# block 1

`config.mk`:
```
export PLATFORM = sky130hd
export DESIGN_NAME = layer_sequencer_flat
export DESIGN_NICKNAME = d
export VERILOG_FILES = /design/src/rtl/layer_sequencer_pkg.sv /design/src/rtl/layer_sequencer_if.sv /design/src/rtl/layer_sequencer_wait_timer.sv /design/src/rtl/layer_sequencer.sv /design/src/flat_wrapper.sv
export SDC_FILE = /design/constraint.sdc
export NUM_CORES = 1
export LEC_CHECK = 0
export CORE_UTILIZATION = 50
export CTS_BUF_LIST = sky130_fd_sc_hd__clkbuf_2 sky130_fd_sc_hd__clkbuf_4 sky130_fd_sc_hd__clkbuf_8
export CTS_CLUSTER_DIAMETER = 80
export DETAILED_ROUTE_END_ITERATION = 10
export MAX_ROUTING_LAYER = met4
export PLACE_DENSITY = 0.84
export SYNTH_ARGS = -nofsm -noshare
export SYNTH_HDL_FRONTEND = slang
export SYNTH_HIERARCHICAL = 1
export SYNTH_SLANG_ARGS = --single-unit
```
`constraint.sdc`:
```
create_clock -name clk -period 2.5 [get_ports clk]
set_input_delay 0.375 -clock clk [delete_from_list [all_inputs] [get_ports clk]]
set_output_delay 0.375 -clock clk [all_outputs]
set_load 0.02 [all_outputs]
```
`src/rtl/layer_sequencer_pkg.sv`:
```
// Purpose: shared types and constants for the layer sequencer, RAM controller and datapath.
// Latency: n/a (declarations only).
// Backpressure: n/a.
package layer_sequencer_pkg;

  // Default network geometry shared with the RAM controller and summation datapath
  localparam int NN_NUM_LAYERS  = 3;
  localparam int NN_NUM_OUTPUTS = 4;
  localparam int NN_TIMEOUT     = 1023;

  // Sequencer states
  typedef enum logic [3:0] {
    ST_IDLE     = 4'd0,
    ST_LOAD     = 4'd1,
    ST_WAIT_RAM = 4'd2,
    ST_SUM      = 4'd3,
    ST_WAIT_SUM = 4'd4,
    ST_NEXT     = 4'd5,
    ST_SCAN     = 4'd6,
    ST_DONE     = 4'd7,
    ST_ERR      = 4'd8
  } seq_state_e;

  // Index width for a count of n items, never narrower than one bit
  function automatic int clog2w(input int n);
    return (n <= 1) ? 1 : $clog2(n);
  endfunction

endpackage

```
`src/rtl/layer_sequencer_if.sv`:
```
// Purpose: control/handshake bundle between host/datapath (master) and the layer sequencer (slave).
// Latency: n/a (wires only).
// Backpressure: none; RAM_done/done are single-cycle completion strobes.
interface layer_sequencer_if #(
  parameter int LAYER_W = 2,
  parameter int OUT_W   = 2
);
  logic               start;
  logic               continuous;
  logic               abort;
  logic               RAM_done;
  logic               done;
  logic               RAM_Controll_Start;
  logic               sum_trigger;
  logic [LAYER_W-1:0] layer_sel;
  logic [OUT_W-1:0]   output_sel;
  logic               out_valid;
  logic               busy;
  logic               net_done;
  logic               error;

  modport master (
    output start, continuous, abort, RAM_done, done,
    input  RAM_Controll_Start, sum_trigger, layer_sel, output_sel,
           out_valid, busy, net_done, error
  );

  modport slave (
    input  start, continuous, abort, RAM_done, done,
    output RAM_Controll_Start, sum_trigger, layer_sel, output_sel,
           out_valid, busy, net_done, error
  );
endinterface

```
`src/rtl/layer_sequencer_wait_timer.sv`:
```
// Purpose: watchdog counter; flags expiry after TIMEOUT consecutive enabled cycles (0 = never).
// Latency: expired is combinational from the count, asserted in the TIMEOUT-th enabled cycle.
// Backpressure: none; clear has priority over enable.
module wait_timer
  import layer_sequencer_pkg::*;
#(
  parameter int TIMEOUT = NN_TIMEOUT
) (
  input  logic clk,
  input  logic reset,
  input  logic clear,
  input  logic enable,
  output logic expired
);
  localparam int               CNT_W    = clog2w(TIMEOUT);
  localparam logic [CNT_W-1:0] CNT_LAST = CNT_W'((TIMEOUT > 0) ? TIMEOUT - 1 : 0);
  localparam bit               WD_ON    = (TIMEOUT > 0);

  logic [CNT_W-1:0] cnt_q, cnt_d;

  assign expired = WD_ON && enable && (cnt_q == CNT_LAST);

  // Count enabled cycles, parking at the last value so the counter never wraps
  always_comb begin
    cnt_d = cnt_q;
    if (clear) begin
      cnt_d = '0;
    end else if (WD_ON && enable && !expired) begin
      cnt_d = cnt_q + CNT_W'(1);
    end
  end

  // Count register
  always_ff @(posedge clk) begin
    if (!reset) begin
      cnt_q <= '0;
    end else begin
      cnt_q <= cnt_d;
    end
  end

endmodule

```
`src/rtl/layer_sequencer.sv`:
```
// Purpose: sequences RAM load / summation per layer, then scans all outputs; continuous, abort, watchdog.
// Latency: outputs registered; start->RAM_Controll_Start 1 cycle, minimum pass 5*NUM_LAYERS+NUM_OUTPUTS+2 cycles.
// Backpressure: holds in WAIT_RAM/WAIT_SUM until RAM_done/done, or until the watchdog sends it to ERR.
module layer_sequencer
  import layer_sequencer_pkg::*;
#(
  parameter int NUM_LAYERS  = NN_NUM_LAYERS,
  parameter int NUM_OUTPUTS = NN_NUM_OUTPUTS,
  parameter int TIMEOUT     = NN_TIMEOUT,
  parameter int LAYER_W     = clog2w(NUM_LAYERS),
  parameter int OUT_W       = clog2w(NUM_OUTPUTS)
) (
  input logic              clk,
  input logic              reset,
  layer_sequencer_if.slave bus
);
  localparam logic [LAYER_W-1:0] LAYER_LAST = LAYER_W'(NUM_LAYERS - 1);
  localparam logic [OUT_W-1:0]   OUT_LAST   = OUT_W'(NUM_OUTPUTS - 1);

  seq_state_e         state_q, state_d;
  logic [LAYER_W-1:0] layer_q, layer_d;
  logic [OUT_W-1:0]   osel_q, osel_d;
  logic               error_q, error_d;
  logic               ram_start_q, ram_start_d;
  logic               sum_trig_q, sum_trig_d;
  logic               out_valid_q, out_valid_d;
  logic               busy_q, busy_d;
  logic               net_done_q, net_done_d;

  logic in_wait;
  logic wd_expired;

  // Watchdog runs only while parked in a wait state; any other state re-arms it
  assign in_wait = (state_q == ST_WAIT_RAM) || (state_q == ST_WAIT_SUM);

  wait_timer #(
    .TIMEOUT(TIMEOUT)
  ) u_wait_timer (
    .clk    (clk),
    .reset  (reset),
    .clear  (!in_wait),
    .enable (in_wait),
    .expired(wd_expired)
  );

  // Next-state, counter and sticky-error logic; abort overrides everything
  always_comb begin
    state_d = state_q;
    layer_d = layer_q;
    osel_d  = osel_q;
    error_d = error_q;
    case (state_q)
      ST_IDLE: begin
        layer_d = '0;
        osel_d  = '0;
        if (bus.start) state_d = ST_LOAD;
      end
      ST_LOAD: state_d = ST_WAIT_RAM;
      ST_WAIT_RAM: begin
        if (bus.RAM_done) begin
          state_d = ST_SUM;
        end else if (wd_expired) begin
          state_d = ST_ERR;
          error_d = 1'b1;
          layer_d = '0;
          osel_d  = '0;
        end
      end
      ST_SUM: state_d = ST_WAIT_SUM;
      ST_WAIT_SUM: begin
        if (bus.done) begin
          state_d = ST_NEXT;
        end else if (wd_expired) begin
          state_d = ST_ERR;
          error_d = 1'b1;
          layer_d = '0;
          osel_d  = '0;
        end
      end
      ST_NEXT: begin
        if (layer_q == LAYER_LAST) begin
          state_d = ST_SCAN;
          osel_d  = '0;
        end else begin
          state_d = ST_LOAD;
          layer_d = layer_q + LAYER_W'(1);
        end
      end
      ST_SCAN: begin
        if (osel_q == OUT_LAST) begin
          state_d = ST_DONE;
        end else begin
          osel_d = osel_q + OUT_W'(1);
        end
      end
      ST_DONE: begin
        layer_d = '0;
        osel_d  = '0;
        state_d = bus.continuous ? ST_LOAD : ST_IDLE;
      end
      ST_ERR: begin
        if (bus.start) begin
          state_d = ST_LOAD;
          error_d = 1'b0;
          layer_d = '0;
          osel_d  = '0;
        end
      end
      default: begin
        state_d = ST_IDLE;
        layer_d = '0;
        osel_d  = '0;
      end
    endcase
    if (bus.abort) begin
      state_d = ST_IDLE;
      layer_d = '0;
      osel_d  = '0;
      error_d = error_q;
    end
  end

  // Decode strobes from the next state so they register in the cycle the state is held
  always_comb begin
    ram_start_d = (state_d == ST_LOAD);
    sum_trig_d  = (state_d == ST_SUM);
    out_valid_d = (state_d == ST_SCAN);
    net_done_d  = (state_d == ST_DONE);
    busy_d      = (state_d != ST_IDLE) && (state_d != ST_ERR);
  end

  // State register
  always_ff @(posedge clk) begin
    if (!reset) begin
      state_q <= ST_IDLE;
    end else begin
      state_q <= state_d;
    end
  end

  // Counters, sticky error and registered output strobes
  always_ff @(posedge clk) begin
    if (!reset) begin
      layer_q     <= '0;
      osel_q      <= '0;
      error_q     <= 1'b0;
      ram_start_q <= 1'b0;
      sum_trig_q  <= 1'b0;
      out_valid_q <= 1'b0;
      busy_q      <= 1'b0;
      net_done_q  <= 1'b0;
    end else begin
      layer_q     <= layer_d;
      osel_q      <= osel_d;
      error_q     <= error_d;
      ram_start_q <= ram_start_d;
      sum_trig_q  <= sum_trig_d;
      out_valid_q <= out_valid_d;
      busy_q      <= busy_d;
      net_done_q  <= net_done_d;
    end
  end

  assign bus.RAM_Controll_Start = ram_start_q;
  assign bus.sum_trigger        = sum_trig_q;
  assign bus.layer_sel          = layer_q;
  assign bus.output_sel         = osel_q;
  assign bus.out_valid          = out_valid_q;
  assign bus.busy               = busy_q;
  assign bus.net_done           = net_done_q;
  assign bus.error              = error_q;

endmodule

```
`src/flat_wrapper.sv`:
```
// flat-port wrapper written by rule: the top's interface ports become plain ports
module layer_sequencer_flat import layer_sequencer_pkg::*;
#(
  parameter int NUM_LAYERS  = NN_NUM_LAYERS,
  parameter int NUM_OUTPUTS = NN_NUM_OUTPUTS,
  parameter int TIMEOUT     = NN_TIMEOUT,
  parameter int LAYER_W     = clog2w(NUM_LAYERS),
  parameter int OUT_W       = clog2w(NUM_OUTPUTS)
)
  (clk, reset, bus_start, bus_continuous, bus_abort, bus_RAM_done, bus_done, bus_RAM_Controll_Start, bus_sum_trigger, bus_layer_sel, bus_output_sel, bus_out_valid, bus_busy, bus_net_done, bus_error);
  layer_sequencer_if #(.LAYER_W(LAYER_W), .OUT_W(OUT_W)) bus_i ();
  input logic clk;
  input logic reset;
  input wire logic [$bits(bus_i.start)-1:0] bus_start;
  input wire logic [$bits(bus_i.continuous)-1:0] bus_continuous;
  input wire logic [$bits(bus_i.abort)-1:0] bus_abort;
  input wire logic [$bits(bus_i.RAM_done)-1:0] bus_RAM_done;
  input wire logic [$bits(bus_i.done)-1:0] bus_done;
  output wire logic [$bits(bus_i.RAM_Controll_Start)-1:0] bus_RAM_Controll_Start;
  output wire logic [$bits(bus_i.sum_trigger)-1:0] bus_sum_trigger;
  output wire logic [$bits(bus_i.layer_sel)-1:0] bus_layer_sel;
  output wire logic [$bits(bus_i.output_sel)-1:0] bus_output_sel;
  output wire logic [$bits(bus_i.out_valid)-1:0] bus_out_valid;
  output wire logic [$bits(bus_i.busy)-1:0] bus_busy;
  output wire logic [$bits(bus_i.net_done)-1:0] bus_net_done;
  output wire logic [$bits(bus_i.error)-1:0] bus_error;
  assign bus_i.start = bus_start;
  assign bus_i.continuous = bus_continuous;
  assign bus_i.abort = bus_abort;
  assign bus_i.RAM_done = bus_RAM_done;
  assign bus_i.done = bus_done;
  assign bus_RAM_Controll_Start = bus_i.RAM_Controll_Start;
  assign bus_sum_trigger = bus_i.sum_trigger;
  assign bus_layer_sel = bus_i.layer_sel;
  assign bus_output_sel = bus_i.output_sel;
  assign bus_out_valid = bus_i.out_valid;
  assign bus_busy = bus_i.busy;
  assign bus_net_done = bus_i.net_done;
  assign bus_error = bus_i.error;
  layer_sequencer #(.NUM_LAYERS(NUM_LAYERS), .NUM_OUTPUTS(NUM_OUTPUTS), .TIMEOUT(TIMEOUT), .LAYER_W(LAYER_W), .OUT_W(OUT_W)) u_core (.clk(clk), .reset(reset), .bus(bus_i));
endmodule
```
==> results.txt <==
Here are the numbers from the latest Yosys + OpenROAD run.

The flow ran to the end, and the final reports show no timing, DRC or antenna violations. The count of instances resized after the clock tree is built is 0. After layout, the design draws a total of 0.7180 mW. The area occupied by registers came out at 480.5 sq um. The kind of start point of the critical path is a flip-flop. The critical path starts at u_core/state_q[1]. The synthesis report lists the most area-consuming cells as sky130_fd_sc_hd__dfxtp_1 (34%), sky130_fd_sc_hd__nor2_1 (4.3%), sky130_fd_sc_hd__ha_1 (3.6%).

After synthesis, the share of cell area in mux cells is 0.02939. The number of warnings reported in the yosys synthesis log is 6. The leakage power summed over all cells is 0.5814 nW. The final number of setup-violating endpoints is 0.

The critical path in this run is classified as flip-flop to flip-flop. The post-layout period usage of the worst path is 0.8974. The count of antenna diodes in the layout is 0. Logged for this run, the post-placement worst setup slack is 314.3 ps.

The number of cells on the worst hold path is listed as 2. The area growth from synthesis to layout came out at 16.56%. The arrival time at the worst endpoint is 2470 ps. The final layout report lists a filler cell count of 217.

After the first detailed-routing iteration, the DRC count stood at 59. The required time at the worst endpoint is listed as 2720 ps. Of the cells placed in the final design, the portion with a size suffix greater than 1 is 0.1073. In the synthesized netlist, the number of instances is 160. The routed metal-1 wirelength came out at 1353 microns. The number of global-route vias before repair came to 1222.

The met1 usage came out at 0.2843.
[worst max-delay path, delay by kind of cell (launching register included)]
kind / cells / cell delay (ps)
AND/OR/NAND/NOR: 4 / 790
AND-OR/OR-AND: 2 / 520
XOR/XNOR: 1 / 220
flip-flops: 1 / 620
[where the power goes]
part           total [mW]  internal (mW)  switching [mW]
registers           0.388          0.385         0.00336
clock network       0.280          0.162           0.118
logic              0.0497         0.0250          0.0247
[cell type report]
cell class | count | share of cell area
well taps | 30 | 0.02292
repair buffers | 18 | 0.1070
clock buffers | 3 | 0.01375
inverters | 9 | 0.02063
multi-input cells | 122 | 0.5241
flip-flops and latches | 24 | 0.2934
clock inverters | 1 | 0.01833
[state kept, by name, indices dropped and copies added, names as in the netlist]
signal / count
u_core/bus.RAM_Controll_Start: 1
u_core/bus.busy: 1
u_core/bus.error: 1
u_core/bus.layer_sel: 2
u_core/bus.net_done: 1
u_core/bus.out_valid: 1
u_core/bus.output_sel: 2
u_core/bus.sum_trigger: 1
u_core/state_q: 4
u_core/u_wait_timer/cnt_q: 10
**Block 1: metal 3**

Scale bar: 20 microns.
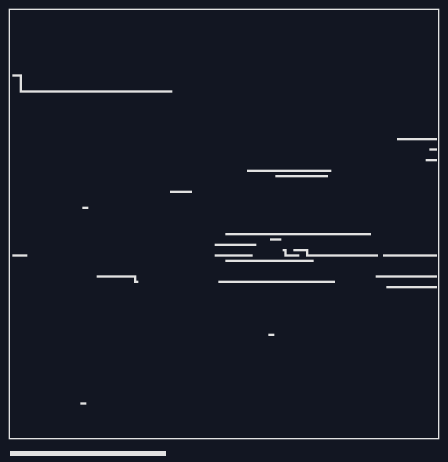
19 nets have wire on it. The longest straight run is 19.3 microns. The layer holds 4.6% of the routed length.
total number of vias: 1278
met3 demand-to-capacity share in global routing: 0.04098
total length of routed wires: 3199 microns

**Block 1: I/O nets highlighted**

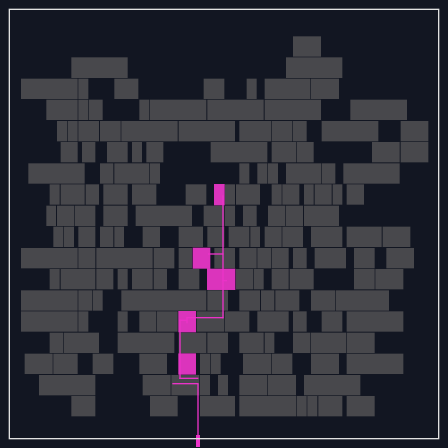
Key: magenta = bus_abort [bits 1, direction input, end cells 5, buffers 1, wire 43.8 microns]
number of buffers inserted by port buffering: 16
Top Ports: 17

**Block 1: signal wires on met2**

Cells faint in the background.
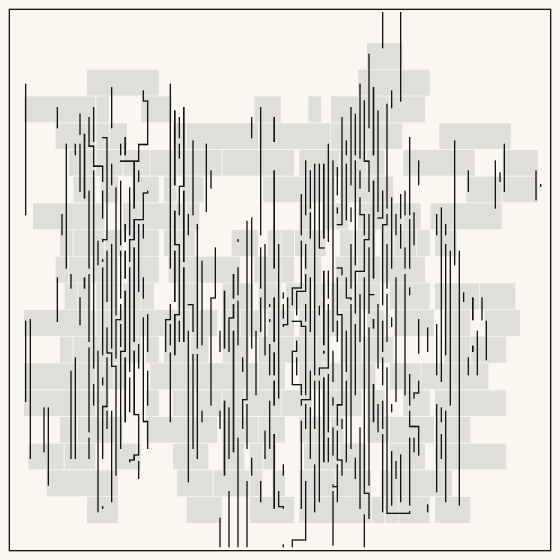
The layer holds 52% of the routed length. The longest straight run is 25.8 microns. The wires run mostly vertical.
fraction of met2 tracks used by global routing: 0.4478


# block 2

**Block 2: cell outlines without signal wires**

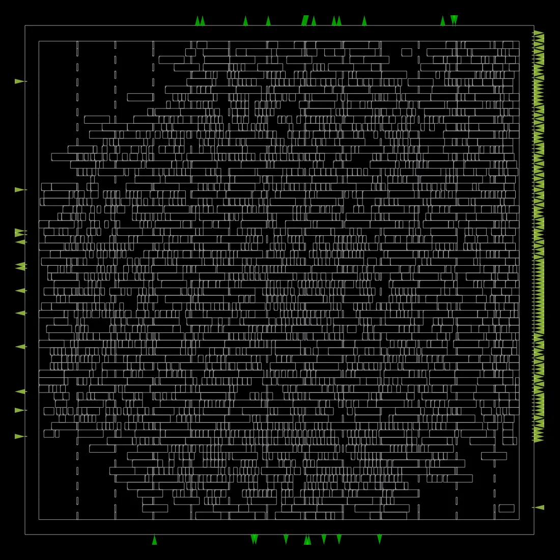
**Block 2: metal 3**

Scale bar: 50 microns.
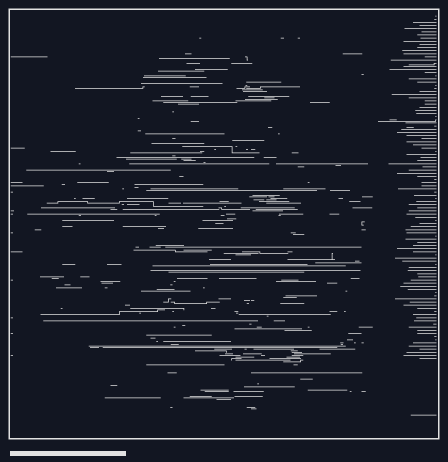
`src/rtl/stat_pkg.sv`:
```
// rtl/stat_pkg.sv - shared types and helpers for the statistics counter bank
package stat_pkg;

    typedef enum logic {
        LIVE   = 1'b0,
        FROZEN = 1'b1
    } read_mode_t;

    localparam int SHOW_CODE_DEFAULT = 34;

    // Select width never collapses to zero so a single-channel bank still has a port.
    function automatic int sel_width(input int num_evt);
        return (num_evt > 1) ? $clog2(num_evt) : 1;
    endfunction

endpackage

```
`src/rtl/stat_counter.sv`:
```
// rtl/stat_counter.sv - one event channel: counter with wrap/saturate and sticky overflow
module stat_counter #(
    parameter int CNT_W = 32,
    parameter int SAT   = 0
) (
    input  logic             clk,
    input  logic             rst,
    input  logic             inc,
    input  logic             clr,
    output logic [CNT_W-1:0] cnt,
    output logic             ovf
);

    logic at_max;

    assign at_max = &cnt;

    always_ff @(posedge clk or negedge rst) begin
        if (!rst) begin
            cnt <= '0;
            ovf <= 1'b0;
        end else if (clr) begin
            cnt <= '0;
            ovf <= 1'b0;
        end else if (inc) begin
            if (at_max) begin
                ovf <= 1'b1;
                // Saturating channels simply hold all-ones.
                if (SAT == 0) begin
                    cnt <= '0;
                end
            end else begin
                cnt <= cnt + 1'b1;
            end
        end
    end

endmodule

```
`src/rtl/stat_counter_bank.sv`:
```
// rtl/stat_counter_bank.sv - event counter bank with snapshot read mode and syscall display latch
module stat_counter_bank
    import stat_pkg::*;
#(
    parameter int  NUM_EVT   = 4,
    parameter int  CNT_W     = 32,
    parameter int  SAT       = 0,
    parameter int  SHOW_CODE = SHOW_CODE_DEFAULT,
    localparam int SEL_W     = sel_width(NUM_EVT)
) (
    input  logic               clk,
    input  logic               rst,
    input  logic               run,
    input  logic [NUM_EVT-1:0] evt,
    input  logic               clr,
    input  logic               freeze,
    input  logic [SEL_W-1:0]   sel,
    output logic [CNT_W-1:0]   rd_data,
    output logic [NUM_EVT-1:0] ovf,
    output logic               frozen,
    input  logic               sys_req,
    input  logic [31:0]        sys_code,
    input  logic [31:0]        sys_val,
    output logic [31:0]        show_val,
    output logic               show_vld
);

    logic [CNT_W-1:0] cnt    [NUM_EVT];
    logic [CNT_W-1:0] shadow [NUM_EVT];
    logic [CNT_W-1:0] rd_next;
    read_mode_t       state_q;
    read_mode_t       state_d;
    logic             capture;

    for (genvar i = 0; i < NUM_EVT; i++) begin : g_chan
        stat_counter #(
            .CNT_W (CNT_W),
            .SAT   (SAT)
        ) u_cnt (
            .clk (clk),
            .rst (rst),
            .inc (run & evt[i] & ~clr),
            .clr (clr),
            .cnt (cnt[i]),
            .ovf (ovf[i])
        );
    end

    always_ff @(posedge clk or negedge rst) begin
        if (!rst) begin
            state_q <= LIVE;
        end else begin
            state_q <= state_d;
        end
    end

    always_comb begin
        state_d = state_q;
        capture = 1'b0;
        case (state_q)
            LIVE: begin
                if (freeze) begin
                    state_d = FROZEN;
                    capture = 1'b1;
                end
            end
            FROZEN: begin
                if (freeze) begin
                    state_d = LIVE;
                end
            end
            default: state_d = LIVE;
        endcase
    end

    assign frozen = (state_q == FROZEN);

    // Capture samples the counters before any same-edge clear takes effect.
    always_ff @(posedge clk or negedge rst) begin
        if (!rst) begin
            for (int i = 0; i < NUM_EVT; i++) begin
                shadow[i] <= '0;
            end
        end else if (capture) begin
            for (int i = 0; i < NUM_EVT; i++) begin
                shadow[i] <= cnt[i];
            end
        end
    end

    // Compare against each channel rather than indexing so out-of-range selects read zero.
    always_comb begin
        rd_next = '0;
        for (int i = 0; i < NUM_EVT; i++) begin
            if (sel == SEL_W'(i)) begin
                rd_next = frozen ? shadow[i] : cnt[i];
            end
        end
    end

    always_ff @(posedge clk or negedge rst) begin
        if (!rst) begin
            rd_data <= '0;
        end else begin
            rd_data <= rd_next;
        end
    end

    always_ff @(posedge clk or negedge rst) begin
        if (!rst) begin
            show_val <= '0;
            show_vld <= 1'b0;
        end else begin
            show_vld <= 1'b0;
            if (sys_req && (sys_code == 32'(SHOW_CODE))) begin
                show_val <= sys_val;
                show_vld <= 1'b1;
            end
        end
    end

endmodule

```
`config.mk`:
```
export PLATFORM = sky130hd
export DESIGN_NAME = stat_counter_bank
export DESIGN_NICKNAME = d
export VERILOG_FILES = /design/src/rtl/stat_pkg.sv /design/src/rtl/stat_counter.sv /design/src/rtl/stat_counter_bank.sv
export SDC_FILE = /design/constraint.sdc
export NUM_CORES = 1
export LEC_CHECK = 0
export ABC_AREA = 1
export CORE_MARGIN = 5
export CORE_UTILIZATION = 55
export DETAILED_ROUTE_END_ITERATION = 16
export GPL_TIMING_DRIVEN = 0
export PLACE_DENSITY = 0.83
export REMOVE_ABC_BUFFERS = 1
export SLEW_MARGIN = 20
export SYNTH_ARGS = -nofsm -noshare
export SYNTH_HDL_FRONTEND = slang
export SYNTH_SLANG_ARGS = --single-unit
```
`constraint.sdc`:
```
create_clock -name clk -period 7 [get_ports clk]
set_clock_uncertainty 0.05 [all_clocks]
set_input_delay 1.4 -clock clk [delete_from_list [all_inputs] [get_ports clk]]
set_output_delay 1.4 -clock clk [all_outputs]
set_load 0.01 [all_outputs]
```
==> results.txt <==
Here are the numbers from the latest Yosys + OpenROAD run.

The run finished with clean final reports. In the placement report, post-DP HPWL is listed as 33930 microns. For the combinational group, total power comes out at 1.27 mW. The number of endpoints with negative hold slack in the final report is 0. The worst reg-to-reg path cell count came out at 8. The number of cells produced by synthesis is 2237.

The iteration count of the initial detailed-routing pass is 5. Along the critical path, the tally of buffer and inverter instances is 2. The worst slew margin relative to its limit is 0.4817. The worst hold-check path type is flip-flop to flip-flop. Setup repair after global routing left no endpoint under its margin. After floorplanning, the die was sized to cover 34310 sq um.

The count of buffers inserted at the top-level ports is 145. Looking at the group totals, the largest power group turns out to be registers. The peak supply drop is 0.2339 mV.
About 'cell outlines without signal wires' of block 2:
count of flip-flops and latches: 326
count of inserted tapcells: 396
proportion of cell area occupied by registers: 0.4113
Fill cells: 2533
number of standard cells in the final layout excluding fillers: 2755

About 'metal 3' of block 2:
The layer holds 9.1% of the routed length. 294 nets have wire on it.
total length of routed wires: 47330 microns
total number of vias: 15260
met3 demand-to-capacity share in global routing: 0.06265

[logic make-up (layout without fill, tap and decap cells)]
family,count (synthesis),in the layout,synth area share
and+or+nand+nor,1150,1150,0.2821
AOI/OAI and AO/OA,361,361,0.1175
buffers and inverters,338,460,0.08238
DFF,326,326,0.4830
xor gates and xnor gates,45,45,0.02334
muxes,12,12,0.008001
adders and majority gates,5,5,0.003704
[layout make-up]
| class | instances | area, sq um | area share |
|---|---|---|---|
| Multi-Input combinational cell | 1573 | 7371 | 0.3714 |
| Inverter | 242 | 933.4 | 0.04703 |
| Clock inverter | 12 | 142.6 | 0.007187 |
| Timing Repair Buffer | 154 | 1689 | 0.08511 |
| Sequential cell | 326 | 8162 | 0.4113 |
| Clock buffer | 52 | 1052 | 0.05302 |
| Tap cell | 396 | 495.5 | 0.02497 |
[per-stage QoR]
stage	hold WS, ps	utilization	total power, mW	std cells	setup TNS, ps
6_report	418.1	0.6522	5.426	2755	0
2_1_floorplan	422.7	-	2.933	2141	-172290
5_1_grt	438.1	0.6522	5.689	2755	0
4_1_cts	423.1	0.6521	5.452	2755	0
3_3_place_gp	402.0	0.6038	3.500	2682	-3823410
3_5_place_dp	408.4	0.6128	3.522	2691	0

# block 3

**Block 3: cell outlines without signal wires**

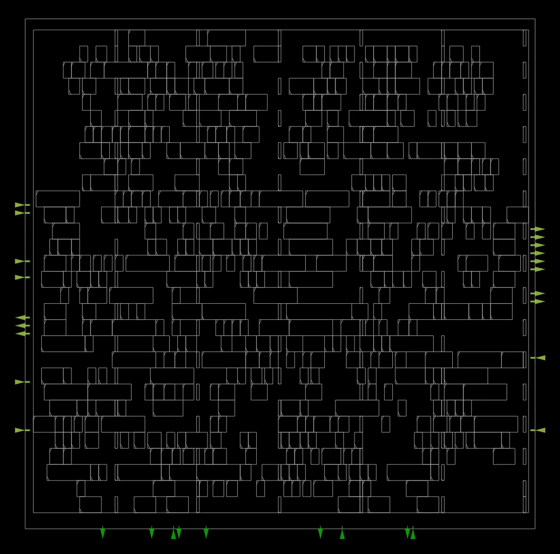
**Block 3: I/O nets highlighted**

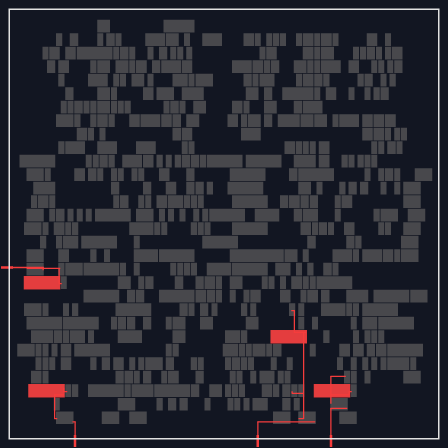
**Block 3: signal wires on met2**

Cells faint in the background.
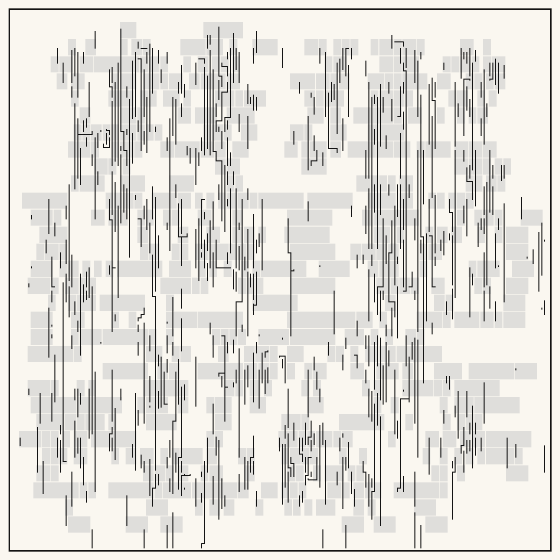
File: config.mk
export PLATFORM = sky130hd
export DESIGN_NAME = chng_evt_arb
export DESIGN_NICKNAME = d
export VERILOG_FILES = /design/src/rtl/chng_det_pkg.sv /design/src/rtl/chng_det_slot.sv /design/src/rtl/chng_evt_arb.sv
export SDC_FILE = /design/constraint.sdc
export NUM_CORES = 1
export LEC_CHECK = 0
export ABC_AREA = 1
export ABC_CLOCK_PERIOD_IN_PS = 6550
export CELL_PAD_IN_SITES_DETAIL_PLACEMENT = 0
export CELL_PAD_IN_SITES_GLOBAL_PLACEMENT = 1
export CORE_UTILIZATION = 40
export CTS_CLUSTER_DIAMETER = 100
export CTS_CLUSTER_SIZE = 14
export DETAILED_ROUTE_END_ITERATION = 6
export HOLD_SLACK_MARGIN = 0.02
export PLACE_DENSITY = 0.76
export SYNTH_ARGS = -nofsm -noshare
export SYNTH_HDL_FRONTEND = slang
export SYNTH_HIERARCHICAL = 1
export SYNTH_SLANG_ARGS = --single-unit
File: constraint.sdc
create_clock -name clk -period 6.55 [get_ports clk]
set_clock_uncertainty 0.15 [all_clocks]
set_input_delay 1.31 -clock clk [delete_from_list [all_inputs] [get_ports clk]]
set_output_delay 1.31 -clock clk [all_outputs]
set_load 0.02 [all_outputs]
File: src/rtl/chng_det_pkg.sv
// Shared types for the change-event scheduler.
//   fsm_e     : output-port state (IDLE: nothing offered, OFFER: evt_* valid)
//   evt_t     : one offered event {channel id, edge type, overwrite flag}
//   EDGE_RISE / EDGE_FALL : encoding of the edge-type bit
package chng_det_pkg;

  // Wide enough for the largest supported channel count (16).
  localparam int unsigned CH_W = 4;

  typedef enum logic [0:0] {
    IDLE,
    OFFER
  } fsm_e;

  typedef struct packed {
    logic [CH_W-1:0] ch;
    logic            rise;
    logic            ovf;
  } evt_t;

  localparam logic EDGE_RISE = 1'b1;
  localparam logic EDGE_FALL = 1'b0;

endpackage

File: src/rtl/chng_det_slot.sv
// Per-channel change detector with a single-entry pending slot.
//   clk, rst : clock, synchronous active-high reset
//   sig      : monitored level (already synchronous)
//   en       : detection enable; when low the slot empties
//   drain    : arbiter takes the slot contents this cycle
//   pend     : slot holds an undelivered edge
//   rise     : edge type held in the slot
//   ovf      : an older edge in the slot was overwritten
//   drop     : pulse, an edge was overwritten this cycle
module chng_det_slot
  import chng_det_pkg::*;
(
  input  logic clk,
  input  logic rst,
  input  logic sig,
  input  logic en,
  input  logic drain,
  output logic pend,
  output logic rise,
  output logic ovf,
  output logic drop
);

  logic sig_q;
  logic pend_q, pend_d;
  logic rise_q, rise_d;
  logic ovf_q, ovf_d;
  logic chg;
  logic chg_type;

  assign chg      = (sig ^ sig_q) & en;
  assign chg_type = (sig & ~sig_q) ? EDGE_RISE : EDGE_FALL;

  always_comb begin
    pend_d = pend_q;
    rise_d = rise_q;
    ovf_d  = ovf_q;
    drop   = 1'b0;
    if (!en) begin
      pend_d = 1'b0;
      ovf_d  = 1'b0;
    end else if (chg) begin
      rise_d = chg_type;
      pend_d = 1'b1;
      if (!pend_q || drain) begin
        // Slot empty, or emptied this very cycle: a fresh event, nothing lost.
        ovf_d = 1'b0;
      end else begin
        ovf_d = 1'b1;
        drop  = 1'b1;
      end
    end else if (drain) begin
      pend_d = 1'b0;
      ovf_d  = 1'b0;
    end
  end

  // sig_q tracks sig even in reset so the level at reset release is not an edge.
  always_ff @(posedge clk) begin
    sig_q <= sig;
    if (rst) begin
      pend_q <= 1'b0;
      rise_q <= 1'b0;
      ovf_q  <= 1'b0;
    end else begin
      pend_q <= pend_d;
      rise_q <= rise_d;
      ovf_q  <= ovf_d;
    end
  end

  assign pend = pend_q;
  assign rise = rise_q;
  assign ovf  = ovf_q;

endmodule

File: src/rtl/chng_evt_arb.sv
// Multi-channel change-event scheduler: per-channel edge detect and pending
// slot, round-robin arbitration onto one registered valid/ready event port.
//   clk, rst   : clock, synchronous active-high reset
//   sig        : monitored signals
//   en_mask    : per-channel detection enable
//   evt_valid  : event offered (registered)
//   evt_ready  : consumer accepts
//   evt_ch     : channel id of offered event
//   evt_rise   : 1 = rising edge, 0 = falling edge
//   evt_ovf    : earlier edge on this channel was overwritten
//   pend       : per-channel pending flags
//   drop_cnt   : saturating count of overwritten events
module chng_evt_arb
  import chng_det_pkg::*;
#(
  parameter int unsigned N_CH  = 4,
  parameter int unsigned CNT_W = 8,
  localparam int unsigned IDW  = $clog2(N_CH)
) (
  input  logic             clk,
  input  logic             rst,
  input  logic [N_CH-1:0]  sig,
  input  logic [N_CH-1:0]  en_mask,
  output logic             evt_valid,
  input  logic             evt_ready,
  output logic [IDW-1:0]   evt_ch,
  output logic             evt_rise,
  output logic             evt_ovf,
  output logic [N_CH-1:0]  pend,
  output logic [CNT_W-1:0] drop_cnt
);

  logic [N_CH-1:0]  slot_pend, slot_rise, slot_ovf, slot_drop, drain, req;
  fsm_e             state_q, state_d;
  evt_t             evt_q, evt_d;
  logic [IDW-1:0]   rr_q, rr_d, base, gnt, nxt_ptr;
  logic             any_req, load, xfer;
  logic [CNT_W-1:0] drop_q, drop_d;
  int unsigned      idx;

  for (genvar i = 0; i < N_CH; i++) begin : g_slot
    chng_det_slot u_slot (
      .clk   (clk),
      .rst   (rst),
      .sig   (sig[i]),
      .en    (en_mask[i]),
      .drain (drain[i]),
      .pend  (slot_pend[i]),
      .rise  (slot_rise[i]),
      .ovf   (slot_ovf[i]),
      .drop  (slot_drop[i])
    );
    assign drain[i] = load && (gnt == IDW'(i));
  end

  // A slot being cleared by a disabled channel is not offered.
  assign req       = slot_pend & en_mask;
  assign evt_valid = (state_q == OFFER);
  assign xfer      = evt_valid & evt_ready;
  assign nxt_ptr   = (evt_q.ch == CH_W'(N_CH - 1)) ? '0 : IDW'(evt_q.ch + CH_W'(1));
  // In OFFER a reload only happens on transfer, so search from the post-transfer pointer.
  assign base      = (state_q == OFFER) ? nxt_ptr : rr_q;

  // First requesting channel at or after base, wrapping.
  always_comb begin
    any_req = 1'b0;
    gnt     = '0;
    idx     = 0;
    for (int unsigned off = 0; off < N_CH; off++) begin
      idx = 32'(base) + off;
      if (idx >= N_CH) idx = idx - N_CH;
      if (!any_req && req[IDW'(idx)]) begin
        any_req = 1'b1;
        gnt     = IDW'(idx);
      end
    end
  end

  always_comb begin
    state_d = state_q;
    evt_d   = evt_q;
    rr_d    = rr_q;
    load    = 1'b0;
    unique case (state_q)
      IDLE: begin
        if (any_req) load = 1'b1;
      end
      OFFER: begin
        if (xfer) begin
          rr_d = nxt_ptr;
          if (any_req) load = 1'b1;
          else         state_d = IDLE;
        end
      end
    endcase
    if (load) begin
      evt_d.ch   = CH_W'(gnt);
      evt_d.rise = slot_rise[gnt];
      evt_d.ovf  = slot_ovf[gnt];
      state_d    = OFFER;
    end
  end

  always_comb begin
    drop_d = drop_q;
    for (int unsigned i = 0; i < N_CH; i++) begin
      if (slot_drop[i] && (drop_d != '1)) drop_d = drop_d + CNT_W'(1);
    end
  end

  always_ff @(posedge clk) begin
    if (rst) begin
      state_q <= IDLE;
      evt_q   <= '0;
      rr_q    <= '0;
      drop_q  <= '0;
    end else begin
      state_q <= state_d;
      evt_q   <= evt_d;
      rr_q    <= rr_d;
      drop_q  <= drop_d;
    end
  end

  assign evt_ch   = evt_q.ch[IDW-1:0];
  assign evt_rise = evt_q.rise;
  assign evt_ovf  = evt_q.ovf;
  assign pend     = slot_pend;
  assign drop_cnt = drop_q;

endmodule

==> results.txt <==
Here are the numbers from the latest Yosys + OpenROAD run.

The run finished with clean final reports. Ranked by total cell area, the synthesized netlist is headed by sky130_fd_sc_hd__dfxtp_1 (22%), sky130_fd_sc_hd__nand2_1 (14%), sky130_fd_sc_hd__inv_1 (9.1%). The half-perimeter wire length of the detailed placement result is 5403 microns. The non-clock inverter count in the final layout came out at 77.

The all-layer global routing usage is 0.1936. In this run the tightest slew margin relative to its limit is 0.6997. The area growth from synthesis to layout came out at 22.82%. The library cells used most frequently in the layout, excluding fill and tap cells, are sky130_fd_sc_hd__nand2_1 (107), sky130_fd_sc_hd__inv_1 (68), sky130_fd_sc_hd__nor2_1 (66), sky130_fd_sc_hd__nand3_1 (34), sky130_fd_sc_hd__dfxtp_1 (31). The number of placed cells counting well taps is 596. The number of antenna violations at the first check in global routing came to 0.

The slowest stage of the critical path belongs to the cell sky130_fd_sc_hd__clkdlybuf4s50_1. The depth of the worst hold-timing path came out at 2. The clock transition at the registers of the reported paths is 70 ps. The synthesized-area fraction occupied by adder cells came out at 0.03530. The wire length of the first global-routing pass is 11300 microns. The maximum cell stage delay along the critical path is 530 ps.

The cell area after layout came out at 3482 sq um. The number of clock buffers added by TritonCTS is 5. The startpoint of the lowest-slack register-to-register path is evt_ch[0]. The flip-flop and latch power is 0.252 mW. Per the layout area report, the register area comes to 620.6 sq um.

The most popular library cell in the synthesized design by count is sky130_fd_sc_hd__nand2_1. The cell count listed in synth_stat.txt came out at 464. After detailed routing, the average wire length per cell comes to 10.98 microns.

The setup slack on the worst flop-to-flop path came out at 920 ps. The compound-gate portion of the synthesized area is 0.08252. The power report attributes to the clock group a share of 0.147. The clock net sink count is 31. Per the synth stats, the flop cell with the highest instance count is sky130_fd_sc_hd__dfxtp_1. The number of warnings reported in the yosys synthesis log came out at 6. Of the cells placed in the final design, the portion with a size suffix greater than 1 is 0.2237. Of the synthesized area, sequential elements account for 0.2189. The average size of a mapped cell is 6.110 sq um. The count of nets after finishing came out at 532. Per the post-place timing report, worst setup slack is -43.79 ps.

The number of multi-input combinational cells in the layout is 351. The count of buffers added by post-CTS timing repair for setup is 0. Looking at the clock tree report, the H-tree level count equals 2.
About 'cell outlines without signal wires' of block 3:
final core utilization: 0.5097
total core area: 6832 sq um
Fill cells: 750
count of flip-flops and latches: 31
proportion of cell area occupied by registers: 0.1782

About 'I/O nets highlighted' of block 3:
Key: red = pend [bits 4, direction output, end cells 4, buffers 4, wire 93.2 microns]
Top Ports: 28
number of buffers inserted by port buffering: 27

About 'signal wires on met2' of block 3:
The layer holds 43% of the routed length. The layer carries 2870 microns of wire. 404 nets have wire on it. The wires run mostly vertical. The longest straight run is 35.2 microns.
total length of routed wires: 6696 microns
fraction of met2 tracks used by global routing: 0.2951
total number of vias: 2820

per-layer routing:
metal  GRT usage  routed length (microns)
met1      0.2770                     3601
met2      0.2951                     2870
met3     0.04667                      186
met4     0.03939                       38
met5           0                        0
how the worst max path moves through the flow:
| stage | from | to | cells after the start |
|---|---|---|---|
| 3_3_place_gp | en_mask[1] | drop_cnt[1] | 40 |
| 5_1_grt | en_mask[3] | drop_cnt[4] | 42 |
| 6_report | en_mask[0] | drop_cnt[5] | 40 |
| 3_5_place_dp | en_mask[0] | drop_cnt[1] | 40 |
| 2_1_floorplan | en_mask[0] | drop_cnt[5] | 40 |
| 4_1_cts | en_mask[0] | drop_cnt[1] | 40 |
worst max-delay path: cells and delay by family:
kind / cells / cell delay (ps)
buffers and inverters: 5 / 1010
adders and majority gates: 2 / 370
and+or+nand+nor: 29 / 2970
AOI/OAI and AO/OA: 4 / 470
cell families after synthesis:
kind of cell,Yosys count
compound gates,41
xor+xnor,4
fa+ha+maj,8
buf+inv,82
flops,31
simple gates,298

# block 4

<file path="src/rtl/fifo_pkg.sv">
// Shared constants and helpers for the synchronous FIFO controller and its
// output buffer.
package fifo_pkg;

    localparam int OB_DEPTH   = 2;
    localparam int OB_CW      = $clog2(OB_DEPTH + 1);
    localparam int AF_OFFSET  = 2;
    localparam int AE_DEFAULT = 2;

    function automatic int addr_w(input int depth);
        return (depth > 1) ? $clog2(depth) : 1;
    endfunction

endpackage

</file>
<file path="src/rtl/fifo_sync_ctrl_if.sv">
// Push stream, pop stream and external RAM port bundle of the FIFO controller.
// slave is the controller's view; master is the producer/consumer/RAM side.
interface fifo_sync_ctrl_if #(
    parameter int DEPTH = 8,
    parameter int WIDTH = 8
);
    import fifo_pkg::*;

    localparam int AW = addr_w(DEPTH);

    logic             wr_valid;
    logic             wr_ready;
    logic [WIDTH-1:0] wr_data;

    logic             rd_valid;
    logic             rd_ready;
    logic [WIDTH-1:0] rd_data;

    logic             mem_write_en;
    logic [AW-1:0]    mem_write_addr;
    logic [WIDTH-1:0] mem_data_in;
    logic             mem_read_en;
    logic [AW-1:0]    mem_read_addr;
    logic [WIDTH-1:0] mem_data_out;
    logic             mem_data_out_vld;

    modport slave (
        input  wr_valid, wr_data, rd_ready, mem_data_out, mem_data_out_vld,
        output wr_ready, rd_valid, rd_data,
        output mem_write_en, mem_write_addr, mem_data_in, mem_read_en, mem_read_addr
    );

    modport master (
        output wr_valid, wr_data, rd_ready, mem_data_out, mem_data_out_vld,
        input  wr_ready, rd_valid, rd_data,
        input  mem_write_en, mem_write_addr, mem_data_in, mem_read_en, mem_read_addr
    );

endinterface

</file>
<file path="src/rtl/fifo_out_buf.sv">
// Two-entry registered first-word-fall-through buffer fed by RAM read data.
// Capture and pop may happen in the same cycle; the head is always a register.
module fifo_out_buf
    import fifo_pkg::*;
#(
    parameter int WIDTH = 8
) (
    input  logic             clk,
    input  logic             rst_n,
    input  logic             cap_en,
    input  logic [WIDTH-1:0] cap_data,
    input  logic             pop,
    output logic [WIDTH-1:0] head,
    output logic [OB_CW-1:0] ob_cnt
);

    logic [OB_CW-1:0] cnt_q, cnt_d;
    logic [WIDTH-1:0] ent0_q, ent0_d, ent1_q, ent1_d;
    logic             do_pop;

    always_comb begin
        cnt_d  = cnt_q;
        ent0_d = ent0_q;
        ent1_d = ent1_q;
        do_pop = pop && (cnt_q != '0);
        case ({cap_en, do_pop})
            2'b11: begin
                if (cnt_q == OB_CW'(1)) begin
                    ent0_d = cap_data;
                end else begin
                    ent0_d = ent1_q;
                    ent1_d = cap_data;
                end
            end
            2'b01: begin
                ent0_d = ent1_q;
                cnt_d  = cnt_q - OB_CW'(1);
            end
            2'b10: begin
                if (cnt_q == '0) ent0_d = cap_data;
                else             ent1_d = cap_data;
                cnt_d = cnt_q + OB_CW'(1);
            end
            default: ;
        endcase
    end

    always_ff @(posedge clk or negedge rst_n) begin
        if (!rst_n) cnt_q <= '0;
        else        cnt_q <= cnt_d;
    end

    // NOTE: data registers carry no reset; validity is tracked solely by cnt_q.
    always_ff @(posedge clk) begin
        ent0_q <= ent0_d;
        ent1_q <= ent1_d;
    end

    assign head   = ent0_q;
    assign ob_cnt = cnt_q;

endmodule

</file>
<file path="src/rtl/fifo_sync_ctrl.sv">
// Single-clock FIFO controller: owns RAM pointers, prefetches through a 1-cycle
// registered RAM read into a 2-entry FWFT buffer, and tracks total occupancy.
module fifo_sync_ctrl
    import fifo_pkg::*;
#(
    parameter int DEPTH    = 8,
    parameter int WIDTH    = 8,
    parameter int AF_LEVEL = DEPTH - AF_OFFSET,
    parameter int AE_LEVEL = AE_DEFAULT
) (
    input  logic                  clk,
    input  logic                  rst_n,
    fifo_sync_ctrl_if.slave       bus,
    output logic [addr_w(DEPTH):0] count,
    output logic                  almost_full,
    output logic                  almost_empty,
    output logic                  overflow
);

    localparam int AW = addr_w(DEPTH);
    typedef logic [AW:0] ptr_t;

    localparam ptr_t DEPTH_C = ptr_t'(DEPTH);
    localparam ptr_t AF_C    = ptr_t'(AF_LEVEL);
    localparam ptr_t AE_C    = ptr_t'(AE_LEVEL);

    ptr_t wptr_q, wptr_d, rptr_q, rptr_d, count_q, count_d, mem_cnt;
    logic inflight_q, inflight_d, overflow_q, overflow_d;
    logic wr_ready, rd_valid, push, pop, rd_issue, cap_en;
    logic [OB_CW-1:0] ob_cnt;
    logic [OB_CW:0]   ob_occ;
    logic [WIDTH-1:0] head;

    always_comb begin
        // NOTE: every signal is assigned on every pass, so no latches can be inferred.
        wr_ready   = rst_n && (count_q < DEPTH_C);
        rd_valid   = (ob_cnt != '0);
        push       = bus.wr_valid && wr_ready;
        pop        = rd_valid && bus.rd_ready;
        mem_cnt    = wptr_q - rptr_q;
        // Buffer slots already spoken for after this cycle's pop.
        ob_occ     = {1'b0, ob_cnt} + (OB_CW + 1)'(inflight_q) - (OB_CW + 1)'(pop);
        rd_issue   = (mem_cnt != '0) && (ob_occ < (OB_CW + 1)'(OB_DEPTH));
        cap_en     = inflight_q && bus.mem_data_out_vld;
        wptr_d     = wptr_q + ptr_t'(push);
        rptr_d     = rptr_q + ptr_t'(rd_issue);
        count_d    = count_q + ptr_t'(push) - ptr_t'(pop);
        inflight_d = rd_issue;
        overflow_d = overflow_q || (bus.wr_valid && !wr_ready);
    end

    always_ff @(posedge clk or negedge rst_n) begin
        // NOTE: state flops use non-blocking assignment so all update together at the edge.
        if (!rst_n) begin
            wptr_q     <= '0;
            rptr_q     <= '0;
            count_q    <= '0;
            inflight_q <= 1'b0;
            overflow_q <= 1'b0;
        end else begin
            wptr_q     <= wptr_d;
            rptr_q     <= rptr_d;
            count_q    <= count_d;
            inflight_q <= inflight_d;
            overflow_q <= overflow_d;
        end
    end

    fifo_out_buf #(.WIDTH(WIDTH)) u_out_buf (
        .clk      (clk),
        .rst_n    (rst_n),
        .cap_en   (cap_en),
        .cap_data (bus.mem_data_out),
        .pop      (pop),
        .head     (head),
        .ob_cnt   (ob_cnt)
    );

    assign bus.wr_ready       = wr_ready;
    assign bus.mem_write_en   = push;
    assign bus.mem_write_addr = wptr_q[AW-1:0];
    assign bus.mem_data_in    = bus.wr_data;
    assign bus.mem_read_en    = rd_issue;
    assign bus.mem_read_addr  = rptr_q[AW-1:0];
    assign bus.rd_valid       = rd_valid;
    assign bus.rd_data        = head;

    assign count        = count_q;
    assign almost_full  = (count_q >= AF_C);
    assign almost_empty = (count_q <= AE_C);
    assign overflow     = overflow_q;

endmodule

</file>
<file path="src/flat_wrapper.sv">
// flat-port wrapper written by rule: the top's interface ports become plain ports
module fifo_sync_ctrl_flat import fifo_pkg::*;
#(
    parameter int DEPTH    = 8,
    parameter int WIDTH    = 8,
    parameter int AF_LEVEL = DEPTH - AF_OFFSET,
    parameter int AE_LEVEL = AE_DEFAULT
)
  (clk, rst_n, count, almost_full, almost_empty, overflow, bus_wr_valid, bus_wr_data, bus_rd_ready, bus_mem_data_out, bus_mem_data_out_vld, bus_wr_ready, bus_rd_valid, bus_rd_data, bus_mem_write_en, bus_mem_write_addr, bus_mem_data_in, bus_mem_read_en, bus_mem_read_addr);
  fifo_sync_ctrl_if #(.DEPTH(DEPTH), .WIDTH(WIDTH)) bus_i ();
  input  logic clk;
  input  logic rst_n;
  output logic [addr_w(DEPTH):0] count;
  output logic almost_full;
  output logic almost_empty;
  output logic overflow;
  input wire logic [$bits(bus_i.wr_valid)-1:0] bus_wr_valid;
  input wire logic [$bits(bus_i.wr_data)-1:0] bus_wr_data;
  input wire logic [$bits(bus_i.rd_ready)-1:0] bus_rd_ready;
  input wire logic [$bits(bus_i.mem_data_out)-1:0] bus_mem_data_out;
  input wire logic [$bits(bus_i.mem_data_out_vld)-1:0] bus_mem_data_out_vld;
  output wire logic [$bits(bus_i.wr_ready)-1:0] bus_wr_ready;
  output wire logic [$bits(bus_i.rd_valid)-1:0] bus_rd_valid;
  output wire logic [$bits(bus_i.rd_data)-1:0] bus_rd_data;
  output wire logic [$bits(bus_i.mem_write_en)-1:0] bus_mem_write_en;
  output wire logic [$bits(bus_i.mem_write_addr)-1:0] bus_mem_write_addr;
  output wire logic [$bits(bus_i.mem_data_in)-1:0] bus_mem_data_in;
  output wire logic [$bits(bus_i.mem_read_en)-1:0] bus_mem_read_en;
  output wire logic [$bits(bus_i.mem_read_addr)-1:0] bus_mem_read_addr;
  assign bus_i.wr_valid = bus_wr_valid;
  assign bus_i.wr_data = bus_wr_data;
  assign bus_i.rd_ready = bus_rd_ready;
  assign bus_i.mem_data_out = bus_mem_data_out;
  assign bus_i.mem_data_out_vld = bus_mem_data_out_vld;
  assign bus_wr_ready = bus_i.wr_ready;
  assign bus_rd_valid = bus_i.rd_valid;
  assign bus_rd_data = bus_i.rd_data;
  assign bus_mem_write_en = bus_i.mem_write_en;
  assign bus_mem_write_addr = bus_i.mem_write_addr;
  assign bus_mem_data_in = bus_i.mem_data_in;
  assign bus_mem_read_en = bus_i.mem_read_en;
  assign bus_mem_read_addr = bus_i.mem_read_addr;
  fifo_sync_ctrl #(.DEPTH(DEPTH), .WIDTH(WIDTH), .AF_LEVEL(AF_LEVEL), .AE_LEVEL(AE_LEVEL)) u_core (.clk(clk), .rst_n(rst_n), .bus(bus_i), .count(count), .almost_full(almost_full), .almost_empty(almost_empty), .overflow(overflow));
endmodule
</file>
<file path="config.mk">
export PLATFORM = sky130hd
export DESIGN_NAME = fifo_sync_ctrl_flat
export DESIGN_NICKNAME = d
export VERILOG_FILES = /design/src/rtl/fifo_pkg.sv /design/src/rtl/fifo_sync_ctrl_if.sv /design/src/rtl/fifo_out_buf.sv /design/src/rtl/fifo_sync_ctrl.sv /design/src/flat_wrapper.sv
export SDC_FILE = /design/constraint.sdc
export NUM_CORES = 1
export LEC_CHECK = 0
export ABC_AREA = 0
export ABC_CLOCK_PERIOD_IN_PS = 6700
export CAP_MARGIN = 30
export CORE_ASPECT_RATIO = 0.6
export CORE_MARGIN = 2
export CORE_UTILIZATION = 51
export DETAILED_ROUTE_END_ITERATION = 6
export HOLD_SLACK_MARGIN = 0.06
export PLACE_DENSITY = 0.95
export SETUP_SLACK_MARGIN = 0.1
export SYNTH_ARGS = -nofsm -noshare
export SYNTH_HDL_FRONTEND = slang
export SYNTH_SLANG_ARGS = --single-unit
export TNS_END_PERCENT = 20
</file>
<file path="constraint.sdc">
create_clock -name clk -period 6.7 [get_ports clk]
set_clock_uncertainty 0.1 [all_clocks]
set_input_delay 0.67 -clock clk [delete_from_list [all_inputs] [get_ports clk]]
set_output_delay 0.67 -clock clk [all_outputs]
set_load 0.01 [all_outputs]
</file>
**Block 4: placement by cell class**

Fill, decap, tap and diode cells in grey.
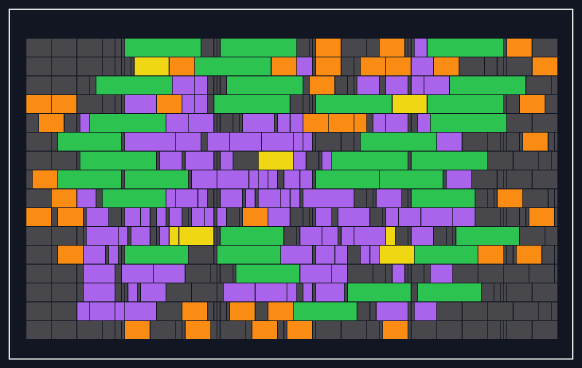
Key: yellow = clock drivers and dummy loads [cells 7, share of their area 3.6%]; purple = combinational and other logic [cells 105, share of their area 38%]; green = sequential cells [cells 32, share of their area 41%]; orange = remaining buffers and delay cells [cells 38, share of their area 17%]
total core area: 3343 sq um
final core utilization: 0.6591
proportion of cell area occupied by registers: 0.3998

**Block 4: metal 3**

Scale bar: 20 microns.
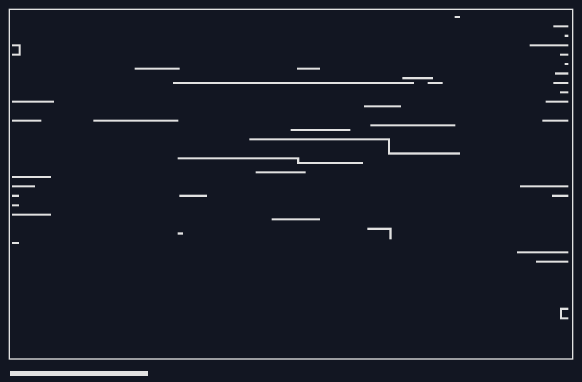
The longest straight run is 34.5 microns. The layer holds 6.8% of the routed length. The wires run mostly horizontal. 32 nets have wire on it.
met3 demand-to-capacity share in global routing: 0.05755
total length of routed wires: 3520 microns
total number of vias: 1232

**Block 4: cell outlines without signal wires**

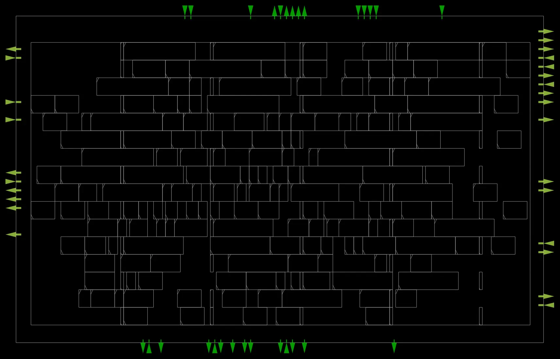
count of inserted tapcells: 45
number of standard cells in the final layout excluding fillers: 227

[cell families (layout without fill, tap and decap cells)]
family / count (synthesis) / count (layout) / synth area share
buf+inv: 36 / 62 / 0.1050
flops: 32 / 32 / 0.4832
compound gates: 30 / 30 / 0.1105
fa+ha+maj: 21 / 21 / 0.1524
simple gates: 17 / 17 / 0.04668
xor+xnor: 12 / 12 / 0.05765
mux: 8 / 8 / 0.04461
[final timing paths]
path	slack, ps	startpoint	cells past startpoint	endpoint
worst max-delay path	2440	bus_rd_ready	10	bus_mem_read_en
worst min-delay path	390	u_core.rptr_q[3]	1	u_core.rptr_q[3]
worst max register to register	3480	u_core.u_out_buf.ob_cnt[1]	13	u_core.rptr_q[2]
worst min register to register	390	u_core.rptr_q[3]	1	u_core.rptr_q[3]
max in group asynchronous	5310	rst_n	1	u_core.overflow
min in group asynchronous	730	rst_n	1	u_core.rptr_q[3]
[state kept, by name (all words and copies together), names as in the netlist]
| register | count |
|---|---|
| u_core.u_out_buf.ent1_q | 8 |
| u_core.u_out_buf.head | 8 |
| u_core.count | 4 |
| u_core.rptr_q | 4 |
| u_core.wptr_q | 4 |
| u_core.u_out_buf.ob_cnt | 2 |
| u_core.inflight_q | 1 |
| u_core.overflow | 1 |
==> results.txt <==
Here are the numbers from the latest Yosys + OpenROAD run.

The H-tree was split into 2 levels. The maximum number of pins on one net before global-route repair is 21. The slowest stage of the critical path is the sky130_fd_sc_hd__clkdlybuf4s50_1 cell. The clock latency at the later pin of the worst-skew pair came out at 280 ps. The number of warnings reported in the stage logs is 32.

The met1 usage is 0.2432. The final number of setup-violating endpoints came out at 0. The iteration count of the initial detailed-routing pass came out at 4. The number of routed nets with antenna violations came out at 0.

The leakage power summed over all cells came out at 0.9480 nW. The number of global-route vias before repair came out at 1197. The area occupied by registers came out at 880.8 sq um. The number of flip-flops and latches in the synthesized netlist came out at 32. The die outline height came out at 50.31 microns.

The CTS buffer count came out at 5. By instance count, the cell type seen most on the critical path is sky130_fd_sc_hd__clkdlybuf4s50_1. The flow ran to the end, and the final reports show no timing, DRC or antenna violations.

The post-detailed-placement cell area is 2127 sq um. Setup slack closes at 2436 ps. Max fanout on the critical path was recorded as 5. The count of instances resized after the clock tree is built came out at 0. The switching power total is 0.4205 mW.

The area figure in the yosys stat output came out at 1823 sq um. Prior to clock tree synthesis, the placed netlist has a worst setup slack of 2527 ps. The worst setup path is launched from a primary input.

The maximum root-to-sink buffer count came out at 2. Sorting the synthesized cells by area gives the leading types as sky130_fd_sc_hd__edfxtp_1 (26%), sky130_fd_sc_hd__dfrtp_1 (22%), sky130_fd_sc_hd__ha_1 (13%). The most popular library cell in the synthesized design by count is sky130_fd_sc_hd__ha_1. The share of synthesized area occupied by flip-flops and latches came out at 0.4832. According to the timing report, the data required time at the worst endpoint equals 5930 ps. Counting plain and timing-repair buffers in the layout gives 38.

The share of power burned in combinational logic is 0.549. The number of endpoints with negative hold slack in the final report came out at 0. The share of cells above drive strength 1 came out at 0.03846. The internal power is 0.6890 mW. After legalization and detailed placement, the total HPWL measured 2679 microns. The count of antenna diodes in the layout is 0. The worst slew margin relative to its limit is 0.4560.

According to the hold report, the worst path is of the flip-flop to flip-flop type. Per the cell usage report, the commonest logic cell in the layout is sky130_fd_sc_hd__clkdlybuf4s50_1. The area of the mapped netlist is 1823 sq um. The horizontal die dimension reported for this design is 81.19 microns.

# block 5

===== src/rtl/div_pkg.sv =====
// Shared types and sizing for the sequential restoring divider.
// Latency: n/a (types and constants only).
// Backpressure: n/a; the divider uses a start/busy/done handshake.
package div_pkg;

  // Default widths line up with the 3x3 multiplier: 6-bit product, 3-bit factor.
  localparam int DIVIDEND_W_DEF = 6;
  localparam int DIVISOR_W_DEF  = 3;

  // Step counter must be able to count to DIVIDEND_W.
  localparam int STEP_CNT_W = $clog2(DIVIDEND_W_DEF + 1);

  typedef enum logic [1:0] {
    IDLE = 2'd0,
    RUN  = 2'd1,
    DONE = 2'd2
  } state_t;

  // Step-counter width for a non-default dividend width.
  function automatic int step_cnt_w(input int dividend_w);
    return $clog2(dividend_w + 1);
  endfunction

endpackage


===== src/rtl/seq_divider_if.sv =====
// Start/busy/done request and result bundle for the sequential divider.
// Latency: n/a (wires only).
// Backpressure: start is honoured only while busy is low; no other flow control.
interface seq_divider_if
  import div_pkg::*;
#(
  parameter int DIVIDEND_W = DIVIDEND_W_DEF,
  parameter int DIVISOR_W  = DIVISOR_W_DEF
) ();

  logic                  start;
  logic [DIVIDEND_W-1:0] dividend;
  logic [DIVISOR_W-1:0]  divisor;
  logic                  busy;
  logic                  done;
  logic [DIVIDEND_W-1:0] quotient;
  logic [DIVISOR_W-1:0]  remainder;
  logic                  div_by_zero;

  // Requester side: issues operands, observes results.
  modport master (
    output start, dividend, divisor,
    input  busy, done, quotient, remainder, div_by_zero
  );

  // Divider side.
  modport slave (
    input  start, dividend, divisor,
    output busy, done, quotient, remainder, div_by_zero
  );

endinterface


===== src/rtl/div_step.sv =====
// One combinational restoring-division step plus the ripple full adder it is built from.
// Latency: 0 cycles (purely combinational).
// Backpressure: none.

// Single-bit full adder.
module full_adder (
  input  logic a_i,
  input  logic b_i,
  input  logic c_i,
  output logic s_o,
  output logic c_o
);
  assign s_o = a_i ^ b_i ^ c_i;
  assign c_o = (a_i & b_i) | (a_i & c_i) | (b_i & c_i);
endmodule

module div_step #(
  parameter int W = 3
) (
  input  logic [W:0]   pr_i,
  input  logic         bit_i,
  input  logic [W-1:0] divisor_i,
  output logic [W:0]   pr_o,
  output logic         qbit_o
);

  logic [W:0]   shifted;
  logic [W:0]   sub_b;
  logic [W:0]   diff;
  logic [W+1:0] carry;

  // Bring in the next dividend bit; subtract the divisor as a + ~b + 1.
  assign shifted  = {pr_i[W-1:0], bit_i};
  assign sub_b    = ~{1'b0, divisor_i};
  assign carry[0] = 1'b1;

  for (genvar i = 0; i <= W; i++) begin : g_sub
    full_adder u_fa (
      .a_i (shifted[i]),
      .b_i (sub_b[i]),
      .c_i (carry[i]),
      .s_o (diff[i]),
      .c_o (carry[i+1])
    );
  end

  // Carry out means no borrow (shifted >= divisor). The dropped pr_i MSB can
  // only be set when the divisor is zero, where the bit must be 1 anyway.
  assign qbit_o = carry[W+1] | pr_i[W];
  assign pr_o   = qbit_o ? diff : shifted;

endmodule


===== src/rtl/seq_divider.sv =====
// Sequential restoring divider, one quotient bit per clock; DIV_ZERO_CHECK_EN adds early divide-by-zero exit.
// Latency: DIVIDEND_W cycles from accepted start to done (1 cycle for a zero divisor with DIV_ZERO_CHECK_EN).
// Backpressure: start ignored while busy; a start in the done cycle is accepted back-to-back.
module seq_divider
  import div_pkg::*;
#(
  parameter int DIVIDEND_W = DIVIDEND_W_DEF,
  parameter int DIVISOR_W  = DIVISOR_W_DEF
) (
  input logic          clk,
  input logic          rst,
  seq_divider_if.slave div_if
);

  localparam int CNT_W = step_cnt_w(DIVIDEND_W);
  localparam logic [CNT_W-1:0] LAST_STEP = CNT_W'(DIVIDEND_W - 1);

  state_t                state_q;
  logic [CNT_W-1:0]      cnt_q;
  // Dividend bits leave at the MSB while quotient bits fill in at the LSB.
  logic [DIVIDEND_W-1:0] dvd_q;
  logic [DIVISOR_W-1:0]  dvs_q;
  logic [DIVISOR_W:0]    pr_q;
  logic                  busy_q;
  logic                  done_q;
  logic [DIVIDEND_W-1:0] quotient_q;
  logic [DIVISOR_W-1:0]  remainder_q;

  logic [DIVISOR_W:0]    pr_d;
  logic                  qbit_d;
  logic [DIVIDEND_W-1:0] dvd_d;

  div_step #(.W(DIVISOR_W)) u_step (
    .pr_i      (pr_q),
    .bit_i     (dvd_q[DIVIDEND_W-1]),
    .divisor_i (dvs_q),
    .pr_o      (pr_d),
    .qbit_o    (qbit_d)
  );

  assign dvd_d = {dvd_q[DIVIDEND_W-2:0], qbit_d};

`ifdef DIV_ZERO_CHECK_EN
  logic dbz_q;
`endif

  // Control FSM, datapath shift registers and registered result outputs.
  always_ff @(posedge clk) begin
    if (rst) begin
      state_q     <= IDLE;
      cnt_q       <= '0;
      dvd_q       <= '0;
      dvs_q       <= '0;
      pr_q        <= '0;
      busy_q      <= 1'b0;
      done_q      <= 1'b0;
      quotient_q  <= '0;
      remainder_q <= '0;
`ifdef DIV_ZERO_CHECK_EN
      dbz_q       <= 1'b0;
`endif
    end else begin
      case (state_q)
        IDLE, DONE: begin
          done_q <= 1'b0;
          if (div_if.start) begin
            dvd_q   <= div_if.dividend;
            dvs_q   <= div_if.divisor;
            pr_q    <= '0;
            cnt_q   <= '0;
            busy_q  <= 1'b1;
            state_q <= RUN;
`ifdef DIV_ZERO_CHECK_EN
            dbz_q   <= 1'b0;
`endif
          end else begin
            state_q <= IDLE;
          end
        end
        RUN: begin
`ifdef DIV_ZERO_CHECK_EN
          if (dvs_q == '0) begin
            quotient_q  <= '1;
            remainder_q <= dvd_q[DIVISOR_W-1:0];
            dbz_q       <= 1'b1;
            busy_q      <= 1'b0;
            done_q      <= 1'b1;
            state_q     <= DONE;
          end else
`endif
          begin
            pr_q  <= pr_d;
            dvd_q <= dvd_d;
            if (cnt_q == LAST_STEP) begin
              quotient_q  <= dvd_d;
              remainder_q <= pr_d[DIVISOR_W-1:0];
              busy_q      <= 1'b0;
              done_q      <= 1'b1;
              state_q     <= DONE;
            end else begin
              cnt_q <= cnt_q + CNT_W'(1);
            end
          end
        end
        default: begin
          busy_q  <= 1'b0;
          done_q  <= 1'b0;
          state_q <= IDLE;
        end
      endcase
    end
  end

  assign div_if.busy      = busy_q;
  assign div_if.done      = done_q;
  assign div_if.quotient  = quotient_q;
  assign div_if.remainder = remainder_q;
`ifdef DIV_ZERO_CHECK_EN
  assign div_if.div_by_zero = dbz_q;
`else
  assign div_if.div_by_zero = 1'b0;
`endif

endmodule


===== src/flat_wrapper.sv =====
// flat-port wrapper written by rule: the top's interface ports become plain ports
module seq_divider_flat import div_pkg::*;
#(
  parameter int DIVIDEND_W = DIVIDEND_W_DEF,
  parameter int DIVISOR_W  = DIVISOR_W_DEF
)
  (clk, rst, div_if_start, div_if_dividend, div_if_divisor, div_if_busy, div_if_done, div_if_quotient, div_if_remainder, div_if_div_by_zero);
  seq_divider_if #(.DIVIDEND_W(DIVIDEND_W), .DIVISOR_W(DIVISOR_W)) div_if_i ();
  input logic clk;
  input logic rst;
  input wire logic [$bits(div_if_i.start)-1:0] div_if_start;
  input wire logic [$bits(div_if_i.dividend)-1:0] div_if_dividend;
  input wire logic [$bits(div_if_i.divisor)-1:0] div_if_divisor;
  output wire logic [$bits(div_if_i.busy)-1:0] div_if_busy;
  output wire logic [$bits(div_if_i.done)-1:0] div_if_done;
  output wire logic [$bits(div_if_i.quotient)-1:0] div_if_quotient;
  output wire logic [$bits(div_if_i.remainder)-1:0] div_if_remainder;
  output wire logic [$bits(div_if_i.div_by_zero)-1:0] div_if_div_by_zero;
  assign div_if_i.start = div_if_start;
  assign div_if_i.dividend = div_if_dividend;
  assign div_if_i.divisor = div_if_divisor;
  assign div_if_busy = div_if_i.busy;
  assign div_if_done = div_if_i.done;
  assign div_if_quotient = div_if_i.quotient;
  assign div_if_remainder = div_if_i.remainder;
  assign div_if_div_by_zero = div_if_i.div_by_zero;
  seq_divider #(.DIVIDEND_W(DIVIDEND_W), .DIVISOR_W(DIVISOR_W)) u_core (.clk(clk), .rst(rst), .div_if(div_if_i));
endmodule

===== config.mk =====
export PLATFORM = sky130hd
export DESIGN_NAME = seq_divider_flat
export DESIGN_NICKNAME = d
export VERILOG_FILES = /design/src/rtl/div_pkg.sv /design/src/rtl/seq_divider_if.sv /design/src/rtl/div_step.sv /design/src/rtl/seq_divider.sv /design/src/flat_wrapper.sv
export SDC_FILE = /design/constraint.sdc
export NUM_CORES = 1
export LEC_CHECK = 0
export CAP_MARGIN = 15
export CORE_MARGIN = 8
export CORE_UTILIZATION = 45
export DETAILED_ROUTE_END_ITERATION = 6
export PLACE_DENSITY = 0.83
export REMOVE_ABC_BUFFERS = 1
export SYNTH_ARGS = -nofsm -noshare
export SYNTH_HDL_FRONTEND = slang
export SYNTH_SLANG_ARGS = --single-unit

===== constraint.sdc =====
create_clock -name clk -period 2.4 [get_ports clk]
set_clock_uncertainty 0.2 [all_clocks]
set_input_delay 0.6 -clock clk [delete_from_list [all_inputs] [get_ports clk]]
set_output_delay 0.6 -clock clk [all_outputs]
set_load 0.1 [all_outputs]

==> results.txt <==
Here are the numbers from the latest Yosys + OpenROAD run.

The flow ran to the end, and the final reports show no timing, DRC or antenna violations. After synthesis, the largest family of logic cells by area is simple AND/OR/NAND/NOR gates. The worst hold slack came out at 260.7 ps. The most common cell in the synthesized netlist is sky130_fd_sc_hd__dfxtp_1. The total of hold buffers inserted after clock tree synthesis is 0.

The wire length of the first global-routing pass is 5340 microns. In this build the clock could be raised as far as 430.1 MHz. The number of cells produced by synthesis is 148. The TritonCTS clock tree is yes. According to the hold report, the worst path is of the flip-flop to flip-flop type. The critical path maximum fanout is 3. The timing report gives the worst reg2reg path a setup slack of 70 ps. The number of routed nets with antenna violations came out at 0. The post-layout period usage of the worst path is 0.9689. For this block, the initial DRC count from the detailed router was 99. Traced cell by cell, the critical path runs through inv_1, ha_1, inv_1, fa_1, inv_1, fa_2, ha_4, nand2b_4, mux2_2, o31ai_2. At the pin with the least slew margin, the transition time is 615.4 ps. The share of synthesized cell area in and, or, nand and nor gates came out at 0.1871. In this run the worst setup path begins at u_core.dvd_q[5].

In this run the critical register-to-register path is launched from u_core.dvd_q[5]. The final worst slack came out at 74.70 ps. The iteration count of the initial detailed-routing pass is 4. Max-slew check failures listed in the final report amount to 0. The half-perimeter wire length of the detailed placement result came out at 2217 microns.
==> cell type report <==
cell class | instances | share of cell area
multi-input combinational | 99 | 0.3949
sequential | 29 | 0.3600
timing repair buffer | 28 | 0.1474
clock buffer | 7 | 0.03413
tap | 31 | 0.02405
inverter | 9 | 0.02095
clock inverter | 1 | 0.01862
==> power groups by stage <==
stage / logic (mW) / clock network (mW) / registers (mW)
final: 0.187 / 0.417 / 0.521
after global routing: 0.203 / 0.448 / 0.523
after CTS: 0.173 / 0.424 / 0.520
after detailed placement: 0.166 / 0 / 0.531
after global placement: 0.157 / 0 / 0.529
after floorplan: 0.0909 / 0 / 0.537
==> routing by layer <==
metal	vias up	GRT usage	wire, microns
li1	555	-	-
met1	550	0.1419	1394
met2	35	0.2305	1529
met3	13	0.04006	125
met4	0	0.07745	123
met5	-	0	0
==> flip-flops by register name (all words and copies together), names as in the netlist <==
register,flops
u_core.cnt_q,3
u_core.div_if.busy,1
u_core.div_if.done,1
u_core.div_if.quotient,6
u_core.div_if.remainder,3
u_core.dvd_q,6
u_core.dvs_q,3
u_core.pr_q,4
u_core.state_q,2
**Block 5: signal wires on met2**

Cells faint in the background.
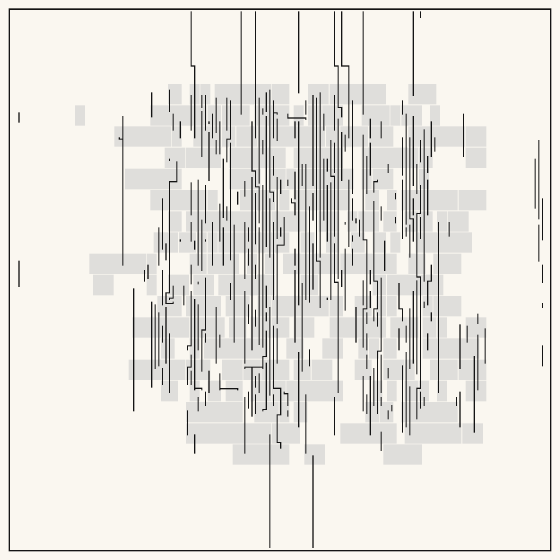
The wires run mostly vertical. The layer carries 1530 microns of wire. The layer holds 48% of the routed length. 163 nets have wire on it.
fraction of met2 tracks used by global routing: 0.2305
total length of routed wires: 3172 microns


# block 6

<file path="config.mk">
export PLATFORM = sky130hd
export DESIGN_NAME = maxpool_2x2
export DESIGN_NICKNAME = d
export VERILOG_FILES = /design/src/rtl/conv_pkg.sv /design/src/rtl/pool_line_buf.sv /design/src/rtl/maxpool_2x2.sv
export SDC_FILE = /design/constraint.sdc
export NUM_CORES = 1
export LEC_CHECK = 0
export ABC_AREA = 1
export CORE_MARGIN = 10
export CORE_UTILIZATION = 50
export DETAILED_ROUTE_END_ITERATION = 8
export PLACE_DENSITY = 0.73
export SLEW_MARGIN = 40
export SYNTH_ARGS = -nofsm -noshare
export SYNTH_HDL_FRONTEND = slang
export SYNTH_SLANG_ARGS = --single-unit
</file>
<file path="constraint.sdc">
create_clock -name clk -period 7.9 [get_ports clk]
set_input_delay 1.58 -clock clk [delete_from_list [all_inputs] [get_ports clk]]
set_output_delay 1.58 -clock clk [all_outputs]
set_load 0.02 [all_outputs]
</file>
<file path="src/rtl/conv_pkg.sv">
// conv_pkg: shared image sizes and pixel type for the conv/pool pipeline
package conv_pkg;
  localparam int IMG_SIZE = 32;
  localparam int KERNEL_SIZE = 5;
  localparam int CONV_OUT_SIZE = IMG_SIZE - KERNEL_SIZE + 1;
  localparam int POOL_OUT_SIZE = CONV_OUT_SIZE / 2;
  localparam int DATA_W = 16;
  typedef logic signed [DATA_W-1:0] pixel_t;
endpackage

</file>
<file path="src/rtl/pool_line_buf.sv">
// pool_line_buf: half-row buffer of pair maxima; combinational read so the
// window max completes in the same cycle as the fourth pixel.
module pool_line_buf #(
  parameter int DEPTH = 14,
  parameter int DATA_W = 16,
  parameter int AW = 4
) (
  input  logic                     clk,
  input  logic                     we,
  input  logic [AW-1:0]            waddr,
  input  logic signed [DATA_W-1:0] wdata,
  input  logic [AW-1:0]            raddr,
  output logic signed [DATA_W-1:0] rdata
);
  logic signed [DATA_W-1:0] mem [DEPTH];
  always_ff @(posedge clk)
    if (we) mem[waddr] <= wdata;
  assign rdata = mem[raddr];
endmodule

</file>
<file path="src/rtl/maxpool_2x2.sv">
// maxpool_2x2: streaming 2x2 stride-2 signed max pooling over a raster frame.
// Define MAXPOOL_RELU_EN to clamp negative pooled results to zero.
module maxpool_2x2 #(
  parameter int IN_SIZE = conv_pkg::CONV_OUT_SIZE,
  parameter int DATA_W = conv_pkg::DATA_W
) (
  input  logic                     clk,
  input  logic                     rst_n,
  input  logic                     in_valid,
  input  logic signed [DATA_W-1:0] in_data,
  output logic                     out_valid,
  output logic signed [DATA_W-1:0] out_data,
  output logic                     frame_done
);
  localparam int CW = $clog2(IN_SIZE);
  localparam int HALF = IN_SIZE / 2;
  localparam int AW = HALF > 1 ? $clog2(HALF) : 1;
  function automatic logic signed [DATA_W-1:0] smax(
    input logic signed [DATA_W-1:0] a,
    input logic signed [DATA_W-1:0] b
  );
    return a > b ? a : b;
  endfunction
  logic [CW-1:0] col, row;
  logic [AW-1:0] addr;
  logic signed [DATA_W-1:0] pair, lb_rd, top_max, win_max, res;
  logic col_last, row_last, wr, emit;
  assign col_last = col == CW'(IN_SIZE - 1);
  assign row_last = row == CW'(IN_SIZE - 1);
  assign addr = AW'(col >> 1);
  assign wr = in_valid && col[0] && !row[0];
  assign emit = in_valid && col[0] && row[0];
  assign top_max = smax(pair, in_data);
  assign win_max = smax(top_max, lb_rd);
`ifdef MAXPOOL_RELU_EN
  assign res = win_max < 0 ? '0 : win_max;
`else
  assign res = win_max;
`endif
  pool_line_buf #(.DEPTH(HALF), .DATA_W(DATA_W), .AW(AW)) u_line_buf (
    .clk(clk),
    .we(wr),
    .waddr(addr),
    .wdata(top_max),
    .raddr(addr),
    .rdata(lb_rd)
  );
  always_ff @(posedge clk or negedge rst_n)
    if (!rst_n) begin
      col <= '0;
      row <= '0;
      pair <= '0;
      out_valid <= 1'b0;
      out_data <= '0;
      frame_done <= 1'b0;
    end else begin
      out_valid <= emit;
      frame_done <= emit && col_last && row_last;
      if (emit) out_data <= res;
      if (in_valid) begin
        col <= col_last ? '0 : col + 1'b1;
        if (col_last) row <= row_last ? '0 : row + 1'b1;
        if (!col[0]) pair <= in_data;
      end
    end
endmodule

</file>
**Block 6: placement by cell class**

Fill, decap, tap and diode cells in grey.
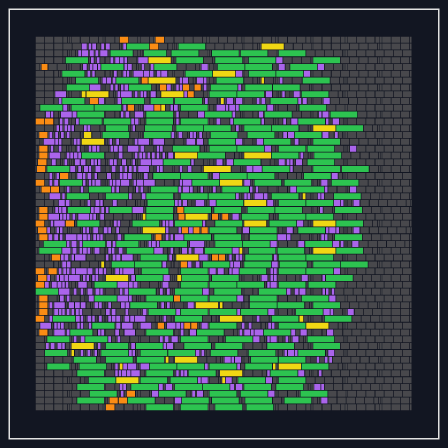
Key: green = sequential cells [cells 268, share of their area 62%]; purple = combinational and other logic [cells 631, share of their area 27%]; yellow = clock drivers and dummy loads [cells 45, share of their area 6.3%]; orange = remaining buffers and delay cells [cells 58, share of their area 4.2%]
post-route cell area: 12920 sq um
total core area: 22500 sq um
row cnt: 55
proportion of cell area occupied by registers: 0.6058

==> results.txt <==
Here are the numbers from the latest Yosys + OpenROAD run.

The clock transition at the registers of the reported paths came out at 60 ps. 0 antenna diodes ended up in the layout. The run finished with clean final reports. The total power per unit cell area came out at 383.1 nW/um^2.

The final number of setup-violating endpoints is 0. The largest registers in the layout are u_line_buf.mem (224), out_data (16), pair (16). The worst slack at placement came out at 1524 ps.

Ranked by instance count, the synthesized netlist is headed by sky130_fd_sc_hd__nand2_1 (225), sky130_fd_sc_hd__edfxtp_1 (224), sky130_fd_sc_hd__a22oi_1 (96), sky130_fd_sc_hd__nor2_1 (62), sky130_fd_sc_hd__a21oi_1 (48). The setup path with the least slack is of type primary input to flip-flop. The count of buffers added by post-CTS timing repair for setup is 0. The top-area cell type share of the netlist area came out at 0.5901. The clock net sink count came out at 268. The half-perimeter wire length of the detailed placement result came out at 16960 microns. The time the worst path needs with I/O delays and setup came out at 5925 ps. CTS added clock buffers totalling 25.

The tally of max-capacitance violations is 0. The maximum root-to-sink buffer count is 3. The share of synthesized cell area in and, or, nand and nor gates is 0.1424. The post-detailed-placement cell area is 12130 sq um. The floorplan die area came out at 29240 sq um. The setup slack on the worst flop-to-flop path came out at 3180 ps. The number of flip-flops and latches in the synthesized netlist came out at 268. The number of global-route vias before repair came to 7680. The number of routed nets with antenna violations is 0.

The most used flip-flop cell after synthesis is sky130_fd_sc_hd__edfxtp_1. The cell count listed in synth_stat.txt came out at 940. The cell sitting at the root of the clock tree is a sky130_fd_sc_hd__clkbuf_16.

The fraction of registers with async set or reset after synthesis is 0.1642.
-- power by group --
group          switching (mW)  total (mW)  internal, mW  leakage [nW]
registers              0.0805        1.88          1.80          2.58
logic                    1.33        1.90         0.574          1.99
clock network           0.492        1.17         0.675         0.388
total                    1.90        4.95          3.05          4.96
-- layout make-up --
cell class                      instances  area (sq um)
Fill cell                            1785          9582
Sequential cell                       268          7828
Multi-Input combinational cell        585          3249
Clock buffer                           28         636.9
Timing Repair Buffer                   58         523.0
Tap cell                              285         356.6
Inverter                               46         175.2
Clock inverter                         17         152.6
-- routing by layer --
metal	vias to the layer above	routed length [microns]	GRT usage
met1	3764	11210	0.2465
met5	-	0	0
met4	0	609	0.05747
met3	55	2403	0.03871
li1	3506	-	-
met2	354	12940	0.3036
-- worst max path at each step --
| stage | start | endpoint | cells after the start |
|---|---|---|---|
| finish | in_data[15] | out_data[4] | 21 |
| global route | in_data[15] | out_data[12] | 21 |
| CTS | in_data[15] | out_data[10] | 21 |
| detailed placement | in_data[15] | out_data[1] | 21 |
| global placement | in_data[15] | out_data[10] | 21 |
| floorplan | in_data[15] | out_data[0] | 22 |

# block 7

**Block 7: placement by cell class**

Fill, decap, tap and diode cells in grey.
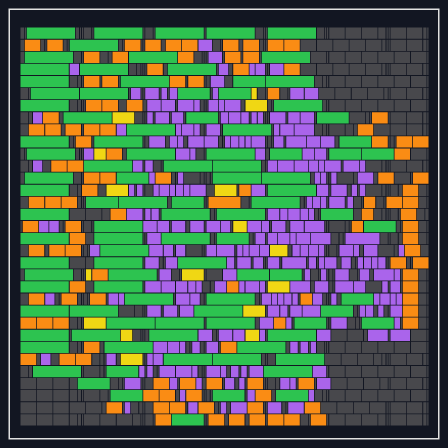
**Block 7: cell outlines without signal wires**

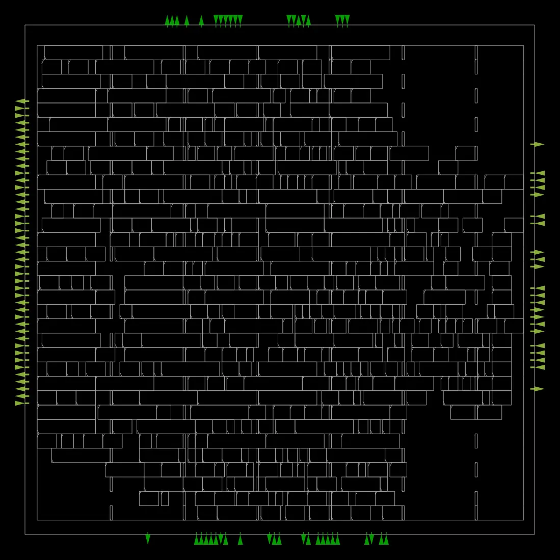
<file path="src/rtl/jtdd_snd_romarb_if.sv">
// Bus bundle for the sound ROM arbiter: three cached ROM read ports and one SDRAM read channel.
// The master side drives chip selects, addresses and SDRAM responses; the slave is the arbiter.
interface jtdd_snd_romarb_if;
  logic        cpu_cs;
  logic [14:0] cpu_addr;
  logic [7:0]  cpu_data;
  logic        cpu_ok;

  logic        ad0_cs;
  logic [15:0] ad0_addr;
  logic [7:0]  ad0_data;
  logic        ad0_ok;

  logic        ad1_cs;
  logic [15:0] ad1_addr;
  logic [7:0]  ad1_data;
  logic        ad1_ok;

  logic        sdram_req;
  logic [16:0] sdram_addr;
  logic        sdram_ack;
  logic        sdram_valid;
  logic [7:0]  sdram_data;

  modport master (
    output cpu_cs, cpu_addr, ad0_cs, ad0_addr, ad1_cs, ad1_addr,
    output sdram_ack, sdram_valid, sdram_data,
    input  cpu_data, cpu_ok, ad0_data, ad0_ok, ad1_data, ad1_ok,
    input  sdram_req, sdram_addr
  );

  modport slave (
    input  cpu_cs, cpu_addr, ad0_cs, ad0_addr, ad1_cs, ad1_addr,
    input  sdram_ack, sdram_valid, sdram_data,
    output cpu_data, cpu_ok, ad0_data, ad0_ok, ad1_data, ad1_ok,
    output sdram_req, sdram_addr
  );
endinterface

</file>
<file path="src/rtl/jtdd_snd_romarb.sv">
// Sound ROM arbiter: three ROM ports, each with a one-byte cache, share one SDRAM read channel.
// state   | meaning
// IDLE    | no fetch outstanding, grant a pending port
// REQ     | sdram_req held high until acknowledged
// WAIT    | request accepted, waiting for read data
module jtdd_snd_romarb #(
  parameter logic [16:0] CPU_OFFSET = 17'h00000,
  parameter logic [16:0] AD0_OFFSET = 17'h08000,
  parameter logic [16:0] AD1_OFFSET = 17'h18000
) (
  input  logic             clk,
  input  logic             rstn,
  jtdd_snd_romarb_if.slave bus
);

  typedef enum logic [1:0] {
    ST_IDLE = 2'd0,
    ST_REQ  = 2'd1,
    ST_WAIT = 2'd2
  } state_t;

  localparam logic [1:0] P_CPU = 2'd0;
  localparam logic [1:0] P_AD0 = 2'd1;
  localparam logic [1:0] P_AD1 = 2'd2;

  state_t      state, state_nxt;
  logic [15:0] port_addr [3];
  logic [2:0]  port_cs;
  logic [2:0]  hit;
  logic [2:0]  pending;

  logic [7:0]  c_data  [3];
  logic [15:0] c_tag   [3];
  logic [2:0]  c_valid;

  logic [1:0]  gnt;
  logic [15:0] gnt_tag;
  logic [1:0]  sel;
  logic [15:0] sel_addr;
  logic [16:0] sel_offset;
  logic [16:0] req_addr;
  logic        rr_ad1;
  logic        issue;
  logic        fill;
  logic        req_q;
  logic [16:0] addr_q;

  assign port_addr[0] = {1'b0, bus.cpu_addr};
  assign port_addr[1] = bus.ad0_addr;
  assign port_addr[2] = bus.ad1_addr;
  assign port_cs      = {bus.ad1_cs, bus.ad0_cs, bus.cpu_cs};

  always_comb begin
    hit = '0;
    for (int i = 0; i < 3; i++) begin
      hit[i] = port_cs[i] & c_valid[i] & (c_tag[i] == port_addr[i]);
    end
    pending = port_cs & ~hit;
  end

  assign bus.cpu_ok   = hit[0];
  assign bus.ad0_ok   = hit[1];
  assign bus.ad1_ok   = hit[2];
  assign bus.cpu_data = c_data[0];
  assign bus.ad0_data = c_data[1];
  assign bus.ad1_data = c_data[2];

  // CPU always wins; the two ADPCM ports share by a pointer at the one not served last.
  always_comb begin
    sel = P_CPU;
    if (pending[0]) begin
      sel = P_CPU;
    end else if (pending[1] && pending[2]) begin
      sel = rr_ad1 ? P_AD1 : P_AD0;
    end else if (pending[1]) begin
      sel = P_AD0;
    end else if (pending[2]) begin
      sel = P_AD1;
    end
  end

  always_comb begin
    sel_addr   = port_addr[0];
    sel_offset = CPU_OFFSET;
    case (sel)
      P_AD0: begin
        sel_addr   = port_addr[1];
        sel_offset = AD0_OFFSET;
      end
      P_AD1: begin
        sel_addr   = port_addr[2];
        sel_offset = AD1_OFFSET;
      end
      default: begin
        sel_addr   = port_addr[0];
        sel_offset = CPU_OFFSET;
      end
    endcase
    req_addr = sel_offset + {1'b0, sel_addr};
  end

  always_ff @(posedge clk) begin
    if (!rstn) begin
      state <= ST_IDLE;
    end else begin
      state <= state_nxt;
    end
  end

  always_comb begin
    state_nxt = state;
    issue     = 1'b0;
    fill      = 1'b0;
    case (state)
      ST_IDLE: begin
        if (|pending) begin
          issue     = 1'b1;
          state_nxt = ST_REQ;
        end
      end
      ST_REQ: begin
        if (bus.sdram_ack) begin
          if (bus.sdram_valid) begin
            fill      = 1'b1;
            state_nxt = ST_IDLE;
          end else begin
            state_nxt = ST_WAIT;
          end
        end
      end
      ST_WAIT: begin
        if (bus.sdram_valid) begin
          fill      = 1'b1;
          state_nxt = ST_IDLE;
        end
      end
      default: state_nxt = ST_IDLE;
    endcase
  end

  always_ff @(posedge clk) begin
    if (!rstn) begin
      req_q   <= 1'b0;
      addr_q  <= '0;
      gnt     <= P_CPU;
      gnt_tag <= '0;
      rr_ad1  <= 1'b0;
      c_valid <= '0;
      for (int i = 0; i < 3; i++) begin
        c_data[i] <= '0;
        c_tag[i]  <= '0;
      end
    end else begin
      if (issue) begin
        req_q   <= 1'b1;
        addr_q  <= req_addr;
        gnt     <= sel;
        gnt_tag <= sel_addr;
        if (sel != P_CPU) begin
          rr_ad1 <= (sel == P_AD0);
        end
      end else if (state == ST_REQ && bus.sdram_ack) begin
        req_q <= 1'b0;
      end
      // The fill uses the address latched at grant, so a port that moved on still misses.
      if (fill) begin
        for (int i = 0; i < 3; i++) begin
          if (gnt == 2'(i)) begin
            c_data[i]  <= bus.sdram_data;
            c_tag[i]   <= gnt_tag;
            c_valid[i] <= 1'b1;
          end
        end
      end
    end
  end

  assign bus.sdram_req  = req_q;
  assign bus.sdram_addr = addr_q;

endmodule

</file>
<file path="src/flat_wrapper.sv">
// flat-port wrapper written by rule: the top's interface ports become plain ports
module jtdd_snd_romarb_flat 
#(
  parameter logic [16:0] CPU_OFFSET = 17'h00000,
  parameter logic [16:0] AD0_OFFSET = 17'h08000,
  parameter logic [16:0] AD1_OFFSET = 17'h18000
)
  (clk, rstn, bus_cpu_cs, bus_cpu_addr, bus_ad0_cs, bus_ad0_addr, bus_ad1_cs, bus_ad1_addr, bus_sdram_ack, bus_sdram_valid, bus_sdram_data, bus_cpu_data, bus_cpu_ok, bus_ad0_data, bus_ad0_ok, bus_ad1_data, bus_ad1_ok, bus_sdram_req, bus_sdram_addr);
  jtdd_snd_romarb_if bus_i ();
  input  logic clk;
  input  logic rstn;
  input wire logic [$bits(bus_i.cpu_cs)-1:0] bus_cpu_cs;
  input wire logic [$bits(bus_i.cpu_addr)-1:0] bus_cpu_addr;
  input wire logic [$bits(bus_i.ad0_cs)-1:0] bus_ad0_cs;
  input wire logic [$bits(bus_i.ad0_addr)-1:0] bus_ad0_addr;
  input wire logic [$bits(bus_i.ad1_cs)-1:0] bus_ad1_cs;
  input wire logic [$bits(bus_i.ad1_addr)-1:0] bus_ad1_addr;
  input wire logic [$bits(bus_i.sdram_ack)-1:0] bus_sdram_ack;
  input wire logic [$bits(bus_i.sdram_valid)-1:0] bus_sdram_valid;
  input wire logic [$bits(bus_i.sdram_data)-1:0] bus_sdram_data;
  output wire logic [$bits(bus_i.cpu_data)-1:0] bus_cpu_data;
  output wire logic [$bits(bus_i.cpu_ok)-1:0] bus_cpu_ok;
  output wire logic [$bits(bus_i.ad0_data)-1:0] bus_ad0_data;
  output wire logic [$bits(bus_i.ad0_ok)-1:0] bus_ad0_ok;
  output wire logic [$bits(bus_i.ad1_data)-1:0] bus_ad1_data;
  output wire logic [$bits(bus_i.ad1_ok)-1:0] bus_ad1_ok;
  output wire logic [$bits(bus_i.sdram_req)-1:0] bus_sdram_req;
  output wire logic [$bits(bus_i.sdram_addr)-1:0] bus_sdram_addr;
  assign bus_i.cpu_cs = bus_cpu_cs;
  assign bus_i.cpu_addr = bus_cpu_addr;
  assign bus_i.ad0_cs = bus_ad0_cs;
  assign bus_i.ad0_addr = bus_ad0_addr;
  assign bus_i.ad1_cs = bus_ad1_cs;
  assign bus_i.ad1_addr = bus_ad1_addr;
  assign bus_i.sdram_ack = bus_sdram_ack;
  assign bus_i.sdram_valid = bus_sdram_valid;
  assign bus_i.sdram_data = bus_sdram_data;
  assign bus_cpu_data = bus_i.cpu_data;
  assign bus_cpu_ok = bus_i.cpu_ok;
  assign bus_ad0_data = bus_i.ad0_data;
  assign bus_ad0_ok = bus_i.ad0_ok;
  assign bus_ad1_data = bus_i.ad1_data;
  assign bus_ad1_ok = bus_i.ad1_ok;
  assign bus_sdram_req = bus_i.sdram_req;
  assign bus_sdram_addr = bus_i.sdram_addr;
  jtdd_snd_romarb #(.CPU_OFFSET(CPU_OFFSET), .AD0_OFFSET(AD0_OFFSET), .AD1_OFFSET(AD1_OFFSET)) u_core (.clk(clk), .rstn(rstn), .bus(bus_i));
endmodule
</file>
<file path="config.mk">
export PLATFORM = sky130hd
export DESIGN_NAME = jtdd_snd_romarb_flat
export DESIGN_NICKNAME = d
export VERILOG_FILES = /design/src/rtl/jtdd_snd_romarb_if.sv /design/src/rtl/jtdd_snd_romarb.sv /design/src/flat_wrapper.sv
export SDC_FILE = /design/constraint.sdc
export NUM_CORES = 1
export LEC_CHECK = 0
export ABC_AREA = 0
export CORE_MARGIN = 2
export CORE_UTILIZATION = 54
export DETAILED_ROUTE_END_ITERATION = 10
export PLACE_DENSITY = 0.95
export SKIP_CTS_REPAIR_TIMING = 1
export SLEW_MARGIN = 10
export SYNTH_ARGS = -nofsm -noshare
export SYNTH_HDL_FRONTEND = slang
export SYNTH_SLANG_ARGS = --single-unit
</file>
<file path="constraint.sdc">
create_clock -name clk -period 5.1 [get_ports clk]
set_input_delay 1.02 -clock clk [delete_from_list [all_inputs] [get_ports clk]]
set_output_delay 1.02 -clock clk [all_outputs]
set_load 0.01 [all_outputs]
</file>
==> results.txt <==
Here are the numbers from the latest Yosys + OpenROAD run.

The switching power total is 0.5179 mW. Data arrives at the worst endpoint at 4660 ps. The largest fanout on the critical path came out at 10. All stages included, the depth of the critical timing path comes to 13.

TritonCTS built the clock tree. The multiplexer area fraction after synthesis is 0.04591. Walking the worst path, the cells encountered are clkdlybuf4s50_1, xnor2_1, nand4_1, or4_1, o21ai_0, nor2_1, nor3_1, ha_1, buf_4, a22oi_1, o21ai_0, nand2_1, mux2i_1. The run finished with clean final reports. In the post-synthesis netlist, the biggest area contributors are sky130_fd_sc_hd__edfxtp_1 (47%), sky130_fd_sc_hd__dfxtp_1 (12%), sky130_fd_sc_hd__xnor2_1 (6.1%). The top register by number of flip-flops is u_core.c_tag. For this design, the slowest cell found on the critical path is sky130_fd_sc_hd__or4_1.

The biggest area contributor in the post-synthesis netlist is sky130_fd_sc_hd__edfxtp_1. Per the synthesis report, the AND-OR/OR-AND share of the synthesized area is 0.07770. The area of the mapped netlist is 4606 sq um.

OpenSTA lists the critical path startpoint as bus_ad0_addr[6]. The register with the most flip-flops in the layout has 48 of them. The worst slack at placement is 444.0 ps. The combinational gate power is 0.381 mW. The number of clock buffers in the layout is 9. The average vias per placed instance is 5.741. By instance count after routing, the leading logic cell type is sky130_fd_sc_hd__clkdlybuf4s50_1. The number of distinct standard cells referenced by the synthesized netlist came out at 42.
## Picture notes: 'placement by cell class' of block 7
Key: orange = remaining buffers and delay cells [cells 115, share of their area 20%]; yellow = clock drivers and dummy loads [cells 16, share of their area 3.1%]; purple = combinational and other logic [cells 260, share of their area 30%]; green = sequential cells [cells 99, share of their area 47%]
total core area: 8258 sq um
final core utilization: 0.7109
post-route cell area: 5871 sq um

## Picture notes: 'cell outlines without signal wires' of block 7
Fill cells: 577
proportion of cell area occupied by registers: 0.4604
count of inserted tapcells: 105
number of standard cells in the final layout excluding fillers: 595
row cnt: 33

[Yosys cell counts (3+ instances only)]
master                     count
sky130_fd_sc_hd__and2_1       25
sky130_fd_sc_hd__mux2i_1      20
sky130_fd_sc_hd__buf_4        15
sky130_fd_sc_hd__a21oi_1       3
sky130_fd_sc_hd__nor2_1       11
sky130_fd_sc_hd__nand2b_1      3
sky130_fd_sc_hd__nand3_1       4
sky130_fd_sc_hd__edfxtp_1     72
sky130_fd_sc_hd__ha_1          7
sky130_fd_sc_hd__xnor2_1      32
sky130_fd_sc_hd__xor2_1       16
sky130_fd_sc_hd__clkbuf_1     13
sky130_fd_sc_hd__nand2_1      61
sky130_fd_sc_hd__nor4_1        4
sky130_fd_sc_hd__nor3_1        3
sky130_fd_sc_hd__nand4_1       7
sky130_fd_sc_hd__a22oi_1      16
sky130_fd_sc_hd__inv_1         7
sky130_fd_sc_hd__o21ai_0      18
sky130_fd_sc_hd__dfxtp_1      27
[routing by layer]
metal,GRT usage,share of wire,up-vias
met2,0.4398,0.48,206
met5,0,0,-
met3,0.07674,0.094,40
met4,0.1185,0.038,0
li1,-,-,1553
met1,0.3344,0.38,1617

# block 8

**Block 8: cell outlines without signal wires**

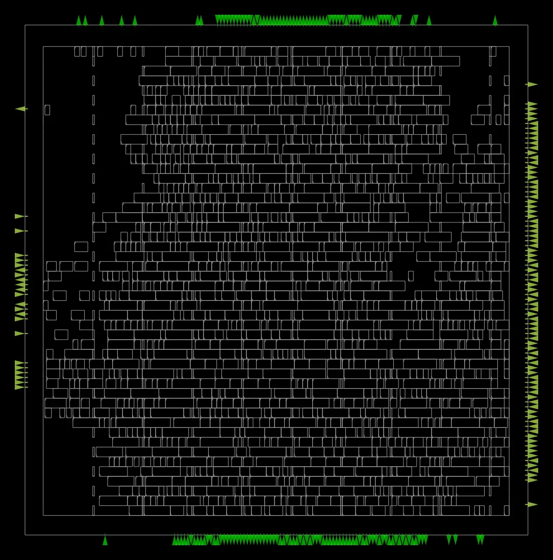
--- config.mk ---
export PLATFORM = sky130hd
export DESIGN_NAME = cp0_regfile_flat
export DESIGN_NICKNAME = d
export VERILOG_FILES = /design/src/rtl/cp0_regfile_if.sv /design/src/rtl/cp0_regfile.sv /design/src/flat_wrapper.sv
export SDC_FILE = /design/constraint.sdc
export NUM_CORES = 1
export LEC_CHECK = 0
export ABC_AREA = 1
export ABC_CLOCK_PERIOD_IN_PS = 1900
export CAP_MARGIN = 20
export CORE_AREA = 5 5 135 137
export CTS_CLUSTER_SIZE = 12
export DETAILED_ROUTE_END_ITERATION = 12
export DIE_AREA = 0 0 140 142
export PLACE_DENSITY = 0.87
export SETUP_SLACK_MARGIN = 0.3
export SYNTH_ARGS = -nofsm -noshare
export SYNTH_HDL_FRONTEND = slang
export SYNTH_SLANG_ARGS = --single-unit
--- constraint.sdc ---
create_clock -name clk -period 1.9 [get_ports clk]
set_clock_uncertainty 0.2 [all_clocks]
set_input_delay 0.38 -clock clk [delete_from_list [all_inputs] [get_ports clk]]
set_output_delay 0.38 -clock clk [all_outputs]
set_load 0.03 [all_outputs]
--- src/rtl/cp0_regfile_if.sv ---
// CP0 register-file types and the commit-stage bus between the exception handler and CP0.
package cp0_regfile_pkg;
  localparam int unsigned XLEN       = 32;
  localparam int unsigned EXC_CODE_W = 5;
  localparam int unsigned REG_ADDR_W = 5;
  localparam int unsigned EXT_INT_W  = 6;

  localparam logic [REG_ADDR_W-1:0] REG_BADVADDR = 5'd8;
  localparam logic [REG_ADDR_W-1:0] REG_COUNT    = 5'd9;
  localparam logic [REG_ADDR_W-1:0] REG_COMPARE  = 5'd11;
  localparam logic [REG_ADDR_W-1:0] REG_STATUS   = 5'd12;
  localparam logic [REG_ADDR_W-1:0] REG_CAUSE    = 5'd13;
  localparam logic [REG_ADDR_W-1:0] REG_EPC      = 5'd14;

  typedef enum logic [3:0] {
    OP_NONE    = 4'd0,
    OP_EXC     = 4'd1,
    OP_BADVA   = 4'd2,
    OP_ERET    = 4'd3,
    OP_MTC0    = 4'd4,
    OP_TLB_EXC = 4'd5,
    OP_TLBW    = 4'd6,
    OP_TLBR    = 4'd7,
    OP_TLBP    = 4'd8
  } cp0_op_t;

  typedef struct packed {
    logic [XLEN-1:0]       epc;
    logic                  cause_bd;
    logic [EXC_CODE_W-1:0] cause_exccode;
    logic [XLEN-1:0]       badvaddr;
  } exc_info_t;
endpackage

interface cp0_regfile_if;
  import cp0_regfile_pkg::*;

  cp0_op_t               cp0_op;
  exc_info_t             exc_info;
  logic [REG_ADDR_W-1:0] wr_addr;
  logic [XLEN-1:0]       wr_data;
  logic [REG_ADDR_W-1:0] rd_addr;
  logic [XLEN-1:0]       rd_data;
  logic [XLEN-1:0]       cp0_epc;
  logic [XLEN-1:0]       cp0_status;
  logic [XLEN-1:0]       cp0_cause;

  modport master (
    output cp0_op, exc_info, wr_addr, wr_data, rd_addr,
    input  rd_data, cp0_epc, cp0_status, cp0_cause
  );

  modport slave (
    input  cp0_op, exc_info, wr_addr, wr_data, rd_addr,
    output rd_data, cp0_epc, cp0_status, cp0_cause
  );
endinterface

--- src/rtl/cp0_regfile.sv ---
// MIPS-style CP0 subset: BadVAddr, Count, Compare, Status, Cause, EPC.
// Define CP0_TIMER_INT_EN to enable the Count/Compare timer interrupt (Cause.TI -> IP[7]).
module cp0_regfile
  import cp0_regfile_pkg::*;
(
  input  logic                 clk,
  input  logic                 rst,
  input  logic [EXT_INT_W-1:0] ext_int,
  cp0_regfile_if.slave         bus
);

  logic [XLEN-1:0]       badvaddr_q, badvaddr_d;
  logic [XLEN-1:0]       count_q, count_d;
  logic [XLEN-1:0]       compare_q, compare_d;
  logic [XLEN-1:0]       epc_q, epc_d;
  logic [7:0]            im_q, im_d;
  logic                  exl_q, exl_d;
  logic                  ie_q, ie_d;
  logic                  bd_q, bd_d;
  logic [EXC_CODE_W-1:0] exccode_q, exccode_d;
  logic [1:0]            ip_sw_q, ip_sw_d;
  logic [4:0]            ip_hw_q, ip_hw_d;
  logic                  ip7_q, ip7_d;
  logic                  ti_q, ti_d;
  logic                  tick_q, tick_d;
  logic                  is_exc;
  logic                  is_mtc0;
  logic [XLEN-1:0]       status_val;
  logic [XLEN-1:0]       cause_val;

  assign is_exc  = (bus.cp0_op == OP_EXC) || (bus.cp0_op == OP_BADVA) ||
                   (bus.cp0_op == OP_TLB_EXC);
  assign is_mtc0 = (bus.cp0_op == OP_MTC0);

`ifdef CP0_TIMER_INT_EN
  logic wr_compare;
  assign wr_compare = is_mtc0 && (bus.wr_addr == REG_COMPARE);

  // Compare match latches TI; a Compare write clears it and beats a same-cycle match.
  always_comb begin
    ti_d = ti_q;
    if ((count_q == compare_q) && (count_q != '0)) ti_d = 1'b1;
    if (wr_compare) ti_d = 1'b0;
  end
`else
  assign ti_d = 1'b0;
`endif

  // Next-state for all architectural registers.
  always_comb begin
    badvaddr_d = badvaddr_q;
    count_d    = count_q;
    compare_d  = compare_q;
    epc_d      = epc_q;
    im_d       = im_q;
    exl_d      = exl_q;
    ie_d       = ie_q;
    bd_d       = bd_q;
    exccode_d  = exccode_q;
    ip_sw_d    = ip_sw_q;
    ip_hw_d    = ext_int[4:0];
    ip7_d      = ext_int[5] | ti_d;
    tick_d     = ~tick_q;

    if (tick_q) count_d = count_q + XLEN'(1);

    if (is_exc) begin
      exccode_d = bus.exc_info.cause_exccode;
      epc_d     = bus.exc_info.epc;
      bd_d      = bus.exc_info.cause_bd;
      exl_d     = 1'b1;
    end
    if (bus.cp0_op == OP_BADVA) badvaddr_d = bus.exc_info.badvaddr;
    if (bus.cp0_op == OP_ERET) exl_d = 1'b0;

    // Software write; a Count load overrides the increment but leaves the tick phase running.
    if (is_mtc0) begin
      case (bus.wr_addr)
        REG_COUNT:   count_d   = bus.wr_data;
        REG_COMPARE: compare_d = bus.wr_data;
        REG_STATUS: begin
          im_d  = bus.wr_data[15:8];
          exl_d = bus.wr_data[1];
          ie_d  = bus.wr_data[0];
        end
        REG_CAUSE:   ip_sw_d   = bus.wr_data[9:8];
        default: ;
      endcase
    end
  end

  always_ff @(posedge clk) begin
    if (rst) begin
      badvaddr_q <= '0;
      count_q    <= '0;
      compare_q  <= '0;
      epc_q      <= '0;
      im_q       <= '0;
      exl_q      <= 1'b0;
      ie_q       <= 1'b0;
      bd_q       <= 1'b0;
      exccode_q  <= '0;
      ip_sw_q    <= '0;
      ip_hw_q    <= '0;
      ip7_q      <= 1'b0;
      ti_q       <= 1'b0;
      tick_q     <= 1'b0;
    end else begin
      badvaddr_q <= badvaddr_d;
      count_q    <= count_d;
      compare_q  <= compare_d;
      epc_q      <= epc_d;
      im_q       <= im_d;
      exl_q      <= exl_d;
      ie_q       <= ie_d;
      bd_q       <= bd_d;
      exccode_q  <= exccode_d;
      ip_sw_q    <= ip_sw_d;
      ip_hw_q    <= ip_hw_d;
      ip7_q      <= ip7_d;
      ti_q       <= ti_d;
      tick_q     <= tick_d;
    end
  end

  assign status_val = {9'b0, 1'b1, 6'b0, im_q, 6'b0, exl_q, ie_q};
  assign cause_val  = {bd_q, ti_q, 14'b0, ip7_q, ip_hw_q, ip_sw_q, 1'b0, exccode_q, 2'b0};

  assign bus.cp0_epc    = epc_q;
  assign bus.cp0_status = status_val;
  assign bus.cp0_cause  = cause_val;

  // MFC0 read port, no bypass of same-cycle updates.
  always_comb begin
    case (bus.rd_addr)
      REG_BADVADDR: bus.rd_data = badvaddr_q;
      REG_COUNT:    bus.rd_data = count_q;
      REG_COMPARE:  bus.rd_data = compare_q;
      REG_STATUS:   bus.rd_data = status_val;
      REG_CAUSE:    bus.rd_data = cause_val;
      REG_EPC:      bus.rd_data = epc_q;
      default:      bus.rd_data = '0;
    endcase
  end

endmodule

--- src/flat_wrapper.sv ---
// flat-port wrapper written by rule: the top's interface ports become plain ports
module cp0_regfile_flat import cp0_regfile_pkg::*;
  (clk, rst, ext_int, bus_cp0_op, bus_exc_info, bus_wr_addr, bus_wr_data, bus_rd_addr, bus_rd_data, bus_cp0_epc, bus_cp0_status, bus_cp0_cause);
  cp0_regfile_if bus_i ();
  input  logic clk;
  input  logic rst;
  input  logic [EXT_INT_W-1:0] ext_int;
  input wire logic [$bits(bus_i.cp0_op)-1:0] bus_cp0_op;
  input wire logic [$bits(bus_i.exc_info)-1:0] bus_exc_info;
  input wire logic [$bits(bus_i.wr_addr)-1:0] bus_wr_addr;
  input wire logic [$bits(bus_i.wr_data)-1:0] bus_wr_data;
  input wire logic [$bits(bus_i.rd_addr)-1:0] bus_rd_addr;
  output wire logic [$bits(bus_i.rd_data)-1:0] bus_rd_data;
  output wire logic [$bits(bus_i.cp0_epc)-1:0] bus_cp0_epc;
  output wire logic [$bits(bus_i.cp0_status)-1:0] bus_cp0_status;
  output wire logic [$bits(bus_i.cp0_cause)-1:0] bus_cp0_cause;
  assign bus_i.cp0_op = bus_cp0_op;
  assign bus_i.exc_info = bus_exc_info;
  assign bus_i.wr_addr = bus_wr_addr;
  assign bus_i.wr_data = bus_wr_data;
  assign bus_i.rd_addr = bus_rd_addr;
  assign bus_rd_data = bus_i.rd_data;
  assign bus_cp0_epc = bus_i.cp0_epc;
  assign bus_cp0_status = bus_i.cp0_status;
  assign bus_cp0_cause = bus_i.cp0_cause;
  cp0_regfile u_core (.clk(clk), .rst(rst), .ext_int(ext_int), .bus(bus_i));
endmodule
==> results.txt <==
Here are the numbers from the latest Yosys + OpenROAD run.

The run finished, with violations left. The final reports fail on negative setup slack. The power report attributes to the combinational group a share of 0.152. The leakage power summed over all cells came out at 5.431 nW. The clock group power came out at 3.50 mW. The number of cells produced by synthesis is 1111. The data required time of the worst path came out at 1320 ps. Registers represent a cell area share of 0.2536. The final number of setup-violating endpoints is 38. The floorplan die area came out at 19880 sq um. The count of pins over their slew limit came out at 0. The met1 usage came out at 0.3840.

The worst reg-to-reg path cell count is 11. TritonCTS built the clock tree. The final worst slack is -493.7 ps. Per the timing report, the most critical flop-to-flop path originates at u_core.count_q[0].

The count of buffers inserted at the top-level ports came out at 211. The number of routed nets with antenna violations came out at 0. The cell-mix breakdown from Yosys lists the XOR/XNOR area share as 0.01510.

The cell kind with the greatest summed area is combinational gates. Per Yosys stat, the portion of area used by sequential elements is 0.4061. Setup repair after global routing could not meet its margin everywhere.

The non-clock inverter count in the final layout is 98. The total wire length after detailed routing came out at 37060 microns. The slowest stage of the critical path is the sky130_fd_sc_hd__nor3b_4 cell.
## Picture notes: 'cell outlines without signal wires' of block 8
row cnt: 48
number of standard cells in the final layout excluding fillers: 1635
final core utilization: 0.7292
count of inserted tapcells: 225

-- kinds of logic (layout without fill, tap and decap cells) --
kind of cell,count (synthesis),count (layout)
AOI/OAI and AO/OA,218,218
xor gates and xnor gates,13,13
adders and majority gates,1,1
buffers and inverters,200,461
DFF,153,153
other,2,40
and+or+nand+nor,524,524
-- state kept, by name, indices dropped and copies added, names as in the netlist --
| register | flops |
|---|---|
| u_core.ip7_q | 1 |
| u_core.ie_q | 1 |
| u_core.tick_q | 1 |
| u_core.compare_q | 32 |
| u_core.count_q | 32 |
| u_core.ip_sw_q | 2 |
| u_core.im_q | 8 |
| u_core.bus.cp0_epc | 32 |
| u_core.bd_q | 1 |
| u_core.exl_q | 1 |
| u_core.exccode_q | 5 |
| u_core.ip_hw_q | 5 |
| u_core.badvaddr_q | 32 |
-- stage by stage --
step	hold slack (ps)	utilization	setup TNS [ps]
floorplan	255.4	-	-1712
global placement	263.0	0.6162	-60960
detailed placement	275.7	0.6162	-65900
CTS	278.6	0.6882	-7219
global route	301.3	0.7292	-11460
finish	268.4	0.7292	-9950
-- what timing repair did --
action	in CTS	in global routing
cloned	8	3
gates resized	494	196
pin swaps	36	72
buffers inserted	20	14
endpoints found under the setup margin	234	166

# block 9

[config.mk]
export PLATFORM = sky130hd
export DESIGN_NAME = cube_scan_ctrl_flat
export DESIGN_NICKNAME = d
export VERILOG_FILES = /design/src/rtl/cube_scan_if.sv /design/src/rtl/cube_scan_ctrl.sv /design/src/flat_wrapper.sv
export SDC_FILE = /design/constraint.sdc
export NUM_CORES = 2
export LEC_CHECK = 0
export ABC_AREA = 1
export CAP_MARGIN = 20
export CORE_AREA = 3 3 321 323
export CTS_CLUSTER_DIAMETER = 60
export CTS_CLUSTER_SIZE = 8
export DETAILED_ROUTE_END_ITERATION = 12
export DIE_AREA = 0 0 324 326
export PLACE_DENSITY = 0.8
export SLEW_MARGIN = 15
export SYNTH_ARGS = -nofsm -noshare
export SYNTH_HDL_FRONTEND = slang
export SYNTH_SLANG_ARGS = --single-unit
[constraint.sdc]
create_clock -name clk -period 3.8 [get_ports clk]
set_input_delay 0.57 -clock clk [delete_from_list [all_inputs] [get_ports clk]]
set_output_delay 0.57 -clock clk [all_outputs]
set_load 0.005 [all_outputs]
[src/rtl/cube_scan_if.sv]
// Frame-in / cube-pins bundle between the frame buffer, the scan sequencer and the driver pins.
interface cube_scan_if;
  logic         en;
  logic         sync;
  logic [511:0] frame_cube_flat;
  logic         ser;
  logic         srclk;
  logic         rclk;
  logic [7:0]   layer_sel;
  logic [2:0]   scan_layer;
  logic         busy;
  logic         frame_done;

  // Frame source / enable side
  modport master (
    output en, sync, frame_cube_flat,
    input  ser, srclk, rclk, layer_sel, scan_layer, busy, frame_done
  );

  // Scan sequencer side
  modport slave (
    input  en, sync, frame_cube_flat,
    output ser, srclk, rclk, layer_sel, scan_layer, busy, frame_done
  );
endinterface

[src/rtl/cube_scan_ctrl.sv]
// Scan sequencer for an 8x8x8 LED cube: double-buffered frame, per-layer serial shift,
// blank, latch and hold. Frames swap only at a layer-0 load so the display never tears.
module cube_scan_ctrl #(
  parameter int unsigned SHIFT_DIV    = 4,
  parameter int unsigned BLANK_CYCLES = 16,
  parameter int unsigned HOLD_CYCLES  = 2000
) (
  input  logic       clk,
  input  logic       rst,
  cube_scan_if.slave bus
);

  localparam int unsigned DivW   = (SHIFT_DIV > 1)    ? $clog2(SHIFT_DIV)    : 1;
  localparam int unsigned BlankW = (BLANK_CYCLES > 1) ? $clog2(BLANK_CYCLES) : 1;
  localparam int unsigned HoldW  = (HOLD_CYCLES > 1)  ? $clog2(HOLD_CYCLES)  : 1;

  localparam logic [DivW-1:0]   DivLast   = DivW'(SHIFT_DIV - 1);
  localparam logic [BlankW-1:0] BlankLast = BlankW'(BLANK_CYCLES - 1);
  localparam logic [HoldW-1:0]  HoldLast  = HoldW'(HOLD_CYCLES - 1);

  typedef enum logic [2:0] {
    StIdle, StLoad, StShift, StBlank, StLatch, StHold
  } state_e;

  state_e              state_q, state_d;
  logic [2:0]          layer_q, layer_d;
  logic [511:0]        active_q, active_d;
  logic [511:0]        next_q, next_d;
  logic                pending_q, pending_d;
  logic [63:0]         shreg_q, shreg_d;
  logic [5:0]          bit_q, bit_d;
  logic [DivW-1:0]     div_q, div_d;
  logic                phase_q, phase_d;
  logic [BlankW-1:0]   blank_q, blank_d;
  logic [HoldW-1:0]    hold_q, hold_d;
  logic [7:0]          lsel_q, lsel_d;

  logic ser, srclk, rclk, busy, frame_done;

  // State and datapath registers
  always_ff @(posedge clk or negedge rst) begin
    if (!rst) begin
      state_q   <= StIdle;
      layer_q   <= '0;
      active_q  <= '0;
      next_q    <= '0;
      pending_q <= 1'b0;
      shreg_q   <= '0;
      bit_q     <= '0;
      div_q     <= '0;
      phase_q   <= 1'b0;
      blank_q   <= '0;
      hold_q    <= '0;
      lsel_q    <= '0;
    end else begin
      state_q   <= state_d;
      layer_q   <= layer_d;
      active_q  <= active_d;
      next_q    <= next_d;
      pending_q <= pending_d;
      shreg_q   <= shreg_d;
      bit_q     <= bit_d;
      div_q     <= div_d;
      phase_q   <= phase_d;
      blank_q   <= blank_d;
      hold_q    <= hold_d;
      lsel_q    <= lsel_d;
    end
  end

  // Next-state: frame capture, buffer swap, shift timing and layer sequencing
  always_comb begin
    state_d   = state_q;
    layer_d   = layer_q;
    active_d  = active_q;
    next_d    = next_q;
    pending_d = pending_q;
    shreg_d   = shreg_q;
    bit_d     = bit_q;
    div_d     = div_q;
    phase_d   = phase_q;
    blank_d   = blank_q;
    hold_d    = hold_q;
    lsel_d    = lsel_q;

    // Capture runs in every state; the latest sync always wins
    if (bus.sync) begin
      next_d    = bus.frame_cube_flat;
      pending_d = 1'b1;
    end

    unique case (state_q)
      StIdle: begin
        if (bus.en) begin
          state_d = StLoad;
          layer_d = '0;
        end
      end
      StLoad: begin
        // A sync landing on the layer-0 load is consumed directly, so nothing stays pending
        if (layer_q == 3'd0 && bus.sync) begin
          active_d  = bus.frame_cube_flat;
          pending_d = 1'b0;
        end else if (layer_q == 3'd0 && pending_q) begin
          active_d  = next_q;
          pending_d = 1'b0;
        end
        shreg_d = active_d[{layer_q, 6'd0} +: 64];
        bit_d   = '0;
        div_d   = '0;
        phase_d = 1'b0;
        state_d = StShift;
      end
      StShift: begin
        if (div_q == DivLast) begin
          div_d = '0;
          if (!phase_q) begin
            phase_d = 1'b1;
          end else begin
            phase_d = 1'b0;
            shreg_d = {shreg_q[62:0], 1'b0};
            bit_d   = bit_q + 6'd1;
            if (bit_q == 6'd63) begin
              state_d = StBlank;
              blank_d = '0;
              lsel_d  = '0;
            end
          end
        end else begin
          div_d = div_q + DivW'(1);
        end
      end
      StBlank: begin
        if (blank_q == BlankLast) state_d = StLatch;
        else                      blank_d = blank_q + BlankW'(1);
      end
      StLatch: begin
        state_d = StHold;
        hold_d  = '0;
        lsel_d  = 8'd1 << layer_q;
      end
      StHold: begin
        // en is only looked at here, so a started layer always completes
        if (hold_q == HoldLast) begin
          if (bus.en) begin
            state_d = StLoad;
            layer_d = layer_q + 3'd1;
          end else begin
            state_d = StIdle;
            layer_d = '0;
            lsel_d  = '0;
          end
        end else begin
          hold_d = hold_q + HoldW'(1);
        end
      end
      default: state_d = StIdle;
    endcase
  end

  // Outputs decoded from registered state
  always_comb begin
    ser        = 1'b0;
    srclk      = 1'b0;
    busy       = (state_q != StIdle);
    rclk       = (state_q == StLatch);
    frame_done = (state_q == StHold) && (hold_q == HoldLast) && (layer_q == 3'd7);
    if (state_q == StShift) begin
      ser   = shreg_q[63];
      srclk = phase_q;
    end
  end

  assign bus.ser        = ser;
  assign bus.srclk      = srclk;
  assign bus.rclk       = rclk;
  assign bus.layer_sel  = lsel_q;
  assign bus.scan_layer = layer_q;
  assign bus.busy       = busy;
  assign bus.frame_done = frame_done;

endmodule

[src/flat_wrapper.sv]
// flat-port wrapper written by rule: the top's interface ports become plain ports
module cube_scan_ctrl_flat 
#(
  parameter int unsigned SHIFT_DIV    = 4,
  parameter int unsigned BLANK_CYCLES = 16,
  parameter int unsigned HOLD_CYCLES  = 2000
)
  (clk, rst, bus_en, bus_sync, bus_frame_cube_flat, bus_ser, bus_srclk, bus_rclk, bus_layer_sel, bus_scan_layer, bus_busy, bus_frame_done);
  cube_scan_if bus_i ();
  input  logic clk;
  input  logic rst;
  input wire logic [$bits(bus_i.en)-1:0] bus_en;
  input wire logic [$bits(bus_i.sync)-1:0] bus_sync;
  input wire logic [$bits(bus_i.frame_cube_flat)-1:0] bus_frame_cube_flat;
  output wire logic [$bits(bus_i.ser)-1:0] bus_ser;
  output wire logic [$bits(bus_i.srclk)-1:0] bus_srclk;
  output wire logic [$bits(bus_i.rclk)-1:0] bus_rclk;
  output wire logic [$bits(bus_i.layer_sel)-1:0] bus_layer_sel;
  output wire logic [$bits(bus_i.scan_layer)-1:0] bus_scan_layer;
  output wire logic [$bits(bus_i.busy)-1:0] bus_busy;
  output wire logic [$bits(bus_i.frame_done)-1:0] bus_frame_done;
  assign bus_i.en = bus_en;
  assign bus_i.sync = bus_sync;
  assign bus_i.frame_cube_flat = bus_frame_cube_flat;
  assign bus_ser = bus_i.ser;
  assign bus_srclk = bus_i.srclk;
  assign bus_rclk = bus_i.rclk;
  assign bus_layer_sel = bus_i.layer_sel;
  assign bus_scan_layer = bus_i.scan_layer;
  assign bus_busy = bus_i.busy;
  assign bus_frame_done = bus_i.frame_done;
  cube_scan_ctrl #(.SHIFT_DIV(SHIFT_DIV), .BLANK_CYCLES(BLANK_CYCLES), .HOLD_CYCLES(HOLD_CYCLES)) u_core (.clk(clk), .rst(rst), .bus(bus_i));
endmodule
**Block 9: signal wires on met2**

Cells faint in the background.
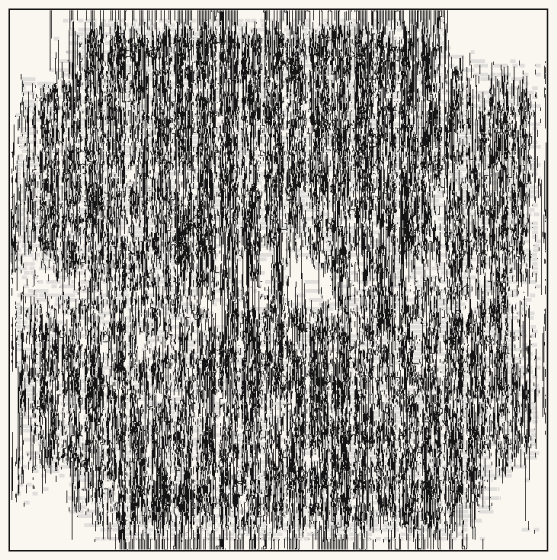
The layer holds 43% of the routed length. The wires run mostly vertical. The layer carries 94.1 mm of wire. The longest straight run is 87.9 microns. 7082 nets have wire on it.
fraction of met2 tracks used by global routing: 0.5854
total number of vias: 59010
total length of routed wires: 216500 microns

==> results.txt <==
Here are the numbers from the latest Yosys + OpenROAD run.

The run finished with clean final reports. The mapped netlist covers 58240 sq um. The count of antenna diodes in the layout is 17.

The maximum number of pins on one net before global-route repair is 190. The share of cells above drive strength 1 is 0.04104. The count of nets after finishing came out at 8719. The total power per unit cell area came out at 422.6 nW/um^2. The critical path ends at bus_frame_done. The depth of the worst hold-timing path came out at 3. For this run, the number of standard cells in the final layout without fillers is 9526. The share of synthesized area occupied by flip-flops and latches is 0.4842. Registers represent a cell area share of 0.4112. Hold is met by 246.8 ps. The half-perimeter wire length of the detailed placement result came out at 136200 microns. For reference, the final report shows the max-slew violation count at 0. The count of buffers added by post-CTS timing repair for setup came out at 0.

Setup slack on the worst reg-to-reg path comes out at 400 ps. The number of distinct standard cells referenced by the synthesized netlist is 37. The tree is rooted in a sky130_fd_sc_hd__clkbuf_16. The leakage power summed over all cells came out at 32.32 nW. The clock transition at the registers of the reported paths came out at 50 ps. The CTS buffer count came out at 161. The detail-routed net length per standard cell came out at 22.73 microns.
## metal layers
layer / share of wire / vias up / GRT usage / wire length (microns)
met5: 0.00042 / - / 0 / 90
met4: 0.066 / 14 / 0.2406 / 14190
met3: 0.12 / 698 / 0.1105 / 26610
met2: 0.43 / 3749 / 0.5854 / 94140
met1: 0.38 / 28190 / 0.5405 / 81510
li1: - / 26360 / - / -
## critical path, stage by stage (launching register included)
cell and delay [ps]:
sky130_fd_sc_hd__dfrtp_4 450, sky130_fd_sc_hd__buf_12 560, sky130_fd_sc_hd__ha_1 420, sky130_fd_sc_hd__ha_1 190, sky130_fd_sc_hd__inv_1 50, sky130_fd_sc_hd__nor2_1 140, sky130_fd_sc_hd__clkdlybuf4s50_1 530
## cell families after synthesis
group                      Yosys count  share of synthesized area
DFF                               1127                     0.4842
buffers and inverters              930                    0.06606
adders and majority gates           10                   0.002148
and+or+nand+nor                   4927                     0.3542
AOI/OAI and AO/OA                  969                    0.09320
xor gates and xnor gates             1                  0.0001504
## report_power, final
part / total, mW / internal [mW] / switching (mW)
Clock: 13.0 / 7.76 / 5.20
Sequential: 12.7 / 12.5 / 0.164
Combinational: 3.37 / 1.13 / 2.23


## Gallery

Signal wires on met2.
Cells faint in the background.
shot_01.png
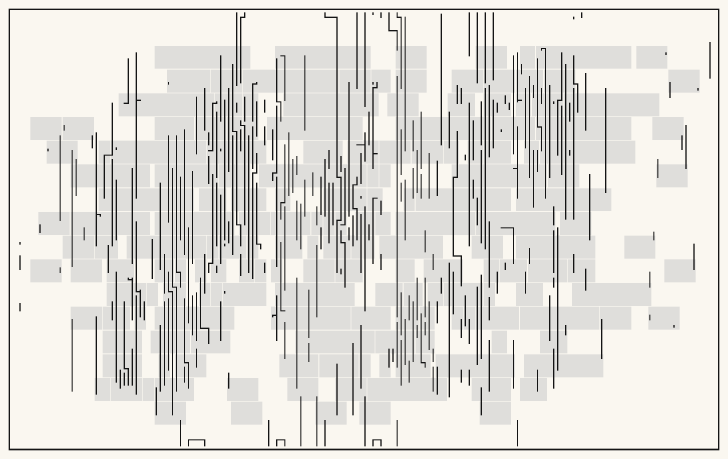
shot_02.png
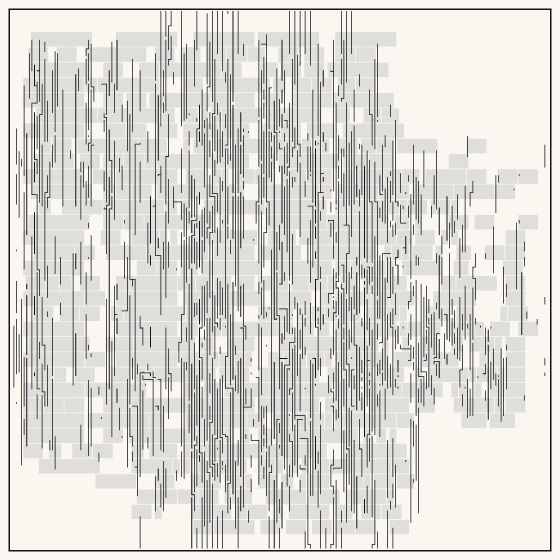
shot_03.png
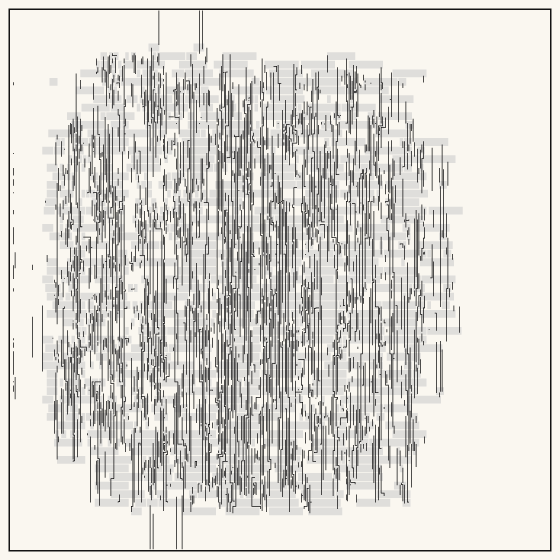
shot_04.png
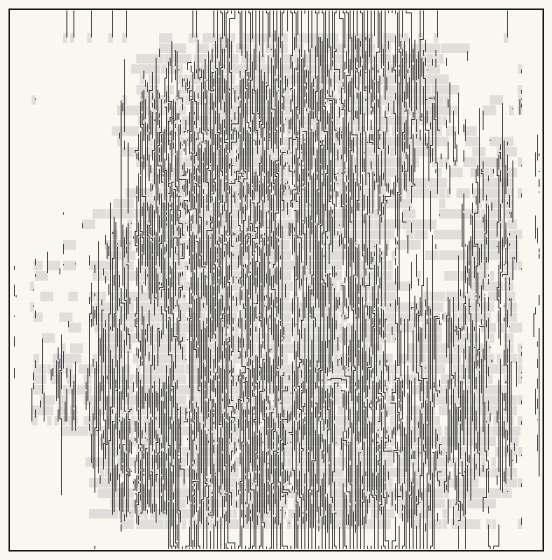
shot_05.png
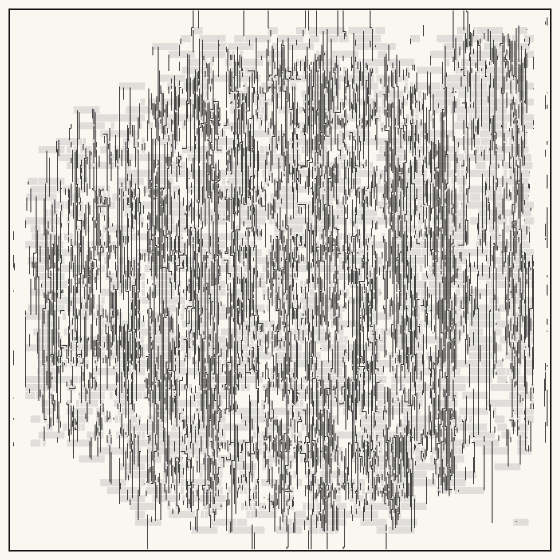
For block 7, see shot_02.png.
For block 6, see shot_03.png.
For block 8, see shot_04.png.
For block 4, see shot_01.png.
For block 2, see shot_05.png.

Key to shot_04.png:
1348 nets have wire on it. The layer carries 16800 microns of wire. The wires run mostly vertical. The longest straight run is 60.9 microns.


## Gallery

I/O nets highlighted.
image #1
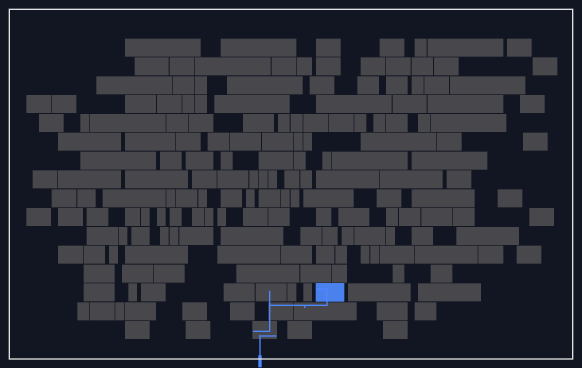
image #2
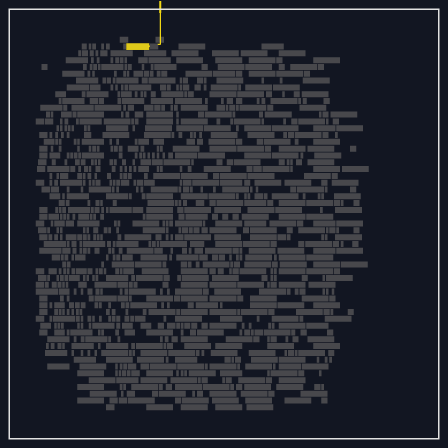
image #3
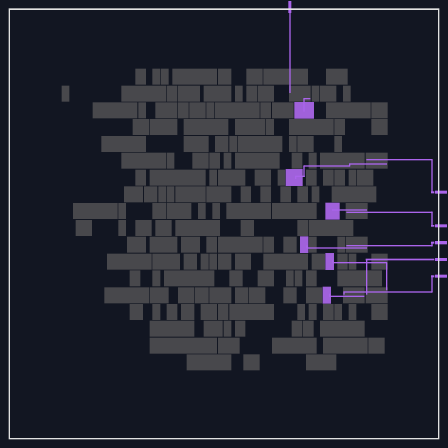
image #4
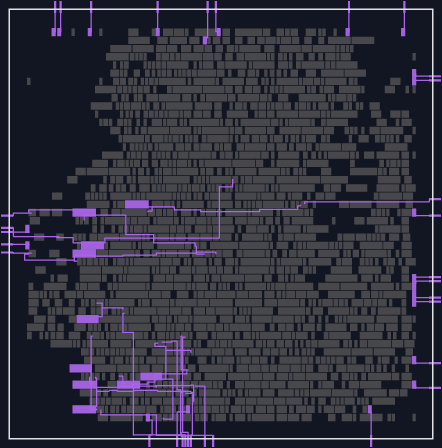
image #5
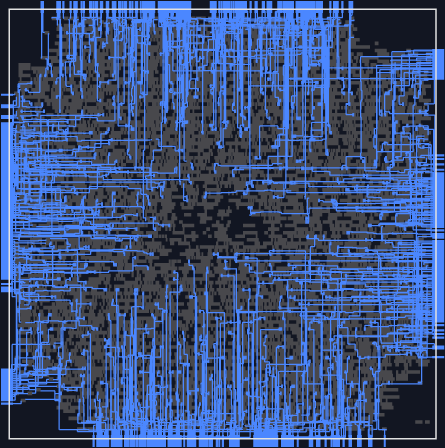
image #6
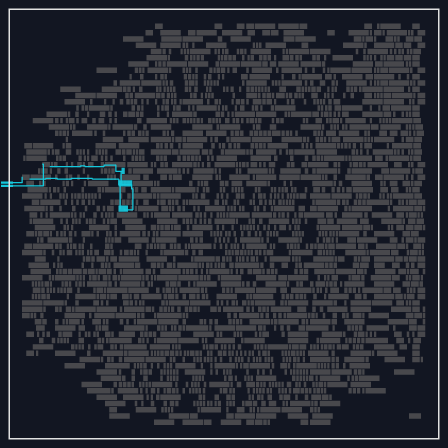
- most cells: image #5
For block 5, see image #3.
For block 6, see image #2.
For block 9, see image #5.
For block 2, see image #6.
For block 4, see image #1.
For block 8, see image #4.

Power and IR drop assume default switching activity.
